==================== mem_arbiter_flat
### Clock routing, mem_arbiter_flat

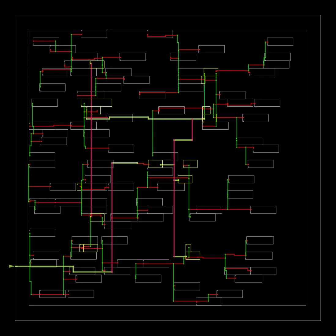

--- src/rtl/mem_arb_pkg.sv ---
// Shared types and constants for the memory arbiter.
//   state_e : arbiter FSM states (IDLE, ISSUE, RESP)
//   port_e  : requester identifiers (PORT_FETCH = 0, PORT_DATA = 1)
//   DATA_W_DEF / ADDR_W_DEF : default data and address widths
//   CNT_W   : width of the saturating conflict counter
package mem_arb_pkg;

    localparam int unsigned DATA_W_DEF = 16;
    localparam int unsigned ADDR_W_DEF = 16;
    localparam int unsigned CNT_W      = 16;

    typedef enum logic [1:0] {
        IDLE  = 2'd0,
        ISSUE = 2'd1,
        RESP  = 2'd2
    } state_e;

    typedef enum logic {
        PORT_FETCH = 1'b0,
        PORT_DATA  = 1'b1
    } port_e;

endpackage

--- src/rtl/mem_arbiter_if.sv ---
// Bus bundle between the two requesters, the arbiter and a single-port
// synchronous memory.
//   fetch port : f_req, f_addr -> arbiter; f_rdata, f_ack <- arbiter
//   data port  : d_req, d_we, d_addr, d_wdata -> arbiter; d_rdata, d_ack <- arbiter
//   memory     : m_en, m_we, m_addr, m_wdata <- arbiter; m_rdata -> arbiter
// Modport slave is the arbiter view; master is the requester/memory view.
interface mem_arbiter_if
    import mem_arb_pkg::*;
#(
    parameter int unsigned DATA_W = DATA_W_DEF,
    parameter int unsigned ADDR_W = ADDR_W_DEF
);

    logic              f_req;
    logic [ADDR_W-1:0] f_addr;
    logic [DATA_W-1:0] f_rdata;
    logic              f_ack;

    logic              d_req;
    logic              d_we;
    logic [ADDR_W-1:0] d_addr;
    logic [DATA_W-1:0] d_wdata;
    logic [DATA_W-1:0] d_rdata;
    logic              d_ack;

    logic              m_en;
    logic              m_we;
    logic [ADDR_W-1:0] m_addr;
    logic [DATA_W-1:0] m_wdata;
    logic [DATA_W-1:0] m_rdata;

    modport slave (
        input  f_req, f_addr, d_req, d_we, d_addr, d_wdata, m_rdata,
        output f_rdata, f_ack, d_rdata, d_ack, m_en, m_we, m_addr, m_wdata
    );

    modport master (
        output f_req, f_addr, d_req, d_we, d_addr, d_wdata, m_rdata,
        input  f_rdata, f_ack, d_rdata, d_ack, m_en, m_we, m_addr, m_wdata
    );

endinterface

--- src/rtl/rr_arbiter2.sv ---
// Two-way round-robin pick, purely combinational.
//   req[1:0]   : eligible requesters, indexed by port_e
//   last_grant : port granted most recently
//   grant      : winning port (don't-care when req == 0)
// A lone requester always wins; on a tie the port not granted last wins.
module rr_arbiter2
    import mem_arb_pkg::*;
(
    input  logic [1:0] req,
    input  port_e      last_grant,
    output port_e      grant
);

    always_comb begin
        grant = PORT_FETCH;
        case (req)
            2'b01:   grant = PORT_FETCH;
            2'b10:   grant = PORT_DATA;
            2'b11:   grant = (last_grant == PORT_DATA) ? PORT_FETCH : PORT_DATA;
            default: grant = PORT_FETCH;
        endcase
    end

endmodule

--- src/rtl/mem_arbiter.sv ---
// Arbitrates a fetch port and a data port onto one single-port memory with
// a 1-cycle synchronous read. Each access runs IDLE -> ISSUE -> RESP and
// returns a registered one-cycle ack in the cycle after RESP.
//   clk          : clock, rising edge
//   Reset_n      : asynchronous active-low reset
//   bus          : mem_arbiter_if.slave (fetch, data and memory signals)
//   conflict_cnt : saturating count of IDLE cycles with both ports eligible
module mem_arbiter
    import mem_arb_pkg::*;
#(
    parameter int unsigned DATA_W = DATA_W_DEF,
    parameter int unsigned ADDR_W = ADDR_W_DEF
)(
    input  logic             clk,
    input  logic             Reset_n,
    mem_arbiter_if.slave     bus,
    output logic [CNT_W-1:0] conflict_cnt
);

    state_e            state_q, state_d;
    port_e             grant_q, last_grant_q, win;
    logic              we_q;
    logic [ADDR_W-1:0] addr_q;
    logic [DATA_W-1:0] wdata_q;
    logic              f_ack_q, d_ack_q;
    logic [DATA_W-1:0] f_rdata_q, d_rdata_q;
    logic [CNT_W-1:0]  conflict_q;
    logic              f_elig, d_elig, take;

    // A port whose ack is showing this cycle still has req high; masking it
    // here stops that req from starting a second access.
    assign f_elig = bus.f_req & ~f_ack_q;
    assign d_elig = bus.d_req & ~d_ack_q;
    assign take   = (state_q == IDLE) && (f_elig || d_elig);

    rr_arbiter2 u_rr (
        .req        ({d_elig, f_elig}),
        .last_grant (last_grant_q),
        .grant      (win)
    );

    always_ff @(posedge clk or negedge Reset_n) begin
        if (!Reset_n) begin
            state_q <= IDLE;
        end else begin
            state_q <= state_d;
        end
    end

    always_comb begin
        state_d     = state_q;
        bus.m_en    = 1'b0;
        bus.m_we    = 1'b0;
        bus.m_addr  = '0;
        bus.m_wdata = '0;
        case (state_q)
            IDLE: begin
                if (take) begin
                    state_d = ISSUE;
                end
            end
            ISSUE: begin
                bus.m_en    = 1'b1;
                bus.m_we    = we_q;
                bus.m_addr  = addr_q;
                bus.m_wdata = wdata_q;
                state_d     = RESP;
            end
            RESP: begin
                state_d = IDLE;
            end
            default: begin
                state_d = IDLE;
            end
        endcase
    end

    // The winner's request fields are captured at grant time so that an
    // early req drop cannot corrupt the access already committed to.
    always_ff @(posedge clk or negedge Reset_n) begin
        if (!Reset_n) begin
            grant_q      <= PORT_FETCH;
            last_grant_q <= PORT_DATA;
            we_q         <= 1'b0;
            addr_q       <= '0;
            wdata_q      <= '0;
        end else if (take) begin
            grant_q      <= win;
            last_grant_q <= win;
            if (win == PORT_DATA) begin
                we_q    <= bus.d_we;
                addr_q  <= bus.d_addr;
                wdata_q <= bus.d_wdata;
            end else begin
                we_q    <= 1'b0;
                addr_q  <= bus.f_addr;
                wdata_q <= '0;
            end
        end
    end

    always_ff @(posedge clk or negedge Reset_n) begin
        if (!Reset_n) begin
            f_ack_q   <= 1'b0;
            d_ack_q   <= 1'b0;
            f_rdata_q <= '0;
            d_rdata_q <= '0;
        end else begin
            f_ack_q <= (state_q == RESP) && (grant_q == PORT_FETCH);
            d_ack_q <= (state_q == RESP) && (grant_q == PORT_DATA);
            if ((state_q == RESP) && (grant_q == PORT_FETCH)) begin
                f_rdata_q <= bus.m_rdata;
            end
            if ((state_q == RESP) && (grant_q == PORT_DATA) && !we_q) begin
                d_rdata_q <= bus.m_rdata;
            end
        end
    end

    always_ff @(posedge clk or negedge Reset_n) begin
        if (!Reset_n) begin
            conflict_q <= '0;
        end else if ((state_q == IDLE) && f_elig && d_elig && (conflict_q != '1)) begin
            conflict_q <= conflict_q + 1'b1;
        end
    end

    assign bus.f_ack     = f_ack_q;
    assign bus.d_ack     = d_ack_q;
    assign bus.f_rdata   = f_rdata_q;
    assign bus.d_rdata   = d_rdata_q;
    assign conflict_cnt  = conflict_q;

endmodule

--- src/flat_wrapper.sv ---
// flat-port wrapper written by rule: the top's interface ports become plain ports
module mem_arbiter_flat import mem_arb_pkg::*;
#(
    parameter int unsigned DATA_W = DATA_W_DEF,
    parameter int unsigned ADDR_W = ADDR_W_DEF
)
  (clk, Reset_n, conflict_cnt, bus_f_req, bus_f_addr, bus_d_req, bus_d_we, bus_d_addr, bus_d_wdata, bus_m_rdata, bus_f_rdata, bus_f_ack, bus_d_rdata, bus_d_ack, bus_m_en, bus_m_we, bus_m_addr, bus_m_wdata);
  mem_arbiter_if #(.DATA_W(DATA_W), .ADDR_W(ADDR_W)) bus_i ();
  input  logic clk;
  input  logic Reset_n;
  output logic [CNT_W-1:0] conflict_cnt;
  input wire logic [$bits(bus_i.f_req)-1:0] bus_f_req;
  input wire logic [$bits(bus_i.f_addr)-1:0] bus_f_addr;
  input wire logic [$bits(bus_i.d_req)-1:0] bus_d_req;
  input wire logic [$bits(bus_i.d_we)-1:0] bus_d_we;
  input wire logic [$bits(bus_i.d_addr)-1:0] bus_d_addr;
  input wire logic [$bits(bus_i.d_wdata)-1:0] bus_d_wdata;
  input wire logic [$bits(bus_i.m_rdata)-1:0] bus_m_rdata;
  output wire logic [$bits(bus_i.f_rdata)-1:0] bus_f_rdata;
  output wire logic [$bits(bus_i.f_ack)-1:0] bus_f_ack;
  output wire logic [$bits(bus_i.d_rdata)-1:0] bus_d_rdata;
  output wire logic [$bits(bus_i.d_ack)-1:0] bus_d_ack;
  output wire logic [$bits(bus_i.m_en)-1:0] bus_m_en;
  output wire logic [$bits(bus_i.m_we)-1:0] bus_m_we;
  output wire logic [$bits(bus_i.m_addr)-1:0] bus_m_addr;
  output wire logic [$bits(bus_i.m_wdata)-1:0] bus_m_wdata;
  assign bus_i.f_req = bus_f_req;
  assign bus_i.f_addr = bus_f_addr;
  assign bus_i.d_req = bus_d_req;
  assign bus_i.d_we = bus_d_we;
  assign bus_i.d_addr = bus_d_addr;
  assign bus_i.d_wdata = bus_d_wdata;
  assign bus_i.m_rdata = bus_m_rdata;
  assign bus_f_rdata = bus_i.f_rdata;
  assign bus_f_ack = bus_i.f_ack;
  assign bus_d_rdata = bus_i.d_rdata;
  assign bus_d_ack = bus_i.d_ack;
  assign bus_m_en = bus_i.m_en;
  assign bus_m_we = bus_i.m_we;
  assign bus_m_addr = bus_i.m_addr;
  assign bus_m_wdata = bus_i.m_wdata;
  mem_arbiter #(.DATA_W(DATA_W), .ADDR_W(ADDR_W)) u_core (.clk(clk), .Reset_n(Reset_n), .bus(bus_i), .conflict_cnt(conflict_cnt));
endmodule
--- config.mk ---
export PLATFORM = sky130hd
export DESIGN_NAME = mem_arbiter_flat
export DESIGN_NICKNAME = d
export VERILOG_FILES = /design/src/rtl/mem_arb_pkg.sv /design/src/rtl/mem_arbiter_if.sv /design/src/rtl/rr_arbiter2.sv /design/src/rtl/mem_arbiter.sv /design/src/flat_wrapper.sv
export SDC_FILE = /design/constraint.sdc
export NUM_CORES = 1
export LEC_CHECK = 0
export CORE_MARGIN = 5
export CORE_UTILIZATION = 39
export DETAILED_ROUTE_END_ITERATION = 10
export HOLD_SLACK_MARGIN = 0.03
export PLACE_DENSITY = 0.73
export SETUP_SLACK_MARGIN = 0.02
export SYNTH_ARGS = -nofsm -noshare
export SYNTH_HDL_FRONTEND = slang
export SYNTH_SLANG_ARGS = --single-unit
export TNS_END_PERCENT = 10
--- constraint.sdc ---
create_clock -name clk -period 1.7 [get_ports clk]
set_input_delay 0.34 -clock clk [delete_from_list [all_inputs] [get_ports clk]]
set_output_delay 0.34 -clock clk [all_outputs]
set_load 0.02 [all_outputs]
==================== uart_xcvr
### config.mk
export PLATFORM = sky130hd
export DESIGN_NAME = uart_xcvr
export DESIGN_NICKNAME = d
export VERILOG_FILES = /design/src/rtl/uart_pkg.sv /design/src/rtl/uart_baud_gen.sv /design/src/rtl/uart_xcvr.sv
export SDC_FILE = /design/constraint.sdc
export NUM_CORES = 1
export LEC_CHECK = 0
export CAP_MARGIN = 20
export CORE_ASPECT_RATIO = 1.25
export CORE_MARGIN = 8
export CORE_UTILIZATION = 57
export CTS_CLUSTER_DIAMETER = 50
export DETAILED_ROUTE_END_ITERATION = 10
export GPL_TIMING_DRIVEN = 0
export PLACE_DENSITY = 0.8
export SLEW_MARGIN = 20
export SYNTH_ARGS = -nofsm -noshare
export SYNTH_HDL_FRONTEND = slang
export SYNTH_HIERARCHICAL = 1
export SYNTH_SLANG_ARGS = --single-unit
### constraint.sdc
create_clock -name clk -period 4.2 [get_ports clk]
set_input_delay 0.84 -clock clk [delete_from_list [all_inputs] [get_ports clk]]
set_output_delay 0.84 -clock clk [all_outputs]
set_load 0.03 [all_outputs]
### src/rtl/uart_pkg.sv
// Shared types and helpers for the uart_xcvr transceiver.
package uart_pkg;

  typedef enum logic [2:0] {
    TX_IDLE, TX_START, TX_DATA, TX_PARITY, TX_STOP
  } tx_state_t;

  typedef enum logic [2:0] {
    RX_IDLE, RX_START, RX_DATA, RX_PARITY, RX_STOP, RX_WAIT_HI
  } rx_state_t;

  localparam int OS_DEFAULT = 16;

  function automatic int os_mid(input int os);
    return os / 2;
  endfunction

  // Parity over the low 5+bits data bits; odd parity is the inverted XOR.
  function automatic logic calc_parity(input logic [7:0] data, input logic [1:0] bits,
                                       input logic odd);
    logic [7:0] masked;
    masked = data & (8'hff >> (2'd3 - bits));
    return (^masked) ^ odd;
  endfunction

endpackage

### src/rtl/uart_baud_gen.sv
// Programmable tick generator: one-clock tick every cfg_div+1 clocks.
module uart_baud_gen #(
  parameter int DIV_W = 16
) (
  input  logic             clk,
  input  logic             rst_n,
  input  logic [DIV_W-1:0] cfg_div,
  output logic             tick
);

  logic [DIV_W-1:0] cnt;

  // >= rather than == so a divider lowered below the current count still wraps promptly.
  assign tick = (cnt >= cfg_div);

  always_ff @(posedge clk) begin
    if (!rst_n)    cnt <= '0;
    else if (tick) cnt <= '0;
    else           cnt <= cnt + 1'b1;
  end

endmodule

### src/rtl/uart_xcvr.sv
// Full-duplex UART with valid/ready on both sides, majority-vote RX, break and overrun detection.
// Handshakes: a transfer happens on any clock edge where valid && ready are both high.
module uart_xcvr
  import uart_pkg::*;
#(
  parameter int DIV_W       = 16,
  parameter int OVERSAMPLE  = OS_DEFAULT,
  parameter int SYNC_STAGES = 2
) (
  input  logic             clk,
  input  logic             rst_n,
  input  logic [DIV_W-1:0] cfg_div,
  input  logic [1:0]       cfg_bits,
  input  logic             cfg_par_en,
  input  logic             cfg_par_odd,
  input  logic             cfg_stop2,
  input  logic [7:0]       tx_data,
  input  logic             tx_valid,
  output logic             tx_ready,
  output logic             tx_out,
  input  logic             rx_in,
  output logic [7:0]       rx_data,
  output logic             rx_valid,
  input  logic             rx_ready,
  output logic             rx_par_err,
  output logic             rx_frm_err,
  output logic             rx_break,
  output logic             rx_overrun
);

  localparam int CW = $clog2(OVERSAMPLE);
  localparam logic [CW-1:0] OS_LAST = CW'(OVERSAMPLE - 1);
  localparam logic [CW-1:0] SMP_A   = CW'(os_mid(OVERSAMPLE) - 1);
  localparam logic [CW-1:0] SMP_B   = CW'(os_mid(OVERSAMPLE));
  localparam logic [CW-1:0] SMP_C   = CW'(os_mid(OVERSAMPLE) + 1);

  logic tick;

  uart_baud_gen #(.DIV_W(DIV_W)) u_baud (
    .clk     (clk),
    .rst_n   (rst_n),
    .cfg_div (cfg_div),
    .tick    (tick)
  );

  tx_state_t   tx_state;
  logic [CW-1:0] tx_cnt;
  logic [2:0]  tx_idx;
  logic [7:0]  tx_sh;
  logic [1:0]  tx_bits_q;
  logic        tx_par_en_q, tx_par_q, tx_stop2_q, tx_stop_second, tx_bit;

  always_comb begin
    tx_bit = 1'b1;
    case (tx_state)
      TX_START:  tx_bit = 1'b0;
      TX_DATA:   tx_bit = tx_sh[0];
      TX_PARITY: tx_bit = tx_par_q;
      default:   tx_bit = 1'b1;
    endcase
  end

  // The line level of a bit is driven on its first tick, so a bit holds for OVERSAMPLE ticks.
  always_ff @(posedge clk) begin
    if (!rst_n) begin
      tx_state       <= TX_IDLE;
      tx_out         <= 1'b1;
      tx_ready       <= 1'b1;
      tx_cnt         <= '0;
      tx_idx         <= '0;
      tx_sh          <= '0;
      tx_bits_q      <= '0;
      tx_par_en_q    <= 1'b0;
      tx_par_q       <= 1'b0;
      tx_stop2_q     <= 1'b0;
      tx_stop_second <= 1'b0;
    end else if (tx_state == TX_IDLE) begin
      if (tx_valid && tx_ready) begin
        tx_state       <= TX_START;
        tx_ready       <= 1'b0;
        tx_cnt         <= '0;
        tx_sh          <= tx_data;
        tx_bits_q      <= cfg_bits;
        tx_par_en_q    <= cfg_par_en;
        tx_par_q       <= calc_parity(tx_data, cfg_bits, cfg_par_odd);
        tx_stop2_q     <= cfg_stop2;
        tx_stop_second <= 1'b0;
      end
    end else if (tick) begin
      if (tx_cnt == '0) tx_out <= tx_bit;
      if (tx_cnt == OS_LAST) begin
        tx_cnt <= '0;
        case (tx_state)
          TX_START: begin
            tx_state <= TX_DATA;
            tx_idx   <= '0;
          end
          TX_DATA: begin
            tx_sh  <= tx_sh >> 1;
            tx_idx <= tx_idx + 3'd1;
            if (tx_idx == {1'b1, tx_bits_q}) tx_state <= tx_par_en_q ? TX_PARITY : TX_STOP;
          end
          TX_PARITY: tx_state <= TX_STOP;
          default: begin
            if (tx_stop2_q && !tx_stop_second) begin
              tx_stop_second <= 1'b1;
            end else begin
              tx_state <= TX_IDLE;
              tx_ready <= 1'b1;
            end
          end
        endcase
      end else begin
        tx_cnt <= tx_cnt + 1'b1;
      end
    end
  end

  logic [SYNC_STAGES-1:0] sync;
  logic        rs, rs_prev, rx_s0, rx_s1, vote;
  rx_state_t   rx_state;
  logic [CW-1:0] rx_cnt;
  logic [2:0]  rx_idx;
  logic [7:0]  rx_sh, rx_frame;
  logic [1:0]  rx_bits_q;
  logic        rx_par_en_q, rx_odd_q, rx_par_bit, rx_par_err_f;
  logic        done, brk_now;

  always_ff @(posedge clk) begin
    if (!rst_n) sync <= '1;
    else        sync <= {sync[SYNC_STAGES-2:0], rx_in};
  end

  assign rs       = sync[SYNC_STAGES-1];
  assign vote     = (rx_s0 & rx_s1) | (rx_s0 & rs) | (rx_s1 & rs);
  // Bits shift in from the top; realign so the frame is right-justified.
  assign rx_frame = rx_sh >> (2'd3 - rx_bits_q);
  assign done     = (rx_state == RX_STOP) && tick && (rx_cnt == SMP_C);
  assign brk_now  = !vote && (rx_frame == 8'd0) && !(rx_par_en_q && rx_par_bit);

  always_ff @(posedge clk) begin
    if (!rst_n) begin
      rx_state     <= RX_IDLE;
      rs_prev      <= 1'b1;
      rx_cnt       <= '0;
      rx_idx       <= '0;
      rx_sh        <= '0;
      rx_bits_q    <= '0;
      rx_par_en_q  <= 1'b0;
      rx_odd_q     <= 1'b0;
      rx_s0        <= 1'b1;
      rx_s1        <= 1'b1;
      rx_par_bit   <= 1'b0;
      rx_par_err_f <= 1'b0;
    end else begin
      rs_prev <= rs;
      case (rx_state)
        RX_IDLE: begin
          if (rs_prev && !rs) begin
            rx_state     <= RX_START;
            rx_cnt       <= '0;
            rx_idx       <= '0;
            rx_sh        <= '0;
            rx_bits_q    <= cfg_bits;
            rx_par_en_q  <= cfg_par_en;
            rx_odd_q     <= cfg_par_odd;
            rx_par_bit   <= 1'b0;
            rx_par_err_f <= 1'b0;
          end
        end
        RX_WAIT_HI: if (rs) rx_state <= RX_IDLE;
        default: begin
          if (tick) begin
            rx_cnt <= (rx_cnt == OS_LAST) ? '0 : rx_cnt + 1'b1;
            if (rx_cnt == SMP_A) rx_s0 <= rs;
            if (rx_cnt == SMP_B) rx_s1 <= rs;
            case (rx_state)
              RX_START: begin
                if (rx_cnt == SMP_C && vote) rx_state <= RX_IDLE;
                else if (rx_cnt == OS_LAST)  rx_state <= RX_DATA;
              end
              RX_DATA: begin
                if (rx_cnt == SMP_C) rx_sh <= {vote, rx_sh[7:1]};
                if (rx_cnt == OS_LAST) begin
                  rx_idx <= rx_idx + 3'd1;
                  if (rx_idx == {1'b1, rx_bits_q}) rx_state <= rx_par_en_q ? RX_PARITY : RX_STOP;
                end
              end
              RX_PARITY: begin
                if (rx_cnt == SMP_C) begin
                  rx_par_bit   <= vote;
                  rx_par_err_f <= vote != calc_parity(rx_frame, rx_bits_q, rx_odd_q);
                end
                if (rx_cnt == OS_LAST) rx_state <= RX_STOP;
              end
              default: if (rx_cnt == SMP_C) rx_state <= vote ? RX_IDLE : RX_WAIT_HI;
            endcase
          end
        end
      endcase
    end
  end

  logic hs;
  assign hs = rx_valid && rx_ready;

  always_ff @(posedge clk) begin
    if (!rst_n) begin
      rx_valid   <= 1'b0;
      rx_data    <= '0;
      rx_par_err <= 1'b0;
      rx_frm_err <= 1'b0;
      rx_break   <= 1'b0;
      rx_overrun <= 1'b0;
    end else if (done && (!rx_valid || hs)) begin
      rx_valid   <= 1'b1;
      rx_data    <= rx_frame;
      rx_par_err <= rx_par_err_f;
      rx_frm_err <= !vote;
      rx_break   <= brk_now;
      if (hs) rx_overrun <= 1'b0;
    end else if (done) begin
      rx_overrun <= 1'b1;
    end else if (hs) begin
      rx_valid   <= 1'b0;
      rx_overrun <= 1'b0;
    end
  end

endmodule
==================== systolic_seq_ctrl
===== src/rtl/systolic_seq_ctrl.sv =====
// Job sequencer for a weight-stationary systolic array: loads weights, streams
// N input vectors from the input buffer and collects N results into the output buffer.
module systolic_seq_ctrl #(
  parameter int CNT_BW    = 8,
  parameter int WLOAD_CYC = 1,
  parameter int ARRAY_LAT = 16
) (
  input  logic              clk,
  input  logic              rst,
  input  logic              start,
  input  logic              abort,
  input  logic [CNT_BW-1:0] num_vec,
  output logic              busy,
  output logic              done,
  output logic              we_rl,
  output logic              in_rd_en,
  output logic [CNT_BW-1:0] in_rd_addr,
  output logic              sa_din_valid,
  output logic              out_wr_en,
  output logic [CNT_BW-1:0] out_wr_addr,
  output logic [2:0]        dbg_state
);

  localparam logic [2:0] S_IDLE   = 3'd0;
  localparam logic [2:0] S_LOAD_W = 3'd1;
  localparam logic [2:0] S_STREAM = 3'd2;
  localparam logic [2:0] S_DRAIN  = 3'd3;
  localparam logic [2:0] S_DONE   = 3'd4;

  localparam logic [3:0] WLOAD_LAST = 4'(WLOAD_CYC - 1);

  logic [2:0]           state;
  logic [2:0]           state_n;
  logic [3:0]           wcnt;
  logic [CNT_BW-1:0]    n_lat;
  logic [CNT_BW-1:0]    last_idx;
  logic [ARRAY_LAT-1:0] dline;
  logic                 kill;

  assign last_idx  = n_lat - CNT_BW'(1);
  assign kill      = abort && (state != S_IDLE);
  assign out_wr_en = dline[ARRAY_LAT-1];
  assign dbg_state = state;

  // Outputs are registered from state_n, so each strobe lines up with the state it belongs to.
  always_comb begin
    state_n = state;
    case (state)
      S_IDLE:   if (start && !abort) state_n = (num_vec == '0) ? S_DONE : S_LOAD_W;
      S_LOAD_W: if (wcnt == WLOAD_LAST) state_n = S_STREAM;
      S_STREAM: if (in_rd_addr == last_idx) state_n = S_DRAIN;
      S_DRAIN:  if (out_wr_en && (out_wr_addr == last_idx)) state_n = S_DONE;
      S_DONE:   state_n = S_IDLE;
      default:  state_n = S_IDLE;
    endcase
    if (kill) state_n = S_IDLE;
  end

  always_ff @(posedge clk or posedge rst) begin
    if (rst) begin
      state        <= S_IDLE;
      busy         <= 1'b0;
      done         <= 1'b0;
      we_rl        <= 1'b0;
      in_rd_en     <= 1'b0;
      in_rd_addr   <= '0;
      sa_din_valid <= 1'b0;
      out_wr_addr  <= '0;
      wcnt         <= '0;
      n_lat        <= '0;
      dline        <= '0;
    end else begin
      state    <= state_n;
      busy     <= (state_n != S_IDLE);
      done     <= (state_n == S_DONE);
      we_rl    <= (state_n == S_LOAD_W);
      in_rd_en <= (state_n == S_STREAM);
      wcnt     <= (state == S_LOAD_W && state_n == S_LOAD_W) ? wcnt + 4'd1 : 4'd0;
      // The read address doubles as the stream beat counter.
      in_rd_addr <= (state == S_STREAM && state_n == S_STREAM) ? in_rd_addr + CNT_BW'(1) : '0;
      if (state == S_IDLE && state_n == S_LOAD_W) n_lat <= num_vec;
      else if (state_n == S_IDLE)                 n_lat <= '0;
      sa_din_valid <= kill ? 1'b0 : in_rd_en;
      if (kill) begin
        dline <= '0;
      end else begin
        dline[0] <= sa_din_valid;
        for (int i = 1; i < ARRAY_LAT; i++) dline[i] <= dline[i-1];
      end
      // Write address doubles as the result beat counter used for the DRAIN exit.
      if (state_n == S_STREAM || state_n == S_DRAIN)
        out_wr_addr <= out_wr_en ? out_wr_addr + CNT_BW'(1) : out_wr_addr;
      else
        out_wr_addr <= '0;
    end
  end

endmodule


===== config.mk =====
export PLATFORM = sky130hd
export DESIGN_NAME = systolic_seq_ctrl
export DESIGN_NICKNAME = d
export VERILOG_FILES = /design/src/rtl/systolic_seq_ctrl.sv
export SDC_FILE = /design/constraint.sdc
export NUM_CORES = 1
export LEC_CHECK = 0
export CAP_MARGIN = 20
export CORE_MARGIN = 4
export CORE_UTILIZATION = 40
export DETAILED_ROUTE_END_ITERATION = 16
export GPL_ROUTABILITY_DRIVEN = 1
export SYNTH_ARGS = -nofsm -noshare
export SYNTH_HDL_FRONTEND = slang
export SYNTH_SLANG_ARGS = --single-unit

===== constraint.sdc =====
create_clock -name clk -period 2.43 [get_ports clk]
set_clock_uncertainty 0.05 [all_clocks]
set_input_delay 0.3645 -clock clk [delete_from_list [all_inputs] [get_ports clk]]
set_output_delay 0.3645 -clock clk [all_outputs]
set_load 0.05 [all_outputs]


==> layout pictures side by side <==
Cell sizes after repair.
Bar = 20 um.
panel A
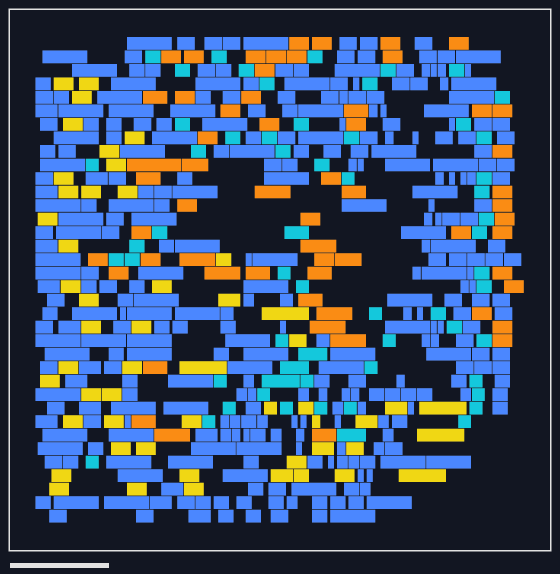
panel B
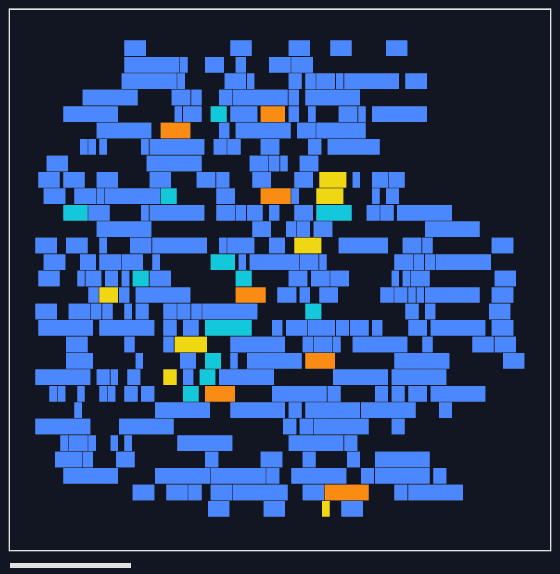
panel C
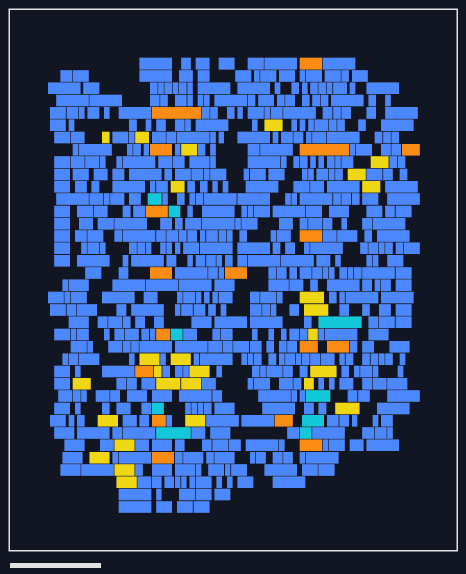
Panel A is mem_arbiter_flat.
Panel C is uart_xcvr.
Panel B is systolic_seq_ctrl.
The one with the fewest cells is panel B.

Key to panel C:
drive 1 or less -> blue  # cells 582, most used dfxtp_1
drive 3 to 4 -> cyan  # cells 9, most used buf_4
drive 2 -> yellow  # cells 27, most used nor4_2
drive 6 and up -> orange  # cells 17, most used clkbuf_8

### Pin map, uart_xcvr

Pins as bars across the die edge, other pins in grey.
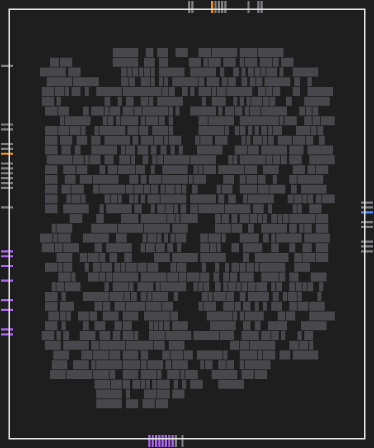
tx_out -> blue  # pins 1, direction output, edge east
cfg_div -> purple  # pins 16, direction input, edge 8 south, 8 west
cfg_bits -> orange  # pins 2, direction input, edge 1 west, 1 north

==> reports/results.txt, uart_xcvr <==
Run status - complete, no violations
Origin of the worst min-delay path - sync[0]
Part of the Yosys area used for sequential elements - 34.6%
Number of buffers inserted by hold repair at cts - 0
Synthesis-to-finish area growth - 17.4%
Cell count after placement - 715
Total of fill cells in the finished design - 669
DR vias/cell - 5.91
DR vias - 4,323
Initial antenna violation count - 0
Design area - 5710 um^2
Area share of fa/ha/maj cells after synthesis - 6.89%
Final core utilization - 68.9%
GP Congestion - 0.882
Worst flop-to-flop path endpoint - rx_sh[5]
Flip-flop cell with the highest count after synthesis - sky130_fd_sc_hd__dfxtp_1
DRC Markers - 0
Area share, top type - 34.6%
Largest net degree at the start of global routing - 17
Max-Slew Margin vs Limit - 47.8%
Finished Layout Cells - 732
Nets at Floorplan - 630
Number of resized instances in the post-cts repair step - 1
Horizontal extent of the die - 98.6 um
Reported max-cap violation count - 0
Area share of xor/xnor cells in the synthesized design - 5.94%
Core Footprint - 8290 um^2
uart_xcvr: power breakdown:
group / total, uW / internal (uW) / leakage [uW] / switching [uW]
combinational: 458 / 200 / 0.00132 / 258
clock: 668 / 344 / 0.000112 / 324
sequential: 900 / 853 / 0.000681 / 46.9
uart_xcvr: layout make-up:
cell class | count | share of cell area, %
tap | 97 | 2.12
timing repair buffer | 49 | 8.54
clock buffer | 9 | 2.17
sequential | 84 | 29.4
buffer | 32 | 2.67
multi-input combinational | 421 | 51.1
clock inverter | 7 | 1.84
inverter | 33 | 2.17
uart_xcvr: critical path: cells and delay by family:
kind            cells  cell delay (ns)
compound gates      6             1.77
buf+inv             3             0.68
simple gates        2             0.62
fa+ha+maj           1             0.30
uart_xcvr: flip-flops by register name, summed over array words and instances (netlist names), 3 cells and up:
register    flops
rx_cnt          4
rx_state        3
tx_cnt          4
u_baud/cnt     16
tx_idx          3
tx_state        3
rx_data         8
tx_sh           8
rx_sh           8
rx_idx          3
uart_xcvr: logic make-up (layout without fill, tap and decap cells):
group	count (synthesis)	after routing
DFF	84	84
AOI/OAI and AO/OA	114	114
and+or+nand+nor	217	217
xor gates and xnor gates	33	33
muxes	30	30
buffers and inverters	65	130
adders and majority gates	27	27
### Pin map, mem_arbiter_flat

Pins as bars across the die edge, other pins in grey.
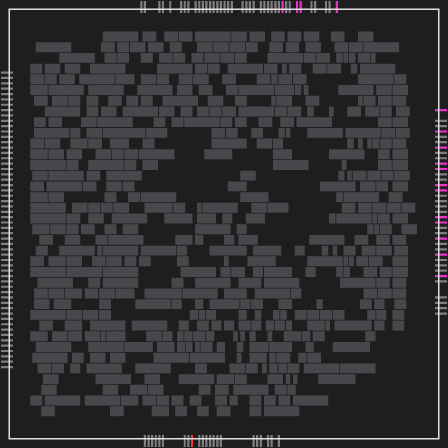
bus_m_addr -> magenta  # pins 16, direction output, edge 12 east, 4 north
bus_f_ack -> red  # pins 1, direction output, edge south

### Cells coloured by class, mem_arbiter_flat

Bar = 20 um.
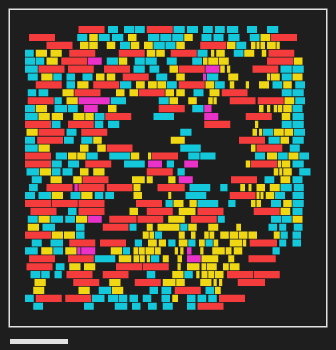
all other logic -> yellow  # cells 204
other buffers and delay cells -> cyan  # cells 186
clock drivers and dummy loads -> magenta  # cells 16
flops -> red  # cells 87

## Picture notes: 'Clock routing' of mem_arbiter_flat
flop count: 87
number of sinks on the clock net: 87
clk latency of the worst-skew pair: 0.35 ns
Clock Power: 1420 uW

==> reports/results.txt, mem_arbiter_flat <==
Reported max-cap violation count - 0
Commonest cells after routing, fill and taps aside - sky130_fd_sc_hd__dfrtp_1, sky130_fd_sc_hd__clkdlybuf4s50_1, sky130_fd_sc_hd__buf_6, sky130_fd_sc_hd__dlygate4sd2_1, sky130_fd_sc_hd__mux2_2
Combinational group share of total power - 52.2%
Final WS setup - -0.0641 ns
AND-OR/OR-AND share of the synthesized area - 8.72%
Setup crit end kind - output port
Yosys stat area - 3800 um^2
Instance area at placement - 5710 um^2
Mean cell area of the mapped netlist - 12.4 um^2
Violations in the final reports - negative setup slack
Total of endpoints with negative setup slack in the final report - 33
Critical Path Fanout Max - 8
Register clock-pin slew on the reported worst setup and hold paths - 0.08 ns
Horizontal extent of the die - 109 um
CTS Buffer Depth - 2
DR vias/cell - 4.78
Buffers & Inverters on Critical Path - 3
Cell types with the highest counts after synthesis - sky130_fd_sc_hd__dfrtp_1, sky130_fd_sc_hd__and2_1, sky130_fd_sc_hd__mux2_2
Cell family with the largest share of critical-path delay - flip-flops
Part of the Yosys area used for sequential elements - 57.3%
Sw power - 3660 uW
Area share of xor/xnor cells in the synthesized design - 1.61%
Run status - finished with violations
[mem_arbiter_flat: through the flow]
step	std cells	power [uW]	worst slack (ns)	utilization, %
floorplan	307	5960	0.00489	-
global placement	603	8260	-0.248	59.2
detailed placement	603	8390	-0.321	59.2
CTS	626	10100	-0.110	62.7
global route	626	10700	-0.159	63.9
finish	626	10000	-0.0641	63.9
[mem_arbiter_flat: area by class of cell]
cell class / count / area (um^2)
Fill cell: 813 / 3480
Clock buffer: 13 / 149
Sequential cell: 87 / 2180
Tap cell: 133 / 166
Timing Repair Buffer: 186 / 1940
Clock inverter: 3 / 42.5
Multi-Input combinational cell: 202 / 1670
Inverter: 2 / 7.51
[mem_arbiter_flat: what timing repair did]
item                       CTS  global route
buffers inserted             3             0
hold endpoints to repair    30             0
setup endpoints to repair   72            85
cloned                       4             0
resized                    270            38
pin swaps                   16            17
hold buffers                 1             0
[mem_arbiter_flat: power groups by stage]
stage / combinational, uW / sequential, uW / clock (uW)
2_1_floorplan: 2030 / 3930 / 0
3_3_place_gp: 4910 / 3350 / 0
3_5_place_dp: 4990 / 3390 / 0
4_1_cts: 5220 / 3370 / 1480
5_1_grt: 5660 / 3500 / 1580
6_report: 5240 / 3380 / 1420
### Clock routing, systolic_seq_ctrl

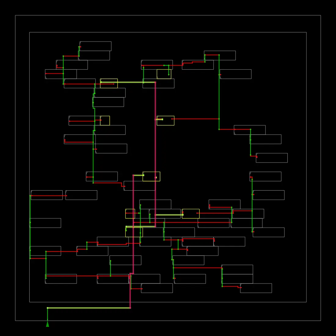
number of sinks on the clock net: 52
Clock Power: 514 uW
# clk buffers: 5
clk latency of the worst-skew pair: 0.31 ns
flop count: 52

==> reports/results.txt, systolic_seq_ctrl <==
Sequential share of power - 42.4%
Run status - complete, no violations
Startpoint of the worst setup timing path - dbg_state[2]
Synth logic family - simple AND/OR/NAND/NOR gates
Clock tree from TritonCTS - done
Fraction of final layout cells with drive strength greater than 1 - 9.19%
Met2 WL - 2230 um
Top Usage Layer GRT - met2
Detail Route Antenna Nets - 0
Count of different cell masters after synthesis - 46
Number of global-route vias before repair - 1,812
Sw power - 946 uW
Y dimension of the die - 89.3 um
Initial antenna violation count - 0
Register clock-pin slew on the reported worst setup and hold paths - 0.10 ns
Yosys warnings - 0
HP Class - input pin to asynchronous set/reset pin
Finished Layout Cells - 360
Detail Placement HPWL - 3720 um
Number of logic gates - 173
Synthesized netlist cell count - 242
First-pass iteration count of the detailed router - 4
Part of the Yosys area used for sequential elements - 49.2%
Port bufs - 36
Core Footprint - 6390 um^2
Largest net degree at the start of global routing - 53
Layout clock area frac - 2.99%
Internal power component - 1600 uW
GRT Util Overall - 14.5%
systolic_seq_ctrl: cell usage after synthesis, types with 3 or more instances:
| library cell | instances | share of area, % |
|---|---|---|
| sky130_fd_sc_hd__dfrtp_1 | 52 | 49 |
| sky130_fd_sc_hd__xor2_1 | 15 | 5.0 |
| sky130_fd_sc_hd__a31oi_1 | 4 | 0.95 |
| sky130_fd_sc_hd__nand3_1 | 10 | 1.9 |
| sky130_fd_sc_hd__xnor3_1 | 3 | 2.6 |
| sky130_fd_sc_hd__mux2i_1 | 9 | 3.4 |
| sky130_fd_sc_hd__o21ai_0 | 5 | 0.95 |
| sky130_fd_sc_hd__and3_1 | 6 | 1.4 |
| sky130_fd_sc_hd__nand2_1 | 8 | 1.1 |
| sky130_fd_sc_hd__ha_1 | 5 | 2.4 |
| sky130_fd_sc_hd__nor3_1 | 11 | 2.1 |
| sky130_fd_sc_hd__and2_1 | 19 | 4.5 |
| sky130_fd_sc_hd__nand4_1 | 4 | 0.95 |
| sky130_fd_sc_hd__xnor2_1 | 16 | 5.3 |
| sky130_fd_sc_hd__nor2_1 | 29 | 4.1 |
| sky130_fd_sc_hd__inv_1 | 7 | 0.99 |
| sky130_fd_sc_hd__buf_6 | 4 | 1.7 |

==================== mac_decode
### Pin map, mac_decode

Pins as bars across the die edge, other pins in grey.
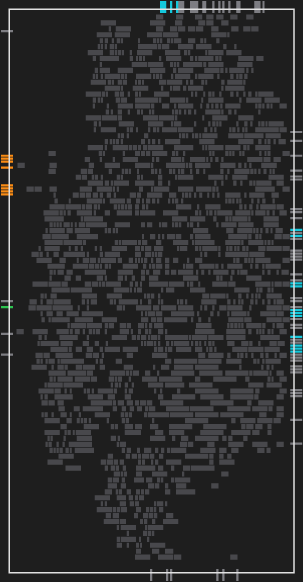

[src/rtl/mac_pkg.sv]
// Shared definitions for the receive MAC framer: FSM states, framing bytes and CRC constants.
package mac_pkg;

    typedef enum logic [2:0] {
        IDLE,
        PREAMBLE,
        DEST,
        SOURCE,
        TYPE,
        PAYLOAD,
        DROP,
        DONE
    } mac_rx_state;

    localparam logic [7:0]  PREAMBLE_BYTE  = 8'h55;
    localparam logic [7:0]  SFD_BYTE       = 8'hD5;
    localparam logic [47:0] BROADCAST_ADDR = 48'hFFFF_FFFF_FFFF;
    localparam logic [31:0] CRC_INIT       = 32'hFFFF_FFFF;
    localparam logic [31:0] CRC_RESIDUE    = 32'hC704_DD7B;
    localparam int          FCS_BYTES      = 4;

endpackage

[src/rtl/crc32.sv]
// Combinational Ethernet CRC-32 step: folds WIDTH bits (LSB first, wire order) into crc_in.
// Non-reflected register form, so a frame with a good FCS leaves residue 32'hC704DD7B.
module crc32 #(
    parameter int WIDTH = 8
) (
    input  logic [WIDTH-1:0] din,
    input  logic [31:0]      crc_in,
    output logic [31:0]      crc_out
);

    localparam logic [31:0] POLY = 32'h04C1_1DB7;

    logic [31:0] c;
    logic        fb;

    always_comb begin
        c  = crc_in;
        fb = 1'b0;
        for (int i = 0; i < WIDTH; i++) begin
            fb = c[31] ^ din[i];
            c  = {c[30:0], 1'b0} ^ (fb ? POLY : 32'h0);
        end
        crc_out = c;
    end

endmodule

[src/rtl/mac_rx_delay_line.sv]
// FCS_BYTES-deep byte shift register; dout is the oldest byte, valid once the line has filled.
module mac_rx_delay_line
    import mac_pkg::*;
(
    input  logic       clk,
    input  logic       rst,
    input  logic       clear,
    input  logic       shift_en,
    input  logic [7:0] din,
    output logic [7:0] dout,
    output logic       full
);

    logic [7:0]           data [FCS_BYTES];
    logic [FCS_BYTES-1:0] vld;

    always_ff @(posedge clk) begin
        if (rst || clear) begin
            vld <= '0;
        end else if (shift_en) begin
            vld <= {vld[FCS_BYTES-2:0], 1'b1};
        end
    end

    // Data needs no reset: it is only observed once vld marks it as filled.
    always_ff @(posedge clk) begin
        if (shift_en) begin
            data[0] <= din;
            for (int i = 1; i < FCS_BYTES; i++) begin
                data[i] <= data[i-1];
            end
        end
    end

    assign dout = data[FCS_BYTES-1];
    assign full = vld[FCS_BYTES-1];

endmodule

[src/rtl/mac_decode.sv]
// Receive-side MAC framer: preamble/SFD strip, destination filter, header extract, FCS check.
// Define MAC_DECODE_PROMISC_EN to accept every frame regardless of destination address.
module mac_decode
    import mac_pkg::*;
#(
    parameter logic [47:0] MAC_ADDR  = 48'h0,
    parameter logic [15:0] MIN_FRAME = 16'd64,
    parameter logic [15:0] MAX_FRAME = 16'd1518
) (
    input  logic        clk,
    input  logic        rst,
    input  logic        mac_phy_rxdv,
    input  logic        mac_phy_rxer,
    input  logic [7:0]  mac_phy_rxd,
    output logic        hdr_valid,
    output logic [47:0] mac_src,
    output logic [15:0] ethertype,
    output logic        payload_valid,
    output logic [7:0]  payload_data,
    output logic        frame_done,
    output logic        frame_ok,
    output logic        frame_err_crc,
    output logic        frame_err_len
);

    mac_rx_state state;
    logic [31:0] crc_reg;
    logic [31:0] crc_out;
    logic [15:0] byte_cnt;
    logic [15:0] cnt_next;
    logic [2:0]  field_cnt;
    logic [47:0] dest_sr;
    logic [47:0] src_sr;
    logic [7:0]  type_hi;
    logic        rxer_seen;
    logic [47:0] dest_full;
    logic        dest_ok;
    logic        crc_bad;
    logic        len_bad;
    logic        dl_shift;
    logic        dl_clear;
    logic [7:0]  dl_out;
    logic        dl_full;

    crc32 #(.WIDTH(8)) u_crc (
        .din    (mac_phy_rxd),
        .crc_in (crc_reg),
        .crc_out(crc_out)
    );

    assign dl_shift = (state == PAYLOAD) && mac_phy_rxdv;
    assign dl_clear = (state != PAYLOAD);

    mac_rx_delay_line u_delay (
        .clk     (clk),
        .rst     (rst),
        .clear   (dl_clear),
        .shift_en(dl_shift),
        .din     (mac_phy_rxd),
        .dout    (dl_out),
        .full    (dl_full)
    );

    assign cnt_next  = (byte_cnt == 16'hFFFF) ? byte_cnt : byte_cnt + 16'd1;
    assign dest_full = {dest_sr[39:0], mac_phy_rxd};

`ifdef MAC_DECODE_PROMISC_EN
    assign dest_ok = 1'b1;
`else
    assign dest_ok = (dest_full == MAC_ADDR) || (dest_full == BROADCAST_ADDR);
`endif

    // Verdict terms, evaluated on the cycle rxdv is seen low inside a frame.
    assign crc_bad = (crc_reg != CRC_RESIDUE);
    assign len_bad = (byte_cnt < MIN_FRAME) || (byte_cnt > MAX_FRAME) || (state != PAYLOAD);

    always_ff @(posedge clk) begin
        if (rst) begin
            state         <= IDLE;
            crc_reg       <= CRC_INIT;
            byte_cnt      <= '0;
            field_cnt     <= '0;
            dest_sr       <= '0;
            src_sr        <= '0;
            type_hi       <= '0;
            rxer_seen     <= 1'b0;
            hdr_valid     <= 1'b0;
            mac_src       <= '0;
            ethertype     <= '0;
            payload_valid <= 1'b0;
            payload_data  <= '0;
            frame_done    <= 1'b0;
            frame_ok      <= 1'b0;
            frame_err_crc <= 1'b0;
            frame_err_len <= 1'b0;
        end else begin
            hdr_valid     <= 1'b0;
            payload_valid <= 1'b0;
            frame_done    <= 1'b0;
            case (state)
                IDLE, DONE: begin
                    if (mac_phy_rxdv) begin
                        state <= (mac_phy_rxd == PREAMBLE_BYTE) ? PREAMBLE : DROP;
                    end else begin
                        state <= IDLE;
                    end
                end
                PREAMBLE: begin
                    if (!mac_phy_rxdv) begin
                        state <= IDLE;
                    end else if (mac_phy_rxd == SFD_BYTE) begin
                        state     <= DEST;
                        crc_reg   <= CRC_INIT;
                        byte_cnt  <= '0;
                        field_cnt <= '0;
                        rxer_seen <= 1'b0;
                    end else if (mac_phy_rxd != PREAMBLE_BYTE) begin
                        state <= DROP;
                    end
                end
                DROP: begin
                    if (!mac_phy_rxdv) begin
                        state <= IDLE;
                    end
                end
                default: begin
                    if (!mac_phy_rxdv) begin
                        state         <= DONE;
                        frame_done    <= 1'b1;
                        frame_err_crc <= crc_bad;
                        frame_err_len <= len_bad;
                        frame_ok      <= ~(crc_bad | len_bad | rxer_seen);
                    end else begin
                        crc_reg  <= crc_out;
                        byte_cnt <= cnt_next;
                        if (mac_phy_rxer) begin
                            rxer_seen <= 1'b1;
                        end
                        case (state)
                            DEST: begin
                                dest_sr <= dest_full;
                                if (field_cnt == 3'd5) begin
                                    field_cnt <= '0;
                                    state     <= dest_ok ? SOURCE : DROP;
                                end else begin
                                    field_cnt <= field_cnt + 3'd1;
                                end
                            end
                            SOURCE: begin
                                src_sr <= {src_sr[39:0], mac_phy_rxd};
                                if (field_cnt == 3'd5) begin
                                    field_cnt <= '0;
                                    state     <= TYPE;
                                end else begin
                                    field_cnt <= field_cnt + 3'd1;
                                end
                            end
                            TYPE: begin
                                if (field_cnt == 3'd0) begin
                                    type_hi   <= mac_phy_rxd;
                                    field_cnt <= 3'd1;
                                end else begin
                                    field_cnt <= '0;
                                    hdr_valid <= 1'b1;
                                    mac_src   <= src_sr;
                                    ethertype <= {type_hi, mac_phy_rxd};
                                    state     <= PAYLOAD;
                                end
                            end
                            PAYLOAD: begin
                                // The four newest bytes stay held back; whatever is left at rxdv fall is the FCS.
                                if (dl_full && (cnt_next <= MAX_FRAME)) begin
                                    payload_valid <= 1'b1;
                                    payload_data  <= dl_out;
                                end
                            end
                            default: ;
                        endcase
                    end
                end
            endcase
        end
    end

endmodule

[config.mk]
export PLATFORM = sky130hd
export DESIGN_NAME = mac_decode
export DESIGN_NICKNAME = d
export VERILOG_FILES = /design/src/rtl/mac_pkg.sv /design/src/rtl/crc32.sv /design/src/rtl/mac_rx_delay_line.sv /design/src/rtl/mac_decode.sv
export SDC_FILE = /design/constraint.sdc
export NUM_CORES = 1
export LEC_CHECK = 0
export CORE_ASPECT_RATIO = 2
export CORE_UTILIZATION = 35
export CTS_CLUSTER_SIZE = 28
export DETAILED_ROUTE_END_ITERATION = 16
export SYNTH_ARGS = -nofsm -noshare
export SYNTH_HDL_FRONTEND = slang
export SYNTH_HIERARCHICAL = 1
export SYNTH_SLANG_ARGS = --single-unit
[constraint.sdc]
create_clock -name clk -period 3.6 [get_ports clk]
set_clock_uncertainty 0.1 [all_clocks]
set_input_delay 0.72 -clock clk [delete_from_list [all_inputs] [get_ports clk]]
set_output_delay 0.72 -clock clk [all_outputs]
set_load 0.02 [all_outputs]
==================== dmem_arbiter
===== config.mk =====
export PLATFORM = sky130hd
export DESIGN_NAME = dmem_arbiter
export DESIGN_NICKNAME = d
export VERILOG_FILES = /design/src/rtl/dmem_arbiter.sv
export SDC_FILE = /design/constraint.sdc
export NUM_CORES = 1
export LEC_CHECK = 0
export CORE_MARGIN = 2
export CORE_UTILIZATION = 35
export DETAILED_ROUTE_END_ITERATION = 10
export PLACE_DENSITY = 0.81
export REMOVE_ABC_BUFFERS = 1
export SYNTH_ARGS = -nofsm -noshare
export SYNTH_HDL_FRONTEND = slang
export SYNTH_SLANG_ARGS = --single-unit

===== constraint.sdc =====
create_clock -name i_clk -period 2.85 [get_ports i_clk]
set_input_delay 0.7125 -clock i_clk [delete_from_list [all_inputs] [get_ports i_clk]]
set_output_delay 0.7125 -clock i_clk [all_outputs]
set_load 0.1 [all_outputs]

===== src/rtl/dmem_arbiter.sv =====
// dmem_arbiter
//   Shares one single-port, byte-addressed data memory between two
//   requesters: port 0 (core load/store path, fixed priority) and port 1
//   (DMA / program loader). A starvation counter forces a port-1 grant after
//   STARVE_LIMIT consecutive port-0 grants while port 1 is waiting.
//   Accesses are checked for size/alignment legality; illegal ones are
//   consumed without writing memory and answered with an error response.
//   Load data and error responses come back registered, one cycle after grant.
//
// Ports
//   i_clk, i_rst_n             clock, synchronous active-low reset
//   i_rN_req/we/addr/wdata/funct3   requester N (0,1) access request
//   o_rN_gnt                   access performed this cycle (combinational)
//   o_rN_rvalid/rdata/err      registered response, one-cycle pulse
//   o_mem_addr/wdata/funct3/we drive the memory with the granted access
//   i_mem_rdata                combinational read data from the memory
module dmem_arbiter #(
  parameter int ADDR_W       = 11,
  parameter int STARVE_LIMIT = 4
) (
  input  logic              i_clk,
  input  logic              i_rst_n,
  input  logic              i_r0_req,
  input  logic              i_r0_we,
  input  logic [ADDR_W-1:0] i_r0_addr,
  input  logic [31:0]       i_r0_wdata,
  input  logic [2:0]        i_r0_funct3,
  input  logic              i_r1_req,
  input  logic              i_r1_we,
  input  logic [ADDR_W-1:0] i_r1_addr,
  input  logic [31:0]       i_r1_wdata,
  input  logic [2:0]        i_r1_funct3,
  output logic              o_r0_gnt,
  output logic              o_r0_rvalid,
  output logic [31:0]       o_r0_rdata,
  output logic              o_r0_err,
  output logic              o_r1_gnt,
  output logic              o_r1_rvalid,
  output logic [31:0]       o_r1_rdata,
  output logic              o_r1_err,
  output logic [ADDR_W-1:0] o_mem_addr,
  output logic [31:0]       o_mem_wdata,
  output logic [2:0]        o_mem_funct3,
  output logic              o_mem_we,
  input  logic [31:0]       i_mem_rdata
);

  localparam int CNT_W = $clog2(STARVE_LIMIT + 1);
  localparam logic [CNT_W-1:0] CNT_MAX = CNT_W'(STARVE_LIMIT);

  // Size/alignment legality. Unsigned sizes only exist for loads.
  function automatic logic is_legal(input logic we, input logic [2:0] funct3,
                                    input logic [1:0] addr_lo);
    logic ok;
    case (funct3)
      3'b000:  ok = 1'b1;
      3'b011:  ok = !we;
      3'b001:  ok = !addr_lo[0];
      3'b100:  ok = !we && !addr_lo[0];
      3'b010:  ok = (addr_lo == 2'b00);
      default: ok = 1'b0;
    endcase
    return ok;
  endfunction

  logic [CNT_W-1:0]  starve_cnt;
  logic              gnt0;
  logic              gnt1;
  logic              any_gnt;
  logic              sel_we;
  logic [ADDR_W-1:0] sel_addr;
  logic [31:0]       sel_wdata;
  logic [2:0]        sel_funct3;
  logic              legal;
  logic              resp;

  logic              vld0_p1;
  logic              vld1_p1;
  logic              err0_p1;
  logic              err1_p1;
  logic [31:0]       rdata0_p1;
  logic [31:0]       rdata1_p1;

  // Stage 0: arbitration, request mux and legality check (combinational).
  // Grants are qualified with i_rst_n so nothing reaches memory in reset.
  always_comb begin
    gnt1       = i_rst_n && i_r1_req && (!i_r0_req || (starve_cnt == CNT_MAX));
    gnt0       = i_rst_n && i_r0_req && !gnt1;
    any_gnt    = gnt0 || gnt1;
    sel_we     = 1'b0;
    sel_addr   = '0;
    sel_wdata  = '0;
    sel_funct3 = '0;
    if (gnt1) begin
      sel_we     = i_r1_we;
      sel_addr   = i_r1_addr;
      sel_wdata  = i_r1_wdata;
      sel_funct3 = i_r1_funct3;
    end else if (gnt0) begin
      sel_we     = i_r0_we;
      sel_addr   = i_r0_addr;
      sel_wdata  = i_r0_wdata;
      sel_funct3 = i_r0_funct3;
    end
    legal = is_legal(sel_we, sel_funct3, sel_addr[1:0]);
    // Loads always answer; stores answer only when they are rejected.
    resp  = any_gnt && (!sel_we || !legal);
  end

  assign o_r0_gnt     = gnt0;
  assign o_r1_gnt     = gnt1;
  assign o_mem_addr   = sel_addr;
  assign o_mem_wdata  = sel_wdata;
  assign o_mem_funct3 = sel_funct3;
  assign o_mem_we     = any_gnt && sel_we && legal;

  // Stage 0 -> 1: starvation counter and registered responses.
  always_ff @(posedge i_clk) begin
    if (!i_rst_n) begin
      starve_cnt <= '0;
      vld0_p1    <= 1'b0;
      vld1_p1    <= 1'b0;
      err0_p1    <= 1'b0;
      err1_p1    <= 1'b0;
      rdata0_p1  <= '0;
      rdata1_p1  <= '0;
    end else begin
      if (gnt1 || !i_r1_req) begin
        starve_cnt <= '0;
      end else if (gnt0 && (starve_cnt != CNT_MAX)) begin
        starve_cnt <= starve_cnt + 1'b1;
      end
      vld0_p1 <= gnt0 && resp;
      vld1_p1 <= gnt1 && resp;
      err0_p1 <= gnt0 && resp && !legal;
      err1_p1 <= gnt1 && resp && !legal;
      if (gnt0 && resp) begin
        rdata0_p1 <= legal ? i_mem_rdata : 32'd0;
      end
      if (gnt1 && resp) begin
        rdata1_p1 <= legal ? i_mem_rdata : 32'd0;
      end
    end
  end

  // A response due in the cycle reset is asserted is dropped immediately.
  assign o_r0_rvalid = vld0_p1 && i_rst_n;
  assign o_r0_err    = err0_p1 && i_rst_n;
  assign o_r0_rdata  = i_rst_n ? rdata0_p1 : 32'd0;
  assign o_r1_rvalid = vld1_p1 && i_rst_n;
  assign o_r1_err    = err1_p1 && i_rst_n;
  assign o_r1_rdata  = i_rst_n ? rdata1_p1 : 32'd0;

endmodule

==================== calc_cmd_sched
File: config.mk
export PLATFORM = sky130hd
export DESIGN_NAME = calc_cmd_sched
export DESIGN_NICKNAME = d
export VERILOG_FILES = /design/src/rtl/calc_cmd_sched.sv
export SDC_FILE = /design/constraint.sdc
export NUM_CORES = 1
export LEC_CHECK = 0
export CAP_MARGIN = 30
export CORE_MARGIN = 3
export CORE_UTILIZATION = 30
export DETAILED_ROUTE_END_ITERATION = 6
export PLACE_DENSITY = 0.61
export SYNTH_ARGS = -nofsm -noshare
export SYNTH_HDL_FRONTEND = slang
export SYNTH_SLANG_ARGS = --single-unit
File: constraint.sdc
create_clock -name clock -period 2.9 [get_ports clock]
set_clock_uncertainty 0.05 [all_clocks]
set_input_delay 0.58 -clock clock [delete_from_list [all_inputs] [get_ports clock]]
set_output_delay 0.58 -clock clock [all_outputs]
set_load 0.1 [all_outputs]
File: src/rtl/calc_cmd_sched.sv
// calc_cmd_sched: schedules keypad codes into the calc datapath and collects
// its serialized digit output into a parallel display bank.
//
// Ports:
//   clock, reset     rising-edge clock, asynchronous active-low reset
//   key_valid/_code  key code offered by the keypad front-end
//   key_ready        FIFO can take a key (not full, not in error)
//   fifo_count       number of buffered key codes
//   calc_cmd         registered command to calc (IDLE_CMD when nothing issued)
//   calc_status      calc state: 00 error, 01 busy, 10 ready, 11 printing
//   calc_data/_pos   serialized digit stream from calc (pos 1..8 valid)
//   disp_digits      8-digit display bank, nibble i = digit i
//   disp_valid       one-cycle pulse when a capture completes
//   err              sticky error flag, cleared only by reset
module calc_cmd_sched #(
    parameter int unsigned FIFO_DEPTH = 4,
    parameter logic [3:0]  IDLE_CMD   = 4'b1101,
    parameter int unsigned TIMEOUT    = 16
) (
    input  logic                          clock,
    input  logic                          reset,
    input  logic                          key_valid,
    input  logic [3:0]                    key_code,
    output logic                          key_ready,
    output logic [$clog2(FIFO_DEPTH):0]   fifo_count,
    output logic [3:0]                    calc_cmd,
    input  logic [1:0]                    calc_status,
    input  logic [3:0]                    calc_data,
    input  logic [3:0]                    calc_pos,
    output logic [31:0]                   disp_digits,
    output logic                          disp_valid,
    output logic                          err
);

    localparam int unsigned PTR_W = $clog2(FIFO_DEPTH);
    localparam int unsigned CNT_W = PTR_W + 1;
    localparam int unsigned TO_W  = $clog2(TIMEOUT + 1);

    localparam logic [1:0] ST_ERR   = 2'b00;
    localparam logic [1:0] ST_BUSY  = 2'b01;
    localparam logic [1:0] ST_READY = 2'b10;
    localparam logic [1:0] ST_PRINT = 2'b11;

    typedef enum logic [2:0] {
        S_IDLE    = 3'd0,
        S_ISSUE   = 3'd1,
        S_WAIT    = 3'd2,
        S_CAPTURE = 3'd3,
        S_ERROR   = 3'd4
    } state_e;

    state_e            state_q, state_d;
    logic [TO_W-1:0]   to_cnt_q, to_cnt_d;
    logic [3:0]        calc_cmd_q, calc_cmd_d;
    logic [31:0]       disp_q, disp_d;
    logic              disp_valid_q, disp_valid_d;
    logic              err_q, err_d;

    logic [3:0]        fifo_mem [FIFO_DEPTH];
    logic [PTR_W-1:0]  rd_ptr_q, wr_ptr_q;
    logic [CNT_W-1:0]  count_q;

    logic full, empty, push, pop, flush, cap_en;

    assign full      = (count_q == CNT_W'(FIFO_DEPTH));
    assign empty     = (count_q == '0);
    assign key_ready = !full && (state_q != S_ERROR);
    assign push      = key_valid && key_ready;
    // ISSUE is only entered with a non-empty FIFO, so the pop is always legal
    assign pop       = (state_q == S_ISSUE);
    assign flush     = (state_d == S_ERROR);

    // Key-code storage; entries beyond the pointers are don't-care
    always_ff @(posedge clock) begin
        if (push) begin
            fifo_mem[wr_ptr_q] <= key_code;
        end
    end

    // FIFO pointers and occupancy
    always_ff @(posedge clock or negedge reset) begin
        if (!reset) begin
            rd_ptr_q <= '0;
            wr_ptr_q <= '0;
            count_q  <= '0;
        end else if (flush) begin
            rd_ptr_q <= '0;
            wr_ptr_q <= '0;
            count_q  <= '0;
        end else begin
            if (push) begin
                wr_ptr_q <= wr_ptr_q + PTR_W'(1);
            end
            if (pop) begin
                rd_ptr_q <= rd_ptr_q + PTR_W'(1);
            end
            case ({push, pop})
                2'b10:   count_q <= count_q + CNT_W'(1);
                2'b01:   count_q <= count_q - CNT_W'(1);
                default: count_q <= count_q;
            endcase
        end
    end

    // State and registered outputs
    always_ff @(posedge clock or negedge reset) begin
        if (!reset) begin
            state_q      <= S_IDLE;
            to_cnt_q     <= '0;
            calc_cmd_q   <= IDLE_CMD;
            disp_q       <= '0;
            disp_valid_q <= 1'b0;
            err_q        <= 1'b0;
        end else begin
            state_q      <= state_d;
            to_cnt_q     <= to_cnt_d;
            calc_cmd_q   <= calc_cmd_d;
            disp_q       <= disp_d;
            disp_valid_q <= disp_valid_d;
            err_q        <= err_d;
        end
    end

    // Next-state and next-output logic
    always_comb begin
        state_d      = state_q;
        to_cnt_d     = to_cnt_q;
        calc_cmd_d   = IDLE_CMD;
        disp_d       = disp_q;
        disp_valid_d = 1'b0;
        cap_en       = 1'b0;

        case (state_q)
            S_IDLE: begin
                if (calc_status == ST_ERR) begin
                    state_d = S_ERROR;
                end else if (!empty && (calc_status == ST_READY)) begin
                    state_d = S_ISSUE;
                end
            end
            S_ISSUE: begin
                calc_cmd_d = fifo_mem[rd_ptr_q];
                to_cnt_d   = '0;
                state_d    = S_WAIT;
            end
            S_WAIT: begin
                case (calc_status)
                    ST_PRINT: begin
                        // first printed digit arrives with the status change
                        cap_en  = 1'b1;
                        state_d = S_CAPTURE;
                    end
                    ST_BUSY: begin
                        to_cnt_d = to_cnt_q;
                    end
                    ST_ERR: begin
                        state_d = S_ERROR;
                    end
                    default: begin
                        if (to_cnt_q == TO_W'(TIMEOUT - 1)) begin
                            state_d = S_IDLE;
                        end else begin
                            to_cnt_d = to_cnt_q + TO_W'(1);
                        end
                    end
                endcase
            end
            S_CAPTURE: begin
                cap_en = 1'b1;
                if (calc_status == ST_READY) begin
                    disp_valid_d = 1'b1;
                    state_d      = S_IDLE;
                end else if (calc_status == ST_ERR) begin
                    state_d = S_ERROR;
                end
            end
            S_ERROR: begin
                state_d = S_ERROR;
            end
            default: begin
                state_d = S_IDLE;
            end
        endcase

        // pos k carries digit k-1; pos 0 and pos > 8 write nothing
        if (cap_en) begin
            for (int i = 0; i < 8; i++) begin
                if (calc_pos == 4'(i + 1)) begin
                    disp_d[i*4 +: 4] = calc_data;
                end
            end
        end

        err_d = err_q | (state_d == S_ERROR);
    end

    assign fifo_count  = count_q;
    assign calc_cmd    = calc_cmd_q;
    assign disp_digits = disp_q;
    assign disp_valid  = disp_valid_q;
    assign err         = err_q;

endmodule

==================== analog_switch_seq_flat
===== config.mk =====
export PLATFORM = sky130hd
export DESIGN_NAME = analog_switch_seq_flat
export DESIGN_NICKNAME = d
export VERILOG_FILES = /design/src/rtl/analog_switch_seq_if.sv /design/src/rtl/analog_switch_seq.sv /design/src/flat_wrapper.sv
export SDC_FILE = /design/constraint.sdc
export NUM_CORES = 1
export LEC_CHECK = 0
export CORE_MARGIN = 1
export CORE_UTILIZATION = 45
export CTS_CLUSTER_SIZE = 25
export DETAILED_ROUTE_END_ITERATION = 8
export DONT_BUFFER_PORTS = 1
export PLACE_DENSITY_LB_ADDON = 0.08
export SLEW_MARGIN = 30
export SYNTH_ARGS = -nofsm -noshare
export SYNTH_HDL_FRONTEND = slang
export SYNTH_SLANG_ARGS = --single-unit

===== constraint.sdc =====
create_clock -name clk -period 2.3 [get_ports clk]
set_input_delay 0.23 -clock clk [delete_from_list [all_inputs] [get_ports clk]]
set_output_delay 0.23 -clock clk [all_outputs]
set_load 0.005 [all_outputs]

===== src/rtl/analog_switch_seq_if.sv =====
// analog_switch_seq_if: request handshake and switch-pin bundle between calibration controller and sequencer.
interface analog_switch_seq_if #(parameter int CH = 3, parameter int SELW = 1);
  logic                 req_valid, req_ready, off_req, scan_en;
  logic                 sw_en_n, settled, busy;
  logic [CH*SELW-1:0]   req_sel, sw_sel;
  modport master (output req_valid, req_sel, off_req, scan_en,
                  input  req_ready, sw_en_n, sw_sel, settled, busy);
  modport slave  (input  req_valid, req_sel, off_req, scan_en,
                  output req_ready, sw_en_n, sw_sel, settled, busy);
endinterface


===== src/rtl/analog_switch_seq.sv =====
// analog_switch_seq: break-before-make analog switch sequencer; define SWITCH_SCAN_EN for dwell-timed auto-scan.
module analog_switch_seq #(
  parameter int CH         = 3,
  parameter int SELW       = 1,
  parameter int BBM_CYC    = 4,
  parameter int SETTLE_CYC = 16,
  parameter int DWELL_CYC  = 64,
  parameter int CNTW       = 8
) (
  input logic               clk,
  input logic               rst,
  analog_switch_seq_if.slave bus
);
  localparam int W = CH*SELW;
  if (BBM_CYC < 1 || SETTLE_CYC < 1 || DWELL_CYC < 1 ||
      BBM_CYC > 2**CNTW || SETTLE_CYC > 2**CNTW || DWELL_CYC > 2**CNTW) begin : g_bad_param
    $error("analog_switch_seq: interval parameters must be >= 1 and fit the timer");
  end
  typedef enum logic [1:0] {IDLE, BREAK, SETTLE, HOLD} state_t;
  state_t          state_q, state_d;
  logic [CNTW-1:0] timer_q, timer_d;
  logic [W-1:0]    sw_sel_q, sw_sel_d, pending_q, pending_d;
  logic            sw_en_n_q, sw_en_n_d, settled_q, settled_d;
  logic            ready, accept;
  assign ready         = (state_q == IDLE || state_q == HOLD) && !bus.off_req && !rst;
  assign accept        = bus.req_valid && ready;
  assign bus.req_ready = ready;
  assign bus.busy      = state_q == BREAK || state_q == SETTLE;
  assign bus.sw_en_n   = sw_en_n_q;
  assign bus.sw_sel    = sw_sel_q;
  assign bus.settled   = settled_q;
  always_comb begin
    state_d   = state_q;
    timer_d   = timer_q;
    sw_sel_d  = sw_sel_q;
    pending_d = pending_q;
    sw_en_n_d = sw_en_n_q;
    settled_d = settled_q;
    if (bus.off_req) begin
      state_d   = IDLE;
      sw_en_n_d = 1'b1;
      settled_d = 1'b0;
      timer_d   = '0;
    end else begin
      case (state_q)
        IDLE: if (accept) begin
          sw_sel_d  = bus.req_sel;
          sw_en_n_d = 1'b0;
          state_d   = SETTLE;
          timer_d   = CNTW'(SETTLE_CYC-1);
        end
        BREAK: if (timer_q == '0) begin
          sw_sel_d  = pending_q;
          sw_en_n_d = 1'b0;
          state_d   = SETTLE;
          timer_d   = CNTW'(SETTLE_CYC-1);
        end else timer_d = timer_q - CNTW'(1);
        SETTLE: if (timer_q == '0) begin
          settled_d = 1'b1;
          state_d   = HOLD;
        end else timer_d = timer_q - CNTW'(1);
        default: begin
          timer_d = '0;
          if (accept && bus.req_sel != sw_sel_q) begin
            pending_d = bus.req_sel;
            sw_en_n_d = 1'b1;
            settled_d = 1'b0;
            state_d   = BREAK;
            timer_d   = CNTW'(BBM_CYC-1);
          end
`ifdef SWITCH_SCAN_EN
          // The idle timer doubles as the dwell counter while holding a path.
          else if (!accept && bus.scan_en) begin
            if (timer_q == CNTW'(DWELL_CYC-1)) begin
              pending_d = sw_sel_q + W'(1);
              sw_en_n_d = 1'b1;
              settled_d = 1'b0;
              state_d   = BREAK;
              timer_d   = CNTW'(BBM_CYC-1);
            end else timer_d = timer_q + CNTW'(1);
          end
`endif
        end
      endcase
    end
  end
  always_ff @(posedge clk or posedge rst) begin
    if (rst) begin
      state_q   <= IDLE;
      timer_q   <= '0;
      sw_sel_q  <= '0;
      pending_q <= '0;
      sw_en_n_q <= 1'b1;
      settled_q <= 1'b0;
    end else begin
      state_q   <= state_d;
      timer_q   <= timer_d;
      sw_sel_q  <= sw_sel_d;
      pending_q <= pending_d;
      sw_en_n_q <= sw_en_n_d;
      settled_q <= settled_d;
    end
  end
endmodule


===== src/flat_wrapper.sv =====
// flat-port wrapper written by rule: the top's interface ports become plain ports
module analog_switch_seq_flat 
#(
  parameter int CH         = 3,
  parameter int SELW       = 1,
  parameter int BBM_CYC    = 4,
  parameter int SETTLE_CYC = 16,
  parameter int DWELL_CYC  = 64,
  parameter int CNTW       = 8
)
  (clk, rst, bus_req_valid, bus_req_sel, bus_off_req, bus_scan_en, bus_req_ready, bus_sw_en_n, bus_sw_sel, bus_settled, bus_busy);
  analog_switch_seq_if #(.CH(CH), .SELW(SELW)) bus_i ();
  input logic clk;
  input logic rst;
  input wire logic [$bits(bus_i.req_valid)-1:0] bus_req_valid;
  input wire logic [$bits(bus_i.req_sel)-1:0] bus_req_sel;
  input wire logic [$bits(bus_i.off_req)-1:0] bus_off_req;
  input wire logic [$bits(bus_i.scan_en)-1:0] bus_scan_en;
  output wire logic [$bits(bus_i.req_ready)-1:0] bus_req_ready;
  output wire logic [$bits(bus_i.sw_en_n)-1:0] bus_sw_en_n;
  output wire logic [$bits(bus_i.sw_sel)-1:0] bus_sw_sel;
  output wire logic [$bits(bus_i.settled)-1:0] bus_settled;
  output wire logic [$bits(bus_i.busy)-1:0] bus_busy;
  assign bus_i.req_valid = bus_req_valid;
  assign bus_i.req_sel = bus_req_sel;
  assign bus_i.off_req = bus_off_req;
  assign bus_i.scan_en = bus_scan_en;
  assign bus_req_ready = bus_i.req_ready;
  assign bus_sw_en_n = bus_i.sw_en_n;
  assign bus_sw_sel = bus_i.sw_sel;
  assign bus_settled = bus_i.settled;
  assign bus_busy = bus_i.busy;
  analog_switch_seq #(.CH(CH), .SELW(SELW), .BBM_CYC(BBM_CYC), .SETTLE_CYC(SETTLE_CYC), .DWELL_CYC(DWELL_CYC), .CNTW(CNTW)) u_core (.clk(clk), .rst(rst), .bus(bus_i));
endmodule

### Cell sizes after repair, analog_switch_seq_flat

Bar = 20 um.
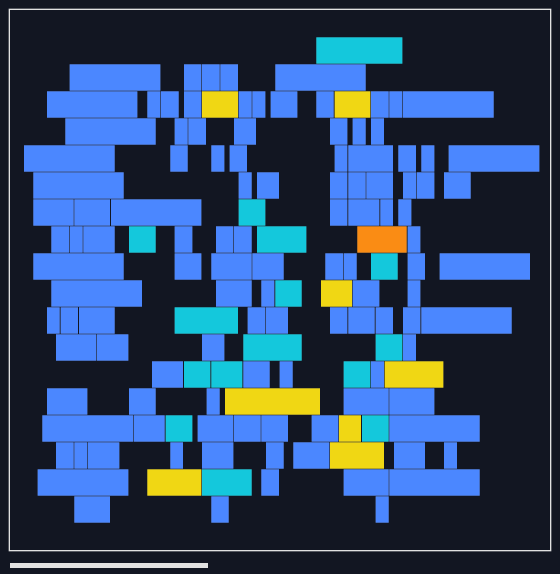
drive 2 -> yellow  # cells 8
drive 3 to 4 -> cyan  # cells 15, most used buf_4
drive 1 or less -> blue  # cells 114, most used dfrtp_1
drive 6 and up -> orange  # cells 1, most used clkbuf_8

### Pin map, analog_switch_seq_flat

Pins as bars across the die edge, other pins in grey.
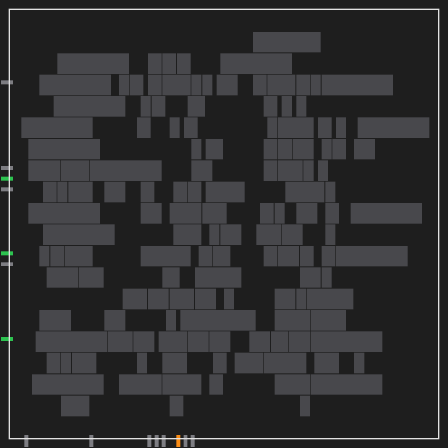
bus_req_sel -> green  # pins 3, direction input, edge west
bus_req_ready -> orange  # pins 1, direction output, edge south
all pins by edge = 8 south, 7 west

==> reports/results.txt, analog_switch_seq_flat <==
Instance count on the critical path - 7
First-pass iteration count of the detailed router - 4
Final core utilization - 52.9%
Post-CTS Setup Repair Bufs - 0
Yosys stat area - 1240 um^2
Count of different cell masters after synthesis - 46
Cell with the most instances on the worst path - sky130_fd_sc_hd__o21ai_1
Total of endpoints with negative setup slack in the final report - 0
Sequential share of cell area - 33.5%
DRC Markers - 0
Synthesis-to-finish area growth - 9.01%
Sequence of cells on the critical path - inv_1 -> ha_2 -> or4b_4 -> a32o_1 -> nor2b_4 -> o21ai_1 -> o21ai_1
Combinational logic power - 916 uW
Commonest cells after routing, fill and taps aside - sky130_fd_sc_hd__dfrtp_1, sky130_fd_sc_hd__nor2_1, sky130_fd_sc_hd__o21ai_1, sky130_fd_sc_hd__a21oi_1, sky130_fd_sc_hd__nand2_1
Sw power - 714 uW
Area share of xor/xnor cells in the synthesized design - 2.13%
CTS Buffer Depth - 2
Fraction of met2 tracks used by global routing - 33.7%
Fraction of final layout cells with drive strength greater than 1 - 17.4%
Simple share - 22.5%
Startpoint of the worst setup timing path - u_core.state_q[1]
Layout clock area frac - 2.69%
Routed met3 length - 106 um
Number of buffers inserted by hold repair at cts - 2
Mux share - 5.16%
Run status - complete, no violations
Internal power component - 902 uW
## analog_switch_seq_flat: cells in the mapped netlist, drive strengths merged
master  instances  share of area, %
dfrtp          17                34
nor4b           2               3.1
or4b            2               1.9
o311ai          1              0.71
a211o           2               2.1
nand3           3               1.2
a21oi          12               6.1
a32o            1              0.81
buf             2               1.2
nand4           1              0.51
o21a            1              0.61
clkbuf          4               1.2
nand2b          1              0.51
o21bai          1              0.61
nor3            5               2.4
xor2            3               2.1
or3b            2               1.4
nor2b           2               1.6
dfstp           1               2.1
a22oi           1              0.61
ha              5               5.1
a41oi           1              0.71
o21ai          14               5.7
a31oi           1              0.51
a2111o          1              0.91
mux2i           3               2.4
o32ai           2               2.0
or4             1              0.61
and2            1              0.71
inv             6               1.8
o31ai           5               3.0
nor3b           2               1.2
nand2          10               3.2
mux2            3               2.7
nor2           13               3.9
## analog_switch_seq_flat: registers in the layout (all words and copies together) (netlist names)
register            count
u_core.pending_q        3
u_core.bus.sw_en_n      1
u_core.state_q          2
u_core.bus.settled      1
u_core.timer_q          8
u_core.bus.sw_sel       3
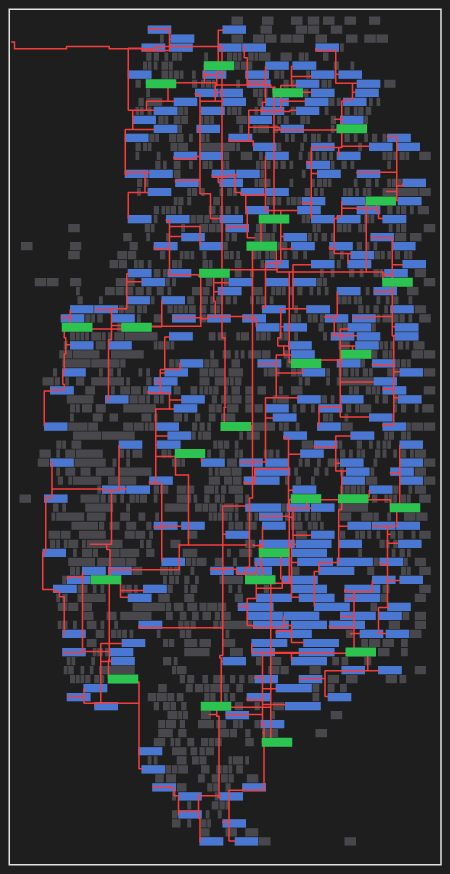
*Routed clock nets over the placement, mac_decode*
flip-flops -> blue  # count 265
clock wires -> red  # length 3,300 um
cells driving clock nets -> green  # count 25
routed clock nets = 26

About 'Pin map' of mac_decode:
ethertype -> cyan  # pins 16, direction output, edge 11 east, 5 north
mac_phy_rxd -> orange  # pins 8, direction input, edge west
frame_err_len -> green  # pins 1, direction output, edge west

==> reports/results.txt, mac_decode <==
Inverters - 9
Post-layout nets - 1,387
Register clock-pin slew on the reported worst setup and hold paths - 0.07 ns
Overall power consumption - 9260 uW
Flop count - 265
Pins over their slew limit - 0
Leftover overflow at the end of global routing - 0
Finished Layout Cells - 1,818
Pwr top - sequential cells
Number of buffers inserted by hold repair at cts - 0
Number of resized instances in the post-cts repair step - 0
Num CTS Buffers - 25
Tool warnings - 27
Part of the Yosys area used for sequential elements - 49.2%
Run status - complete, no violations
Final wirelength - 29,100 um
Post-CTS Setup Repair Bufs - 0
Y dimension of the die - 258 um
Setup crit end kind - flip-flop
End point of the worst hold path - u_delay/data[1][0]
Number of sinks on the clock net - 265
Clk latency of the worst-skew pair - 0.53 ns
Number of top-level pins - 90
Static leakage power - 0.00480 uW
FF-to-FF Start - byte_cnt[1]
Setup TNS - 0 ns
Combinational logic power - 2850 uW
# clk buffers - 32
GP Congestion - 0.881
## mac_decode: critical path: stages (launching register included)
cell and delay (ns):
sky130_fd_sc_hd__dfxtp_1 0.57, sky130_fd_sc_hd__ha_1 0.40, sky130_fd_sc_hd__and3_1 0.40, sky130_fd_sc_hd__and3_1 0.35, sky130_fd_sc_hd__and3_1 0.20, sky130_fd_sc_hd__o2111a_1 0.20
sky130_fd_sc_hd__or4bb_1 0.54, sky130_fd_sc_hd__o32ai_4 0.18, sky130_fd_sc_hd__buf_12 0.17, sky130_fd_sc_hd__mux2i_1 0.18
## mac_decode: worst max path at each step
stage,depth (start not counted),end,from
3_5_place_dp,8,payload_data[6],byte_cnt[1]
6_report,9,payload_data[6],byte_cnt[1]
3_3_place_gp,7,payload_data[6],byte_cnt[1]
2_1_floorplan,5,u_delay/vld[1],mac_phy_rxdv
4_1_cts,7,payload_data[6],byte_cnt[1]
5_1_grt,9,payload_data[1],byte_cnt[1]
## mac_decode: per-layer routing
layer / GRT usage (%) / vias to the layer above
met4: 8.62 / 0
met2: 33.8 / 228
met3: 2.52 / 72
met5: 0 / -
li1: - / 4604
met1: 18.6 / 4297
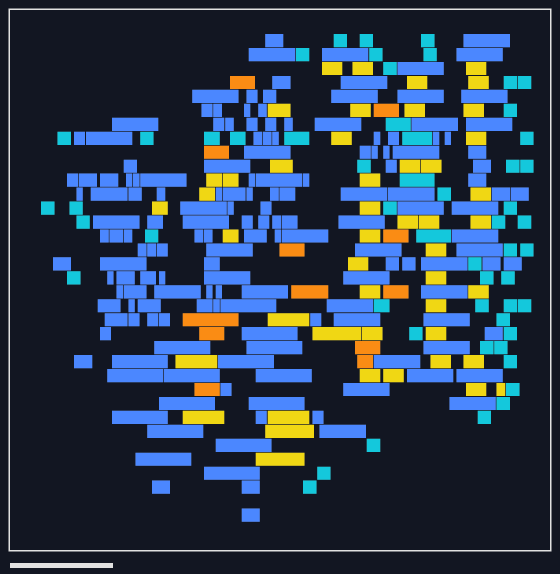
*Cell sizes after repair, calc_cmd_sched*
Bar = 20 um.
drive 1 or less -> blue  # cells 163, most used dfrtp_1
drive 2 -> yellow  # cells 47, most used mux2_2
drive 6 and up -> orange  # cells 12, most used clkbuf_8
drive 3 to 4 -> cyan  # cells 54, most used buf_4

==> reports/results.txt, calc_cmd_sched <==
Core Footprint - 9420 um^2
Detail Route Antenna Nets - 0
Footprint of the flip-flops and latches - 1810 um^2
Final wirelength - 5950 um
Setup crit end kind - output port
Largest net degree at the start of global routing - 29
Cell accounting for the most synthesized area - sky130_fd_sc_hd__dfrtp_1
Type of the worst setup path - flip-flop to output port
Count of library flops with an enable pin - 16
Mux share - 16.3%
Clk latency of the worst-skew pair - 0.34 ns
Combined area of the multi-input logic cells - 1100 um^2
# Cells Yosys - 202
Total number of H-tree levels - 3
Clock network power share - 33.7%
Commonest cells after routing, fill and taps aside - sky130_fd_sc_hd__dfrtp_1, sky130_fd_sc_hd__buf_4, sky130_fd_sc_hd__mux2_2, sky130_fd_sc_hd__edfxtp_1, sky130_fd_sc_hd__clkdlybuf4s50_1
Iteration-0 DRC count of the detailed router - 106
Dominant cell by count in the synthesized netlist - sky130_fd_sc_hd__dfrtp_1
Horizontal extent of the die - 105 um
Num CTS Buffers - 9
Combinational group share of total power - 19.8%
Detail Placement HPWL - 4240 um
Number of buffers inserted by hold repair at cts - 0
Part of the Yosys area used for sequential elements - 61.3%
Internal reg-to-reg setup slack - 0.78 ns
Run status - complete, no violations
Total of endpoints with negative setup slack in the final report - 0
Synthesis-to-finish area growth - 28.7%
Top layer reached by signal wires - met4
==> calc_cmd_sched: critical path: stages, from the launching register on <==
cell and delay, ns:
sky130_fd_sc_hd__dfrtp_1 0.51, sky130_fd_sc_hd__or3b_2 0.53, sky130_fd_sc_hd__and2_1 0.23, sky130_fd_sc_hd__buf_4 0.25
==> calc_cmd_sched: area by class of cell <==
type / instances / share of cell area, %
clock buffers: 10 / 3.36
clock inverters: 6 / 1.91
flip-flops and latches: 69 / 47.6
well taps: 129 / 4.24
repair buffers: 62 / 13.5
inverters: 4 / 0.395
multi-input cells: 125 / 29.0
==> calc_cmd_sched: power by group through the flow <==
stage	combinational [uW]	clock (uW)	sequential, uW
after floorplan	152	0	1270
after global placement	462	0	1100
after detailed placement	465	0	1100
after CTS	466	813	1080
after global routing	485	851	1090
final	461	785	1080
==> calc_cmd_sched: through the flow <==
step                util [%]  setup slack, ns  hold slack (ns)
floorplan                  -            0.131            0.234
global placement        38.3            0.229            0.419
detailed placement      38.3            0.203            0.404
CTS                     40.4            0.396            0.193
global route            40.4            0.350            0.213
finish                  40.4            0.409            0.192
### Clock routing, dmem_arbiter

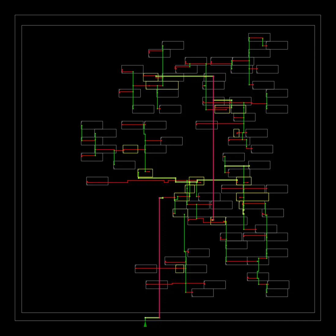
Clock Power: 888 uW
clock skew after layout: 0.00459 ns
clk latency of the worst-skew pair: 0.33 ns

==> reports/results.txt, dmem_arbiter <==
Sequential share of power - 32.5%
Relative area of non-clock buffer cells in the final design - 51.5%
FF-to-FF path depth - 16
Iteration-0 DRC count of the detailed router - 213
Top Usage Layer GRT - met2
Flop count - 71
P per Cell Area - 413 nW/um^2
GRT Util Overall - 27.3%
Final wirelength - 15,300 um
GRT met3 Usage - 6.89%
Synthesis-to-finish area growth - 121%
Routing usage on met1 - 27.8%
Min cycle time layout - 2.79 ns
Mean cell area of the mapped netlist - 8.40 um^2
Wire length of the first global-routing pass - 23,600 um
Worst hold slack - 0.487 ns
DRC Markers - 0
Number of antenna cells inserted - 0
Peak per-stage delay on the critical path - 0.39 ns
Run status - complete, no violations
Combined area of the multi-input logic cells - 1800 um^2
Largest net degree at the start of global routing - 61
Total of fill cells in the finished design - 621
Num CTS Buffers - 9
Reported max-cap violation count - 0
dmem_arbiter: stage by stage:
stage	utilization [%]	TNS [ns]	instance area, um^2	instances	power, uW
global placement	76.1	-27.57	7440	792	2300
global route	79.2	0	7740	814	3290
CTS	79.1	0	7730	813	3210
detailed placement	76.1	-26.44	7440	792	2320
finish	79.2	0	7740	814	3200
floorplan	-	-176.04	3320	379	1700
dmem_arbiter: cell families after synthesis:
logic type | Yosys count | synth area share (%)
simple gates | 135 | 18.3
compound gates | 131 | 30.7
buf+inv | 78 | 9.55
flops | 71 | 40.5
fa+ha+maj | 2 | 0.712
mux | 1 | 0.285
dmem_arbiter: cell usage after synthesis, drive strengths merged:
library cell	n
or4	1
nor2	9
a32oi	1
nand4	3
a22oi	1
dfxtp	71
o21a	2
a211oi	2
mux2i	1
a22o	46
inv	39
nor3	2
o22a	1
or3	2
nand3	2
a21oi	3
nor4	1
buf	14
o21ai	5
a21bo	1
a32o	32
nand2	72
o21bai	1
a21boi	1
a222oi	1
ha	2
clkbuf	25
nand2b	1
and2	38
and3	4
a221oi	1
o22ai	33


==> screenshots <==
Clock routing.
(a)
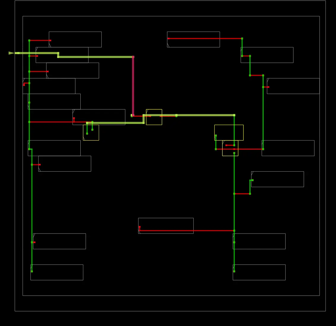
(b)
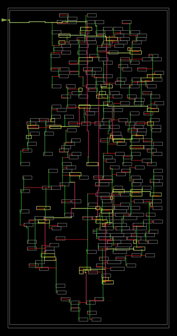
(c)
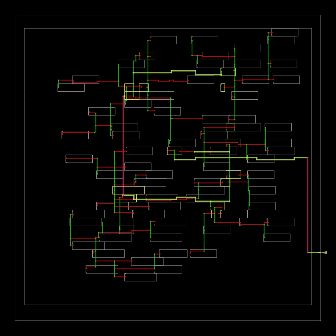
(d)
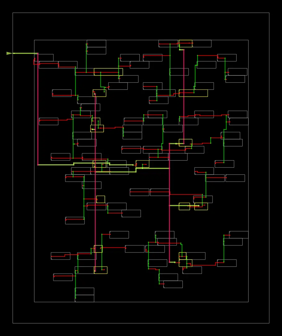
(d) is uart_xcvr.
(b) is mac_decode.
(c) is calc_cmd_sched.
(a) is analog_switch_seq_flat.


==> layout pictures side by side <==
Metal 4.
shot_01.png
Bar = 50 um.
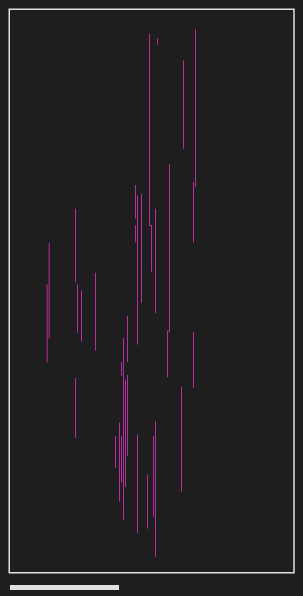
shot_02.png
Bar = 20 um.
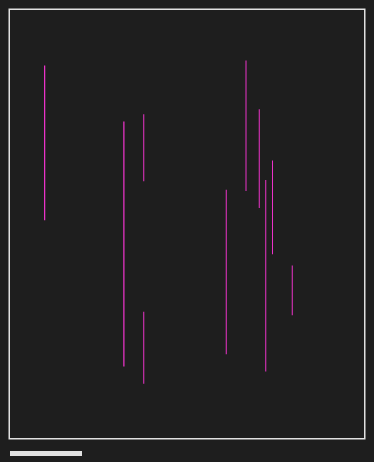
shot_03.png
Bar = 20 um.
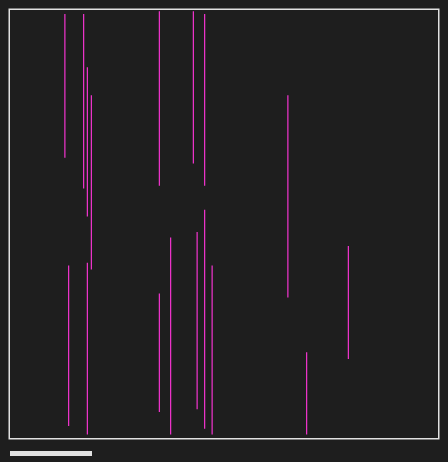
shot_01.png is mac_decode.
shot_03.png is dmem_arbiter.
shot_02.png is uart_xcvr.

Power figures rest on the tool's default switching activity, not on a simulated workload.
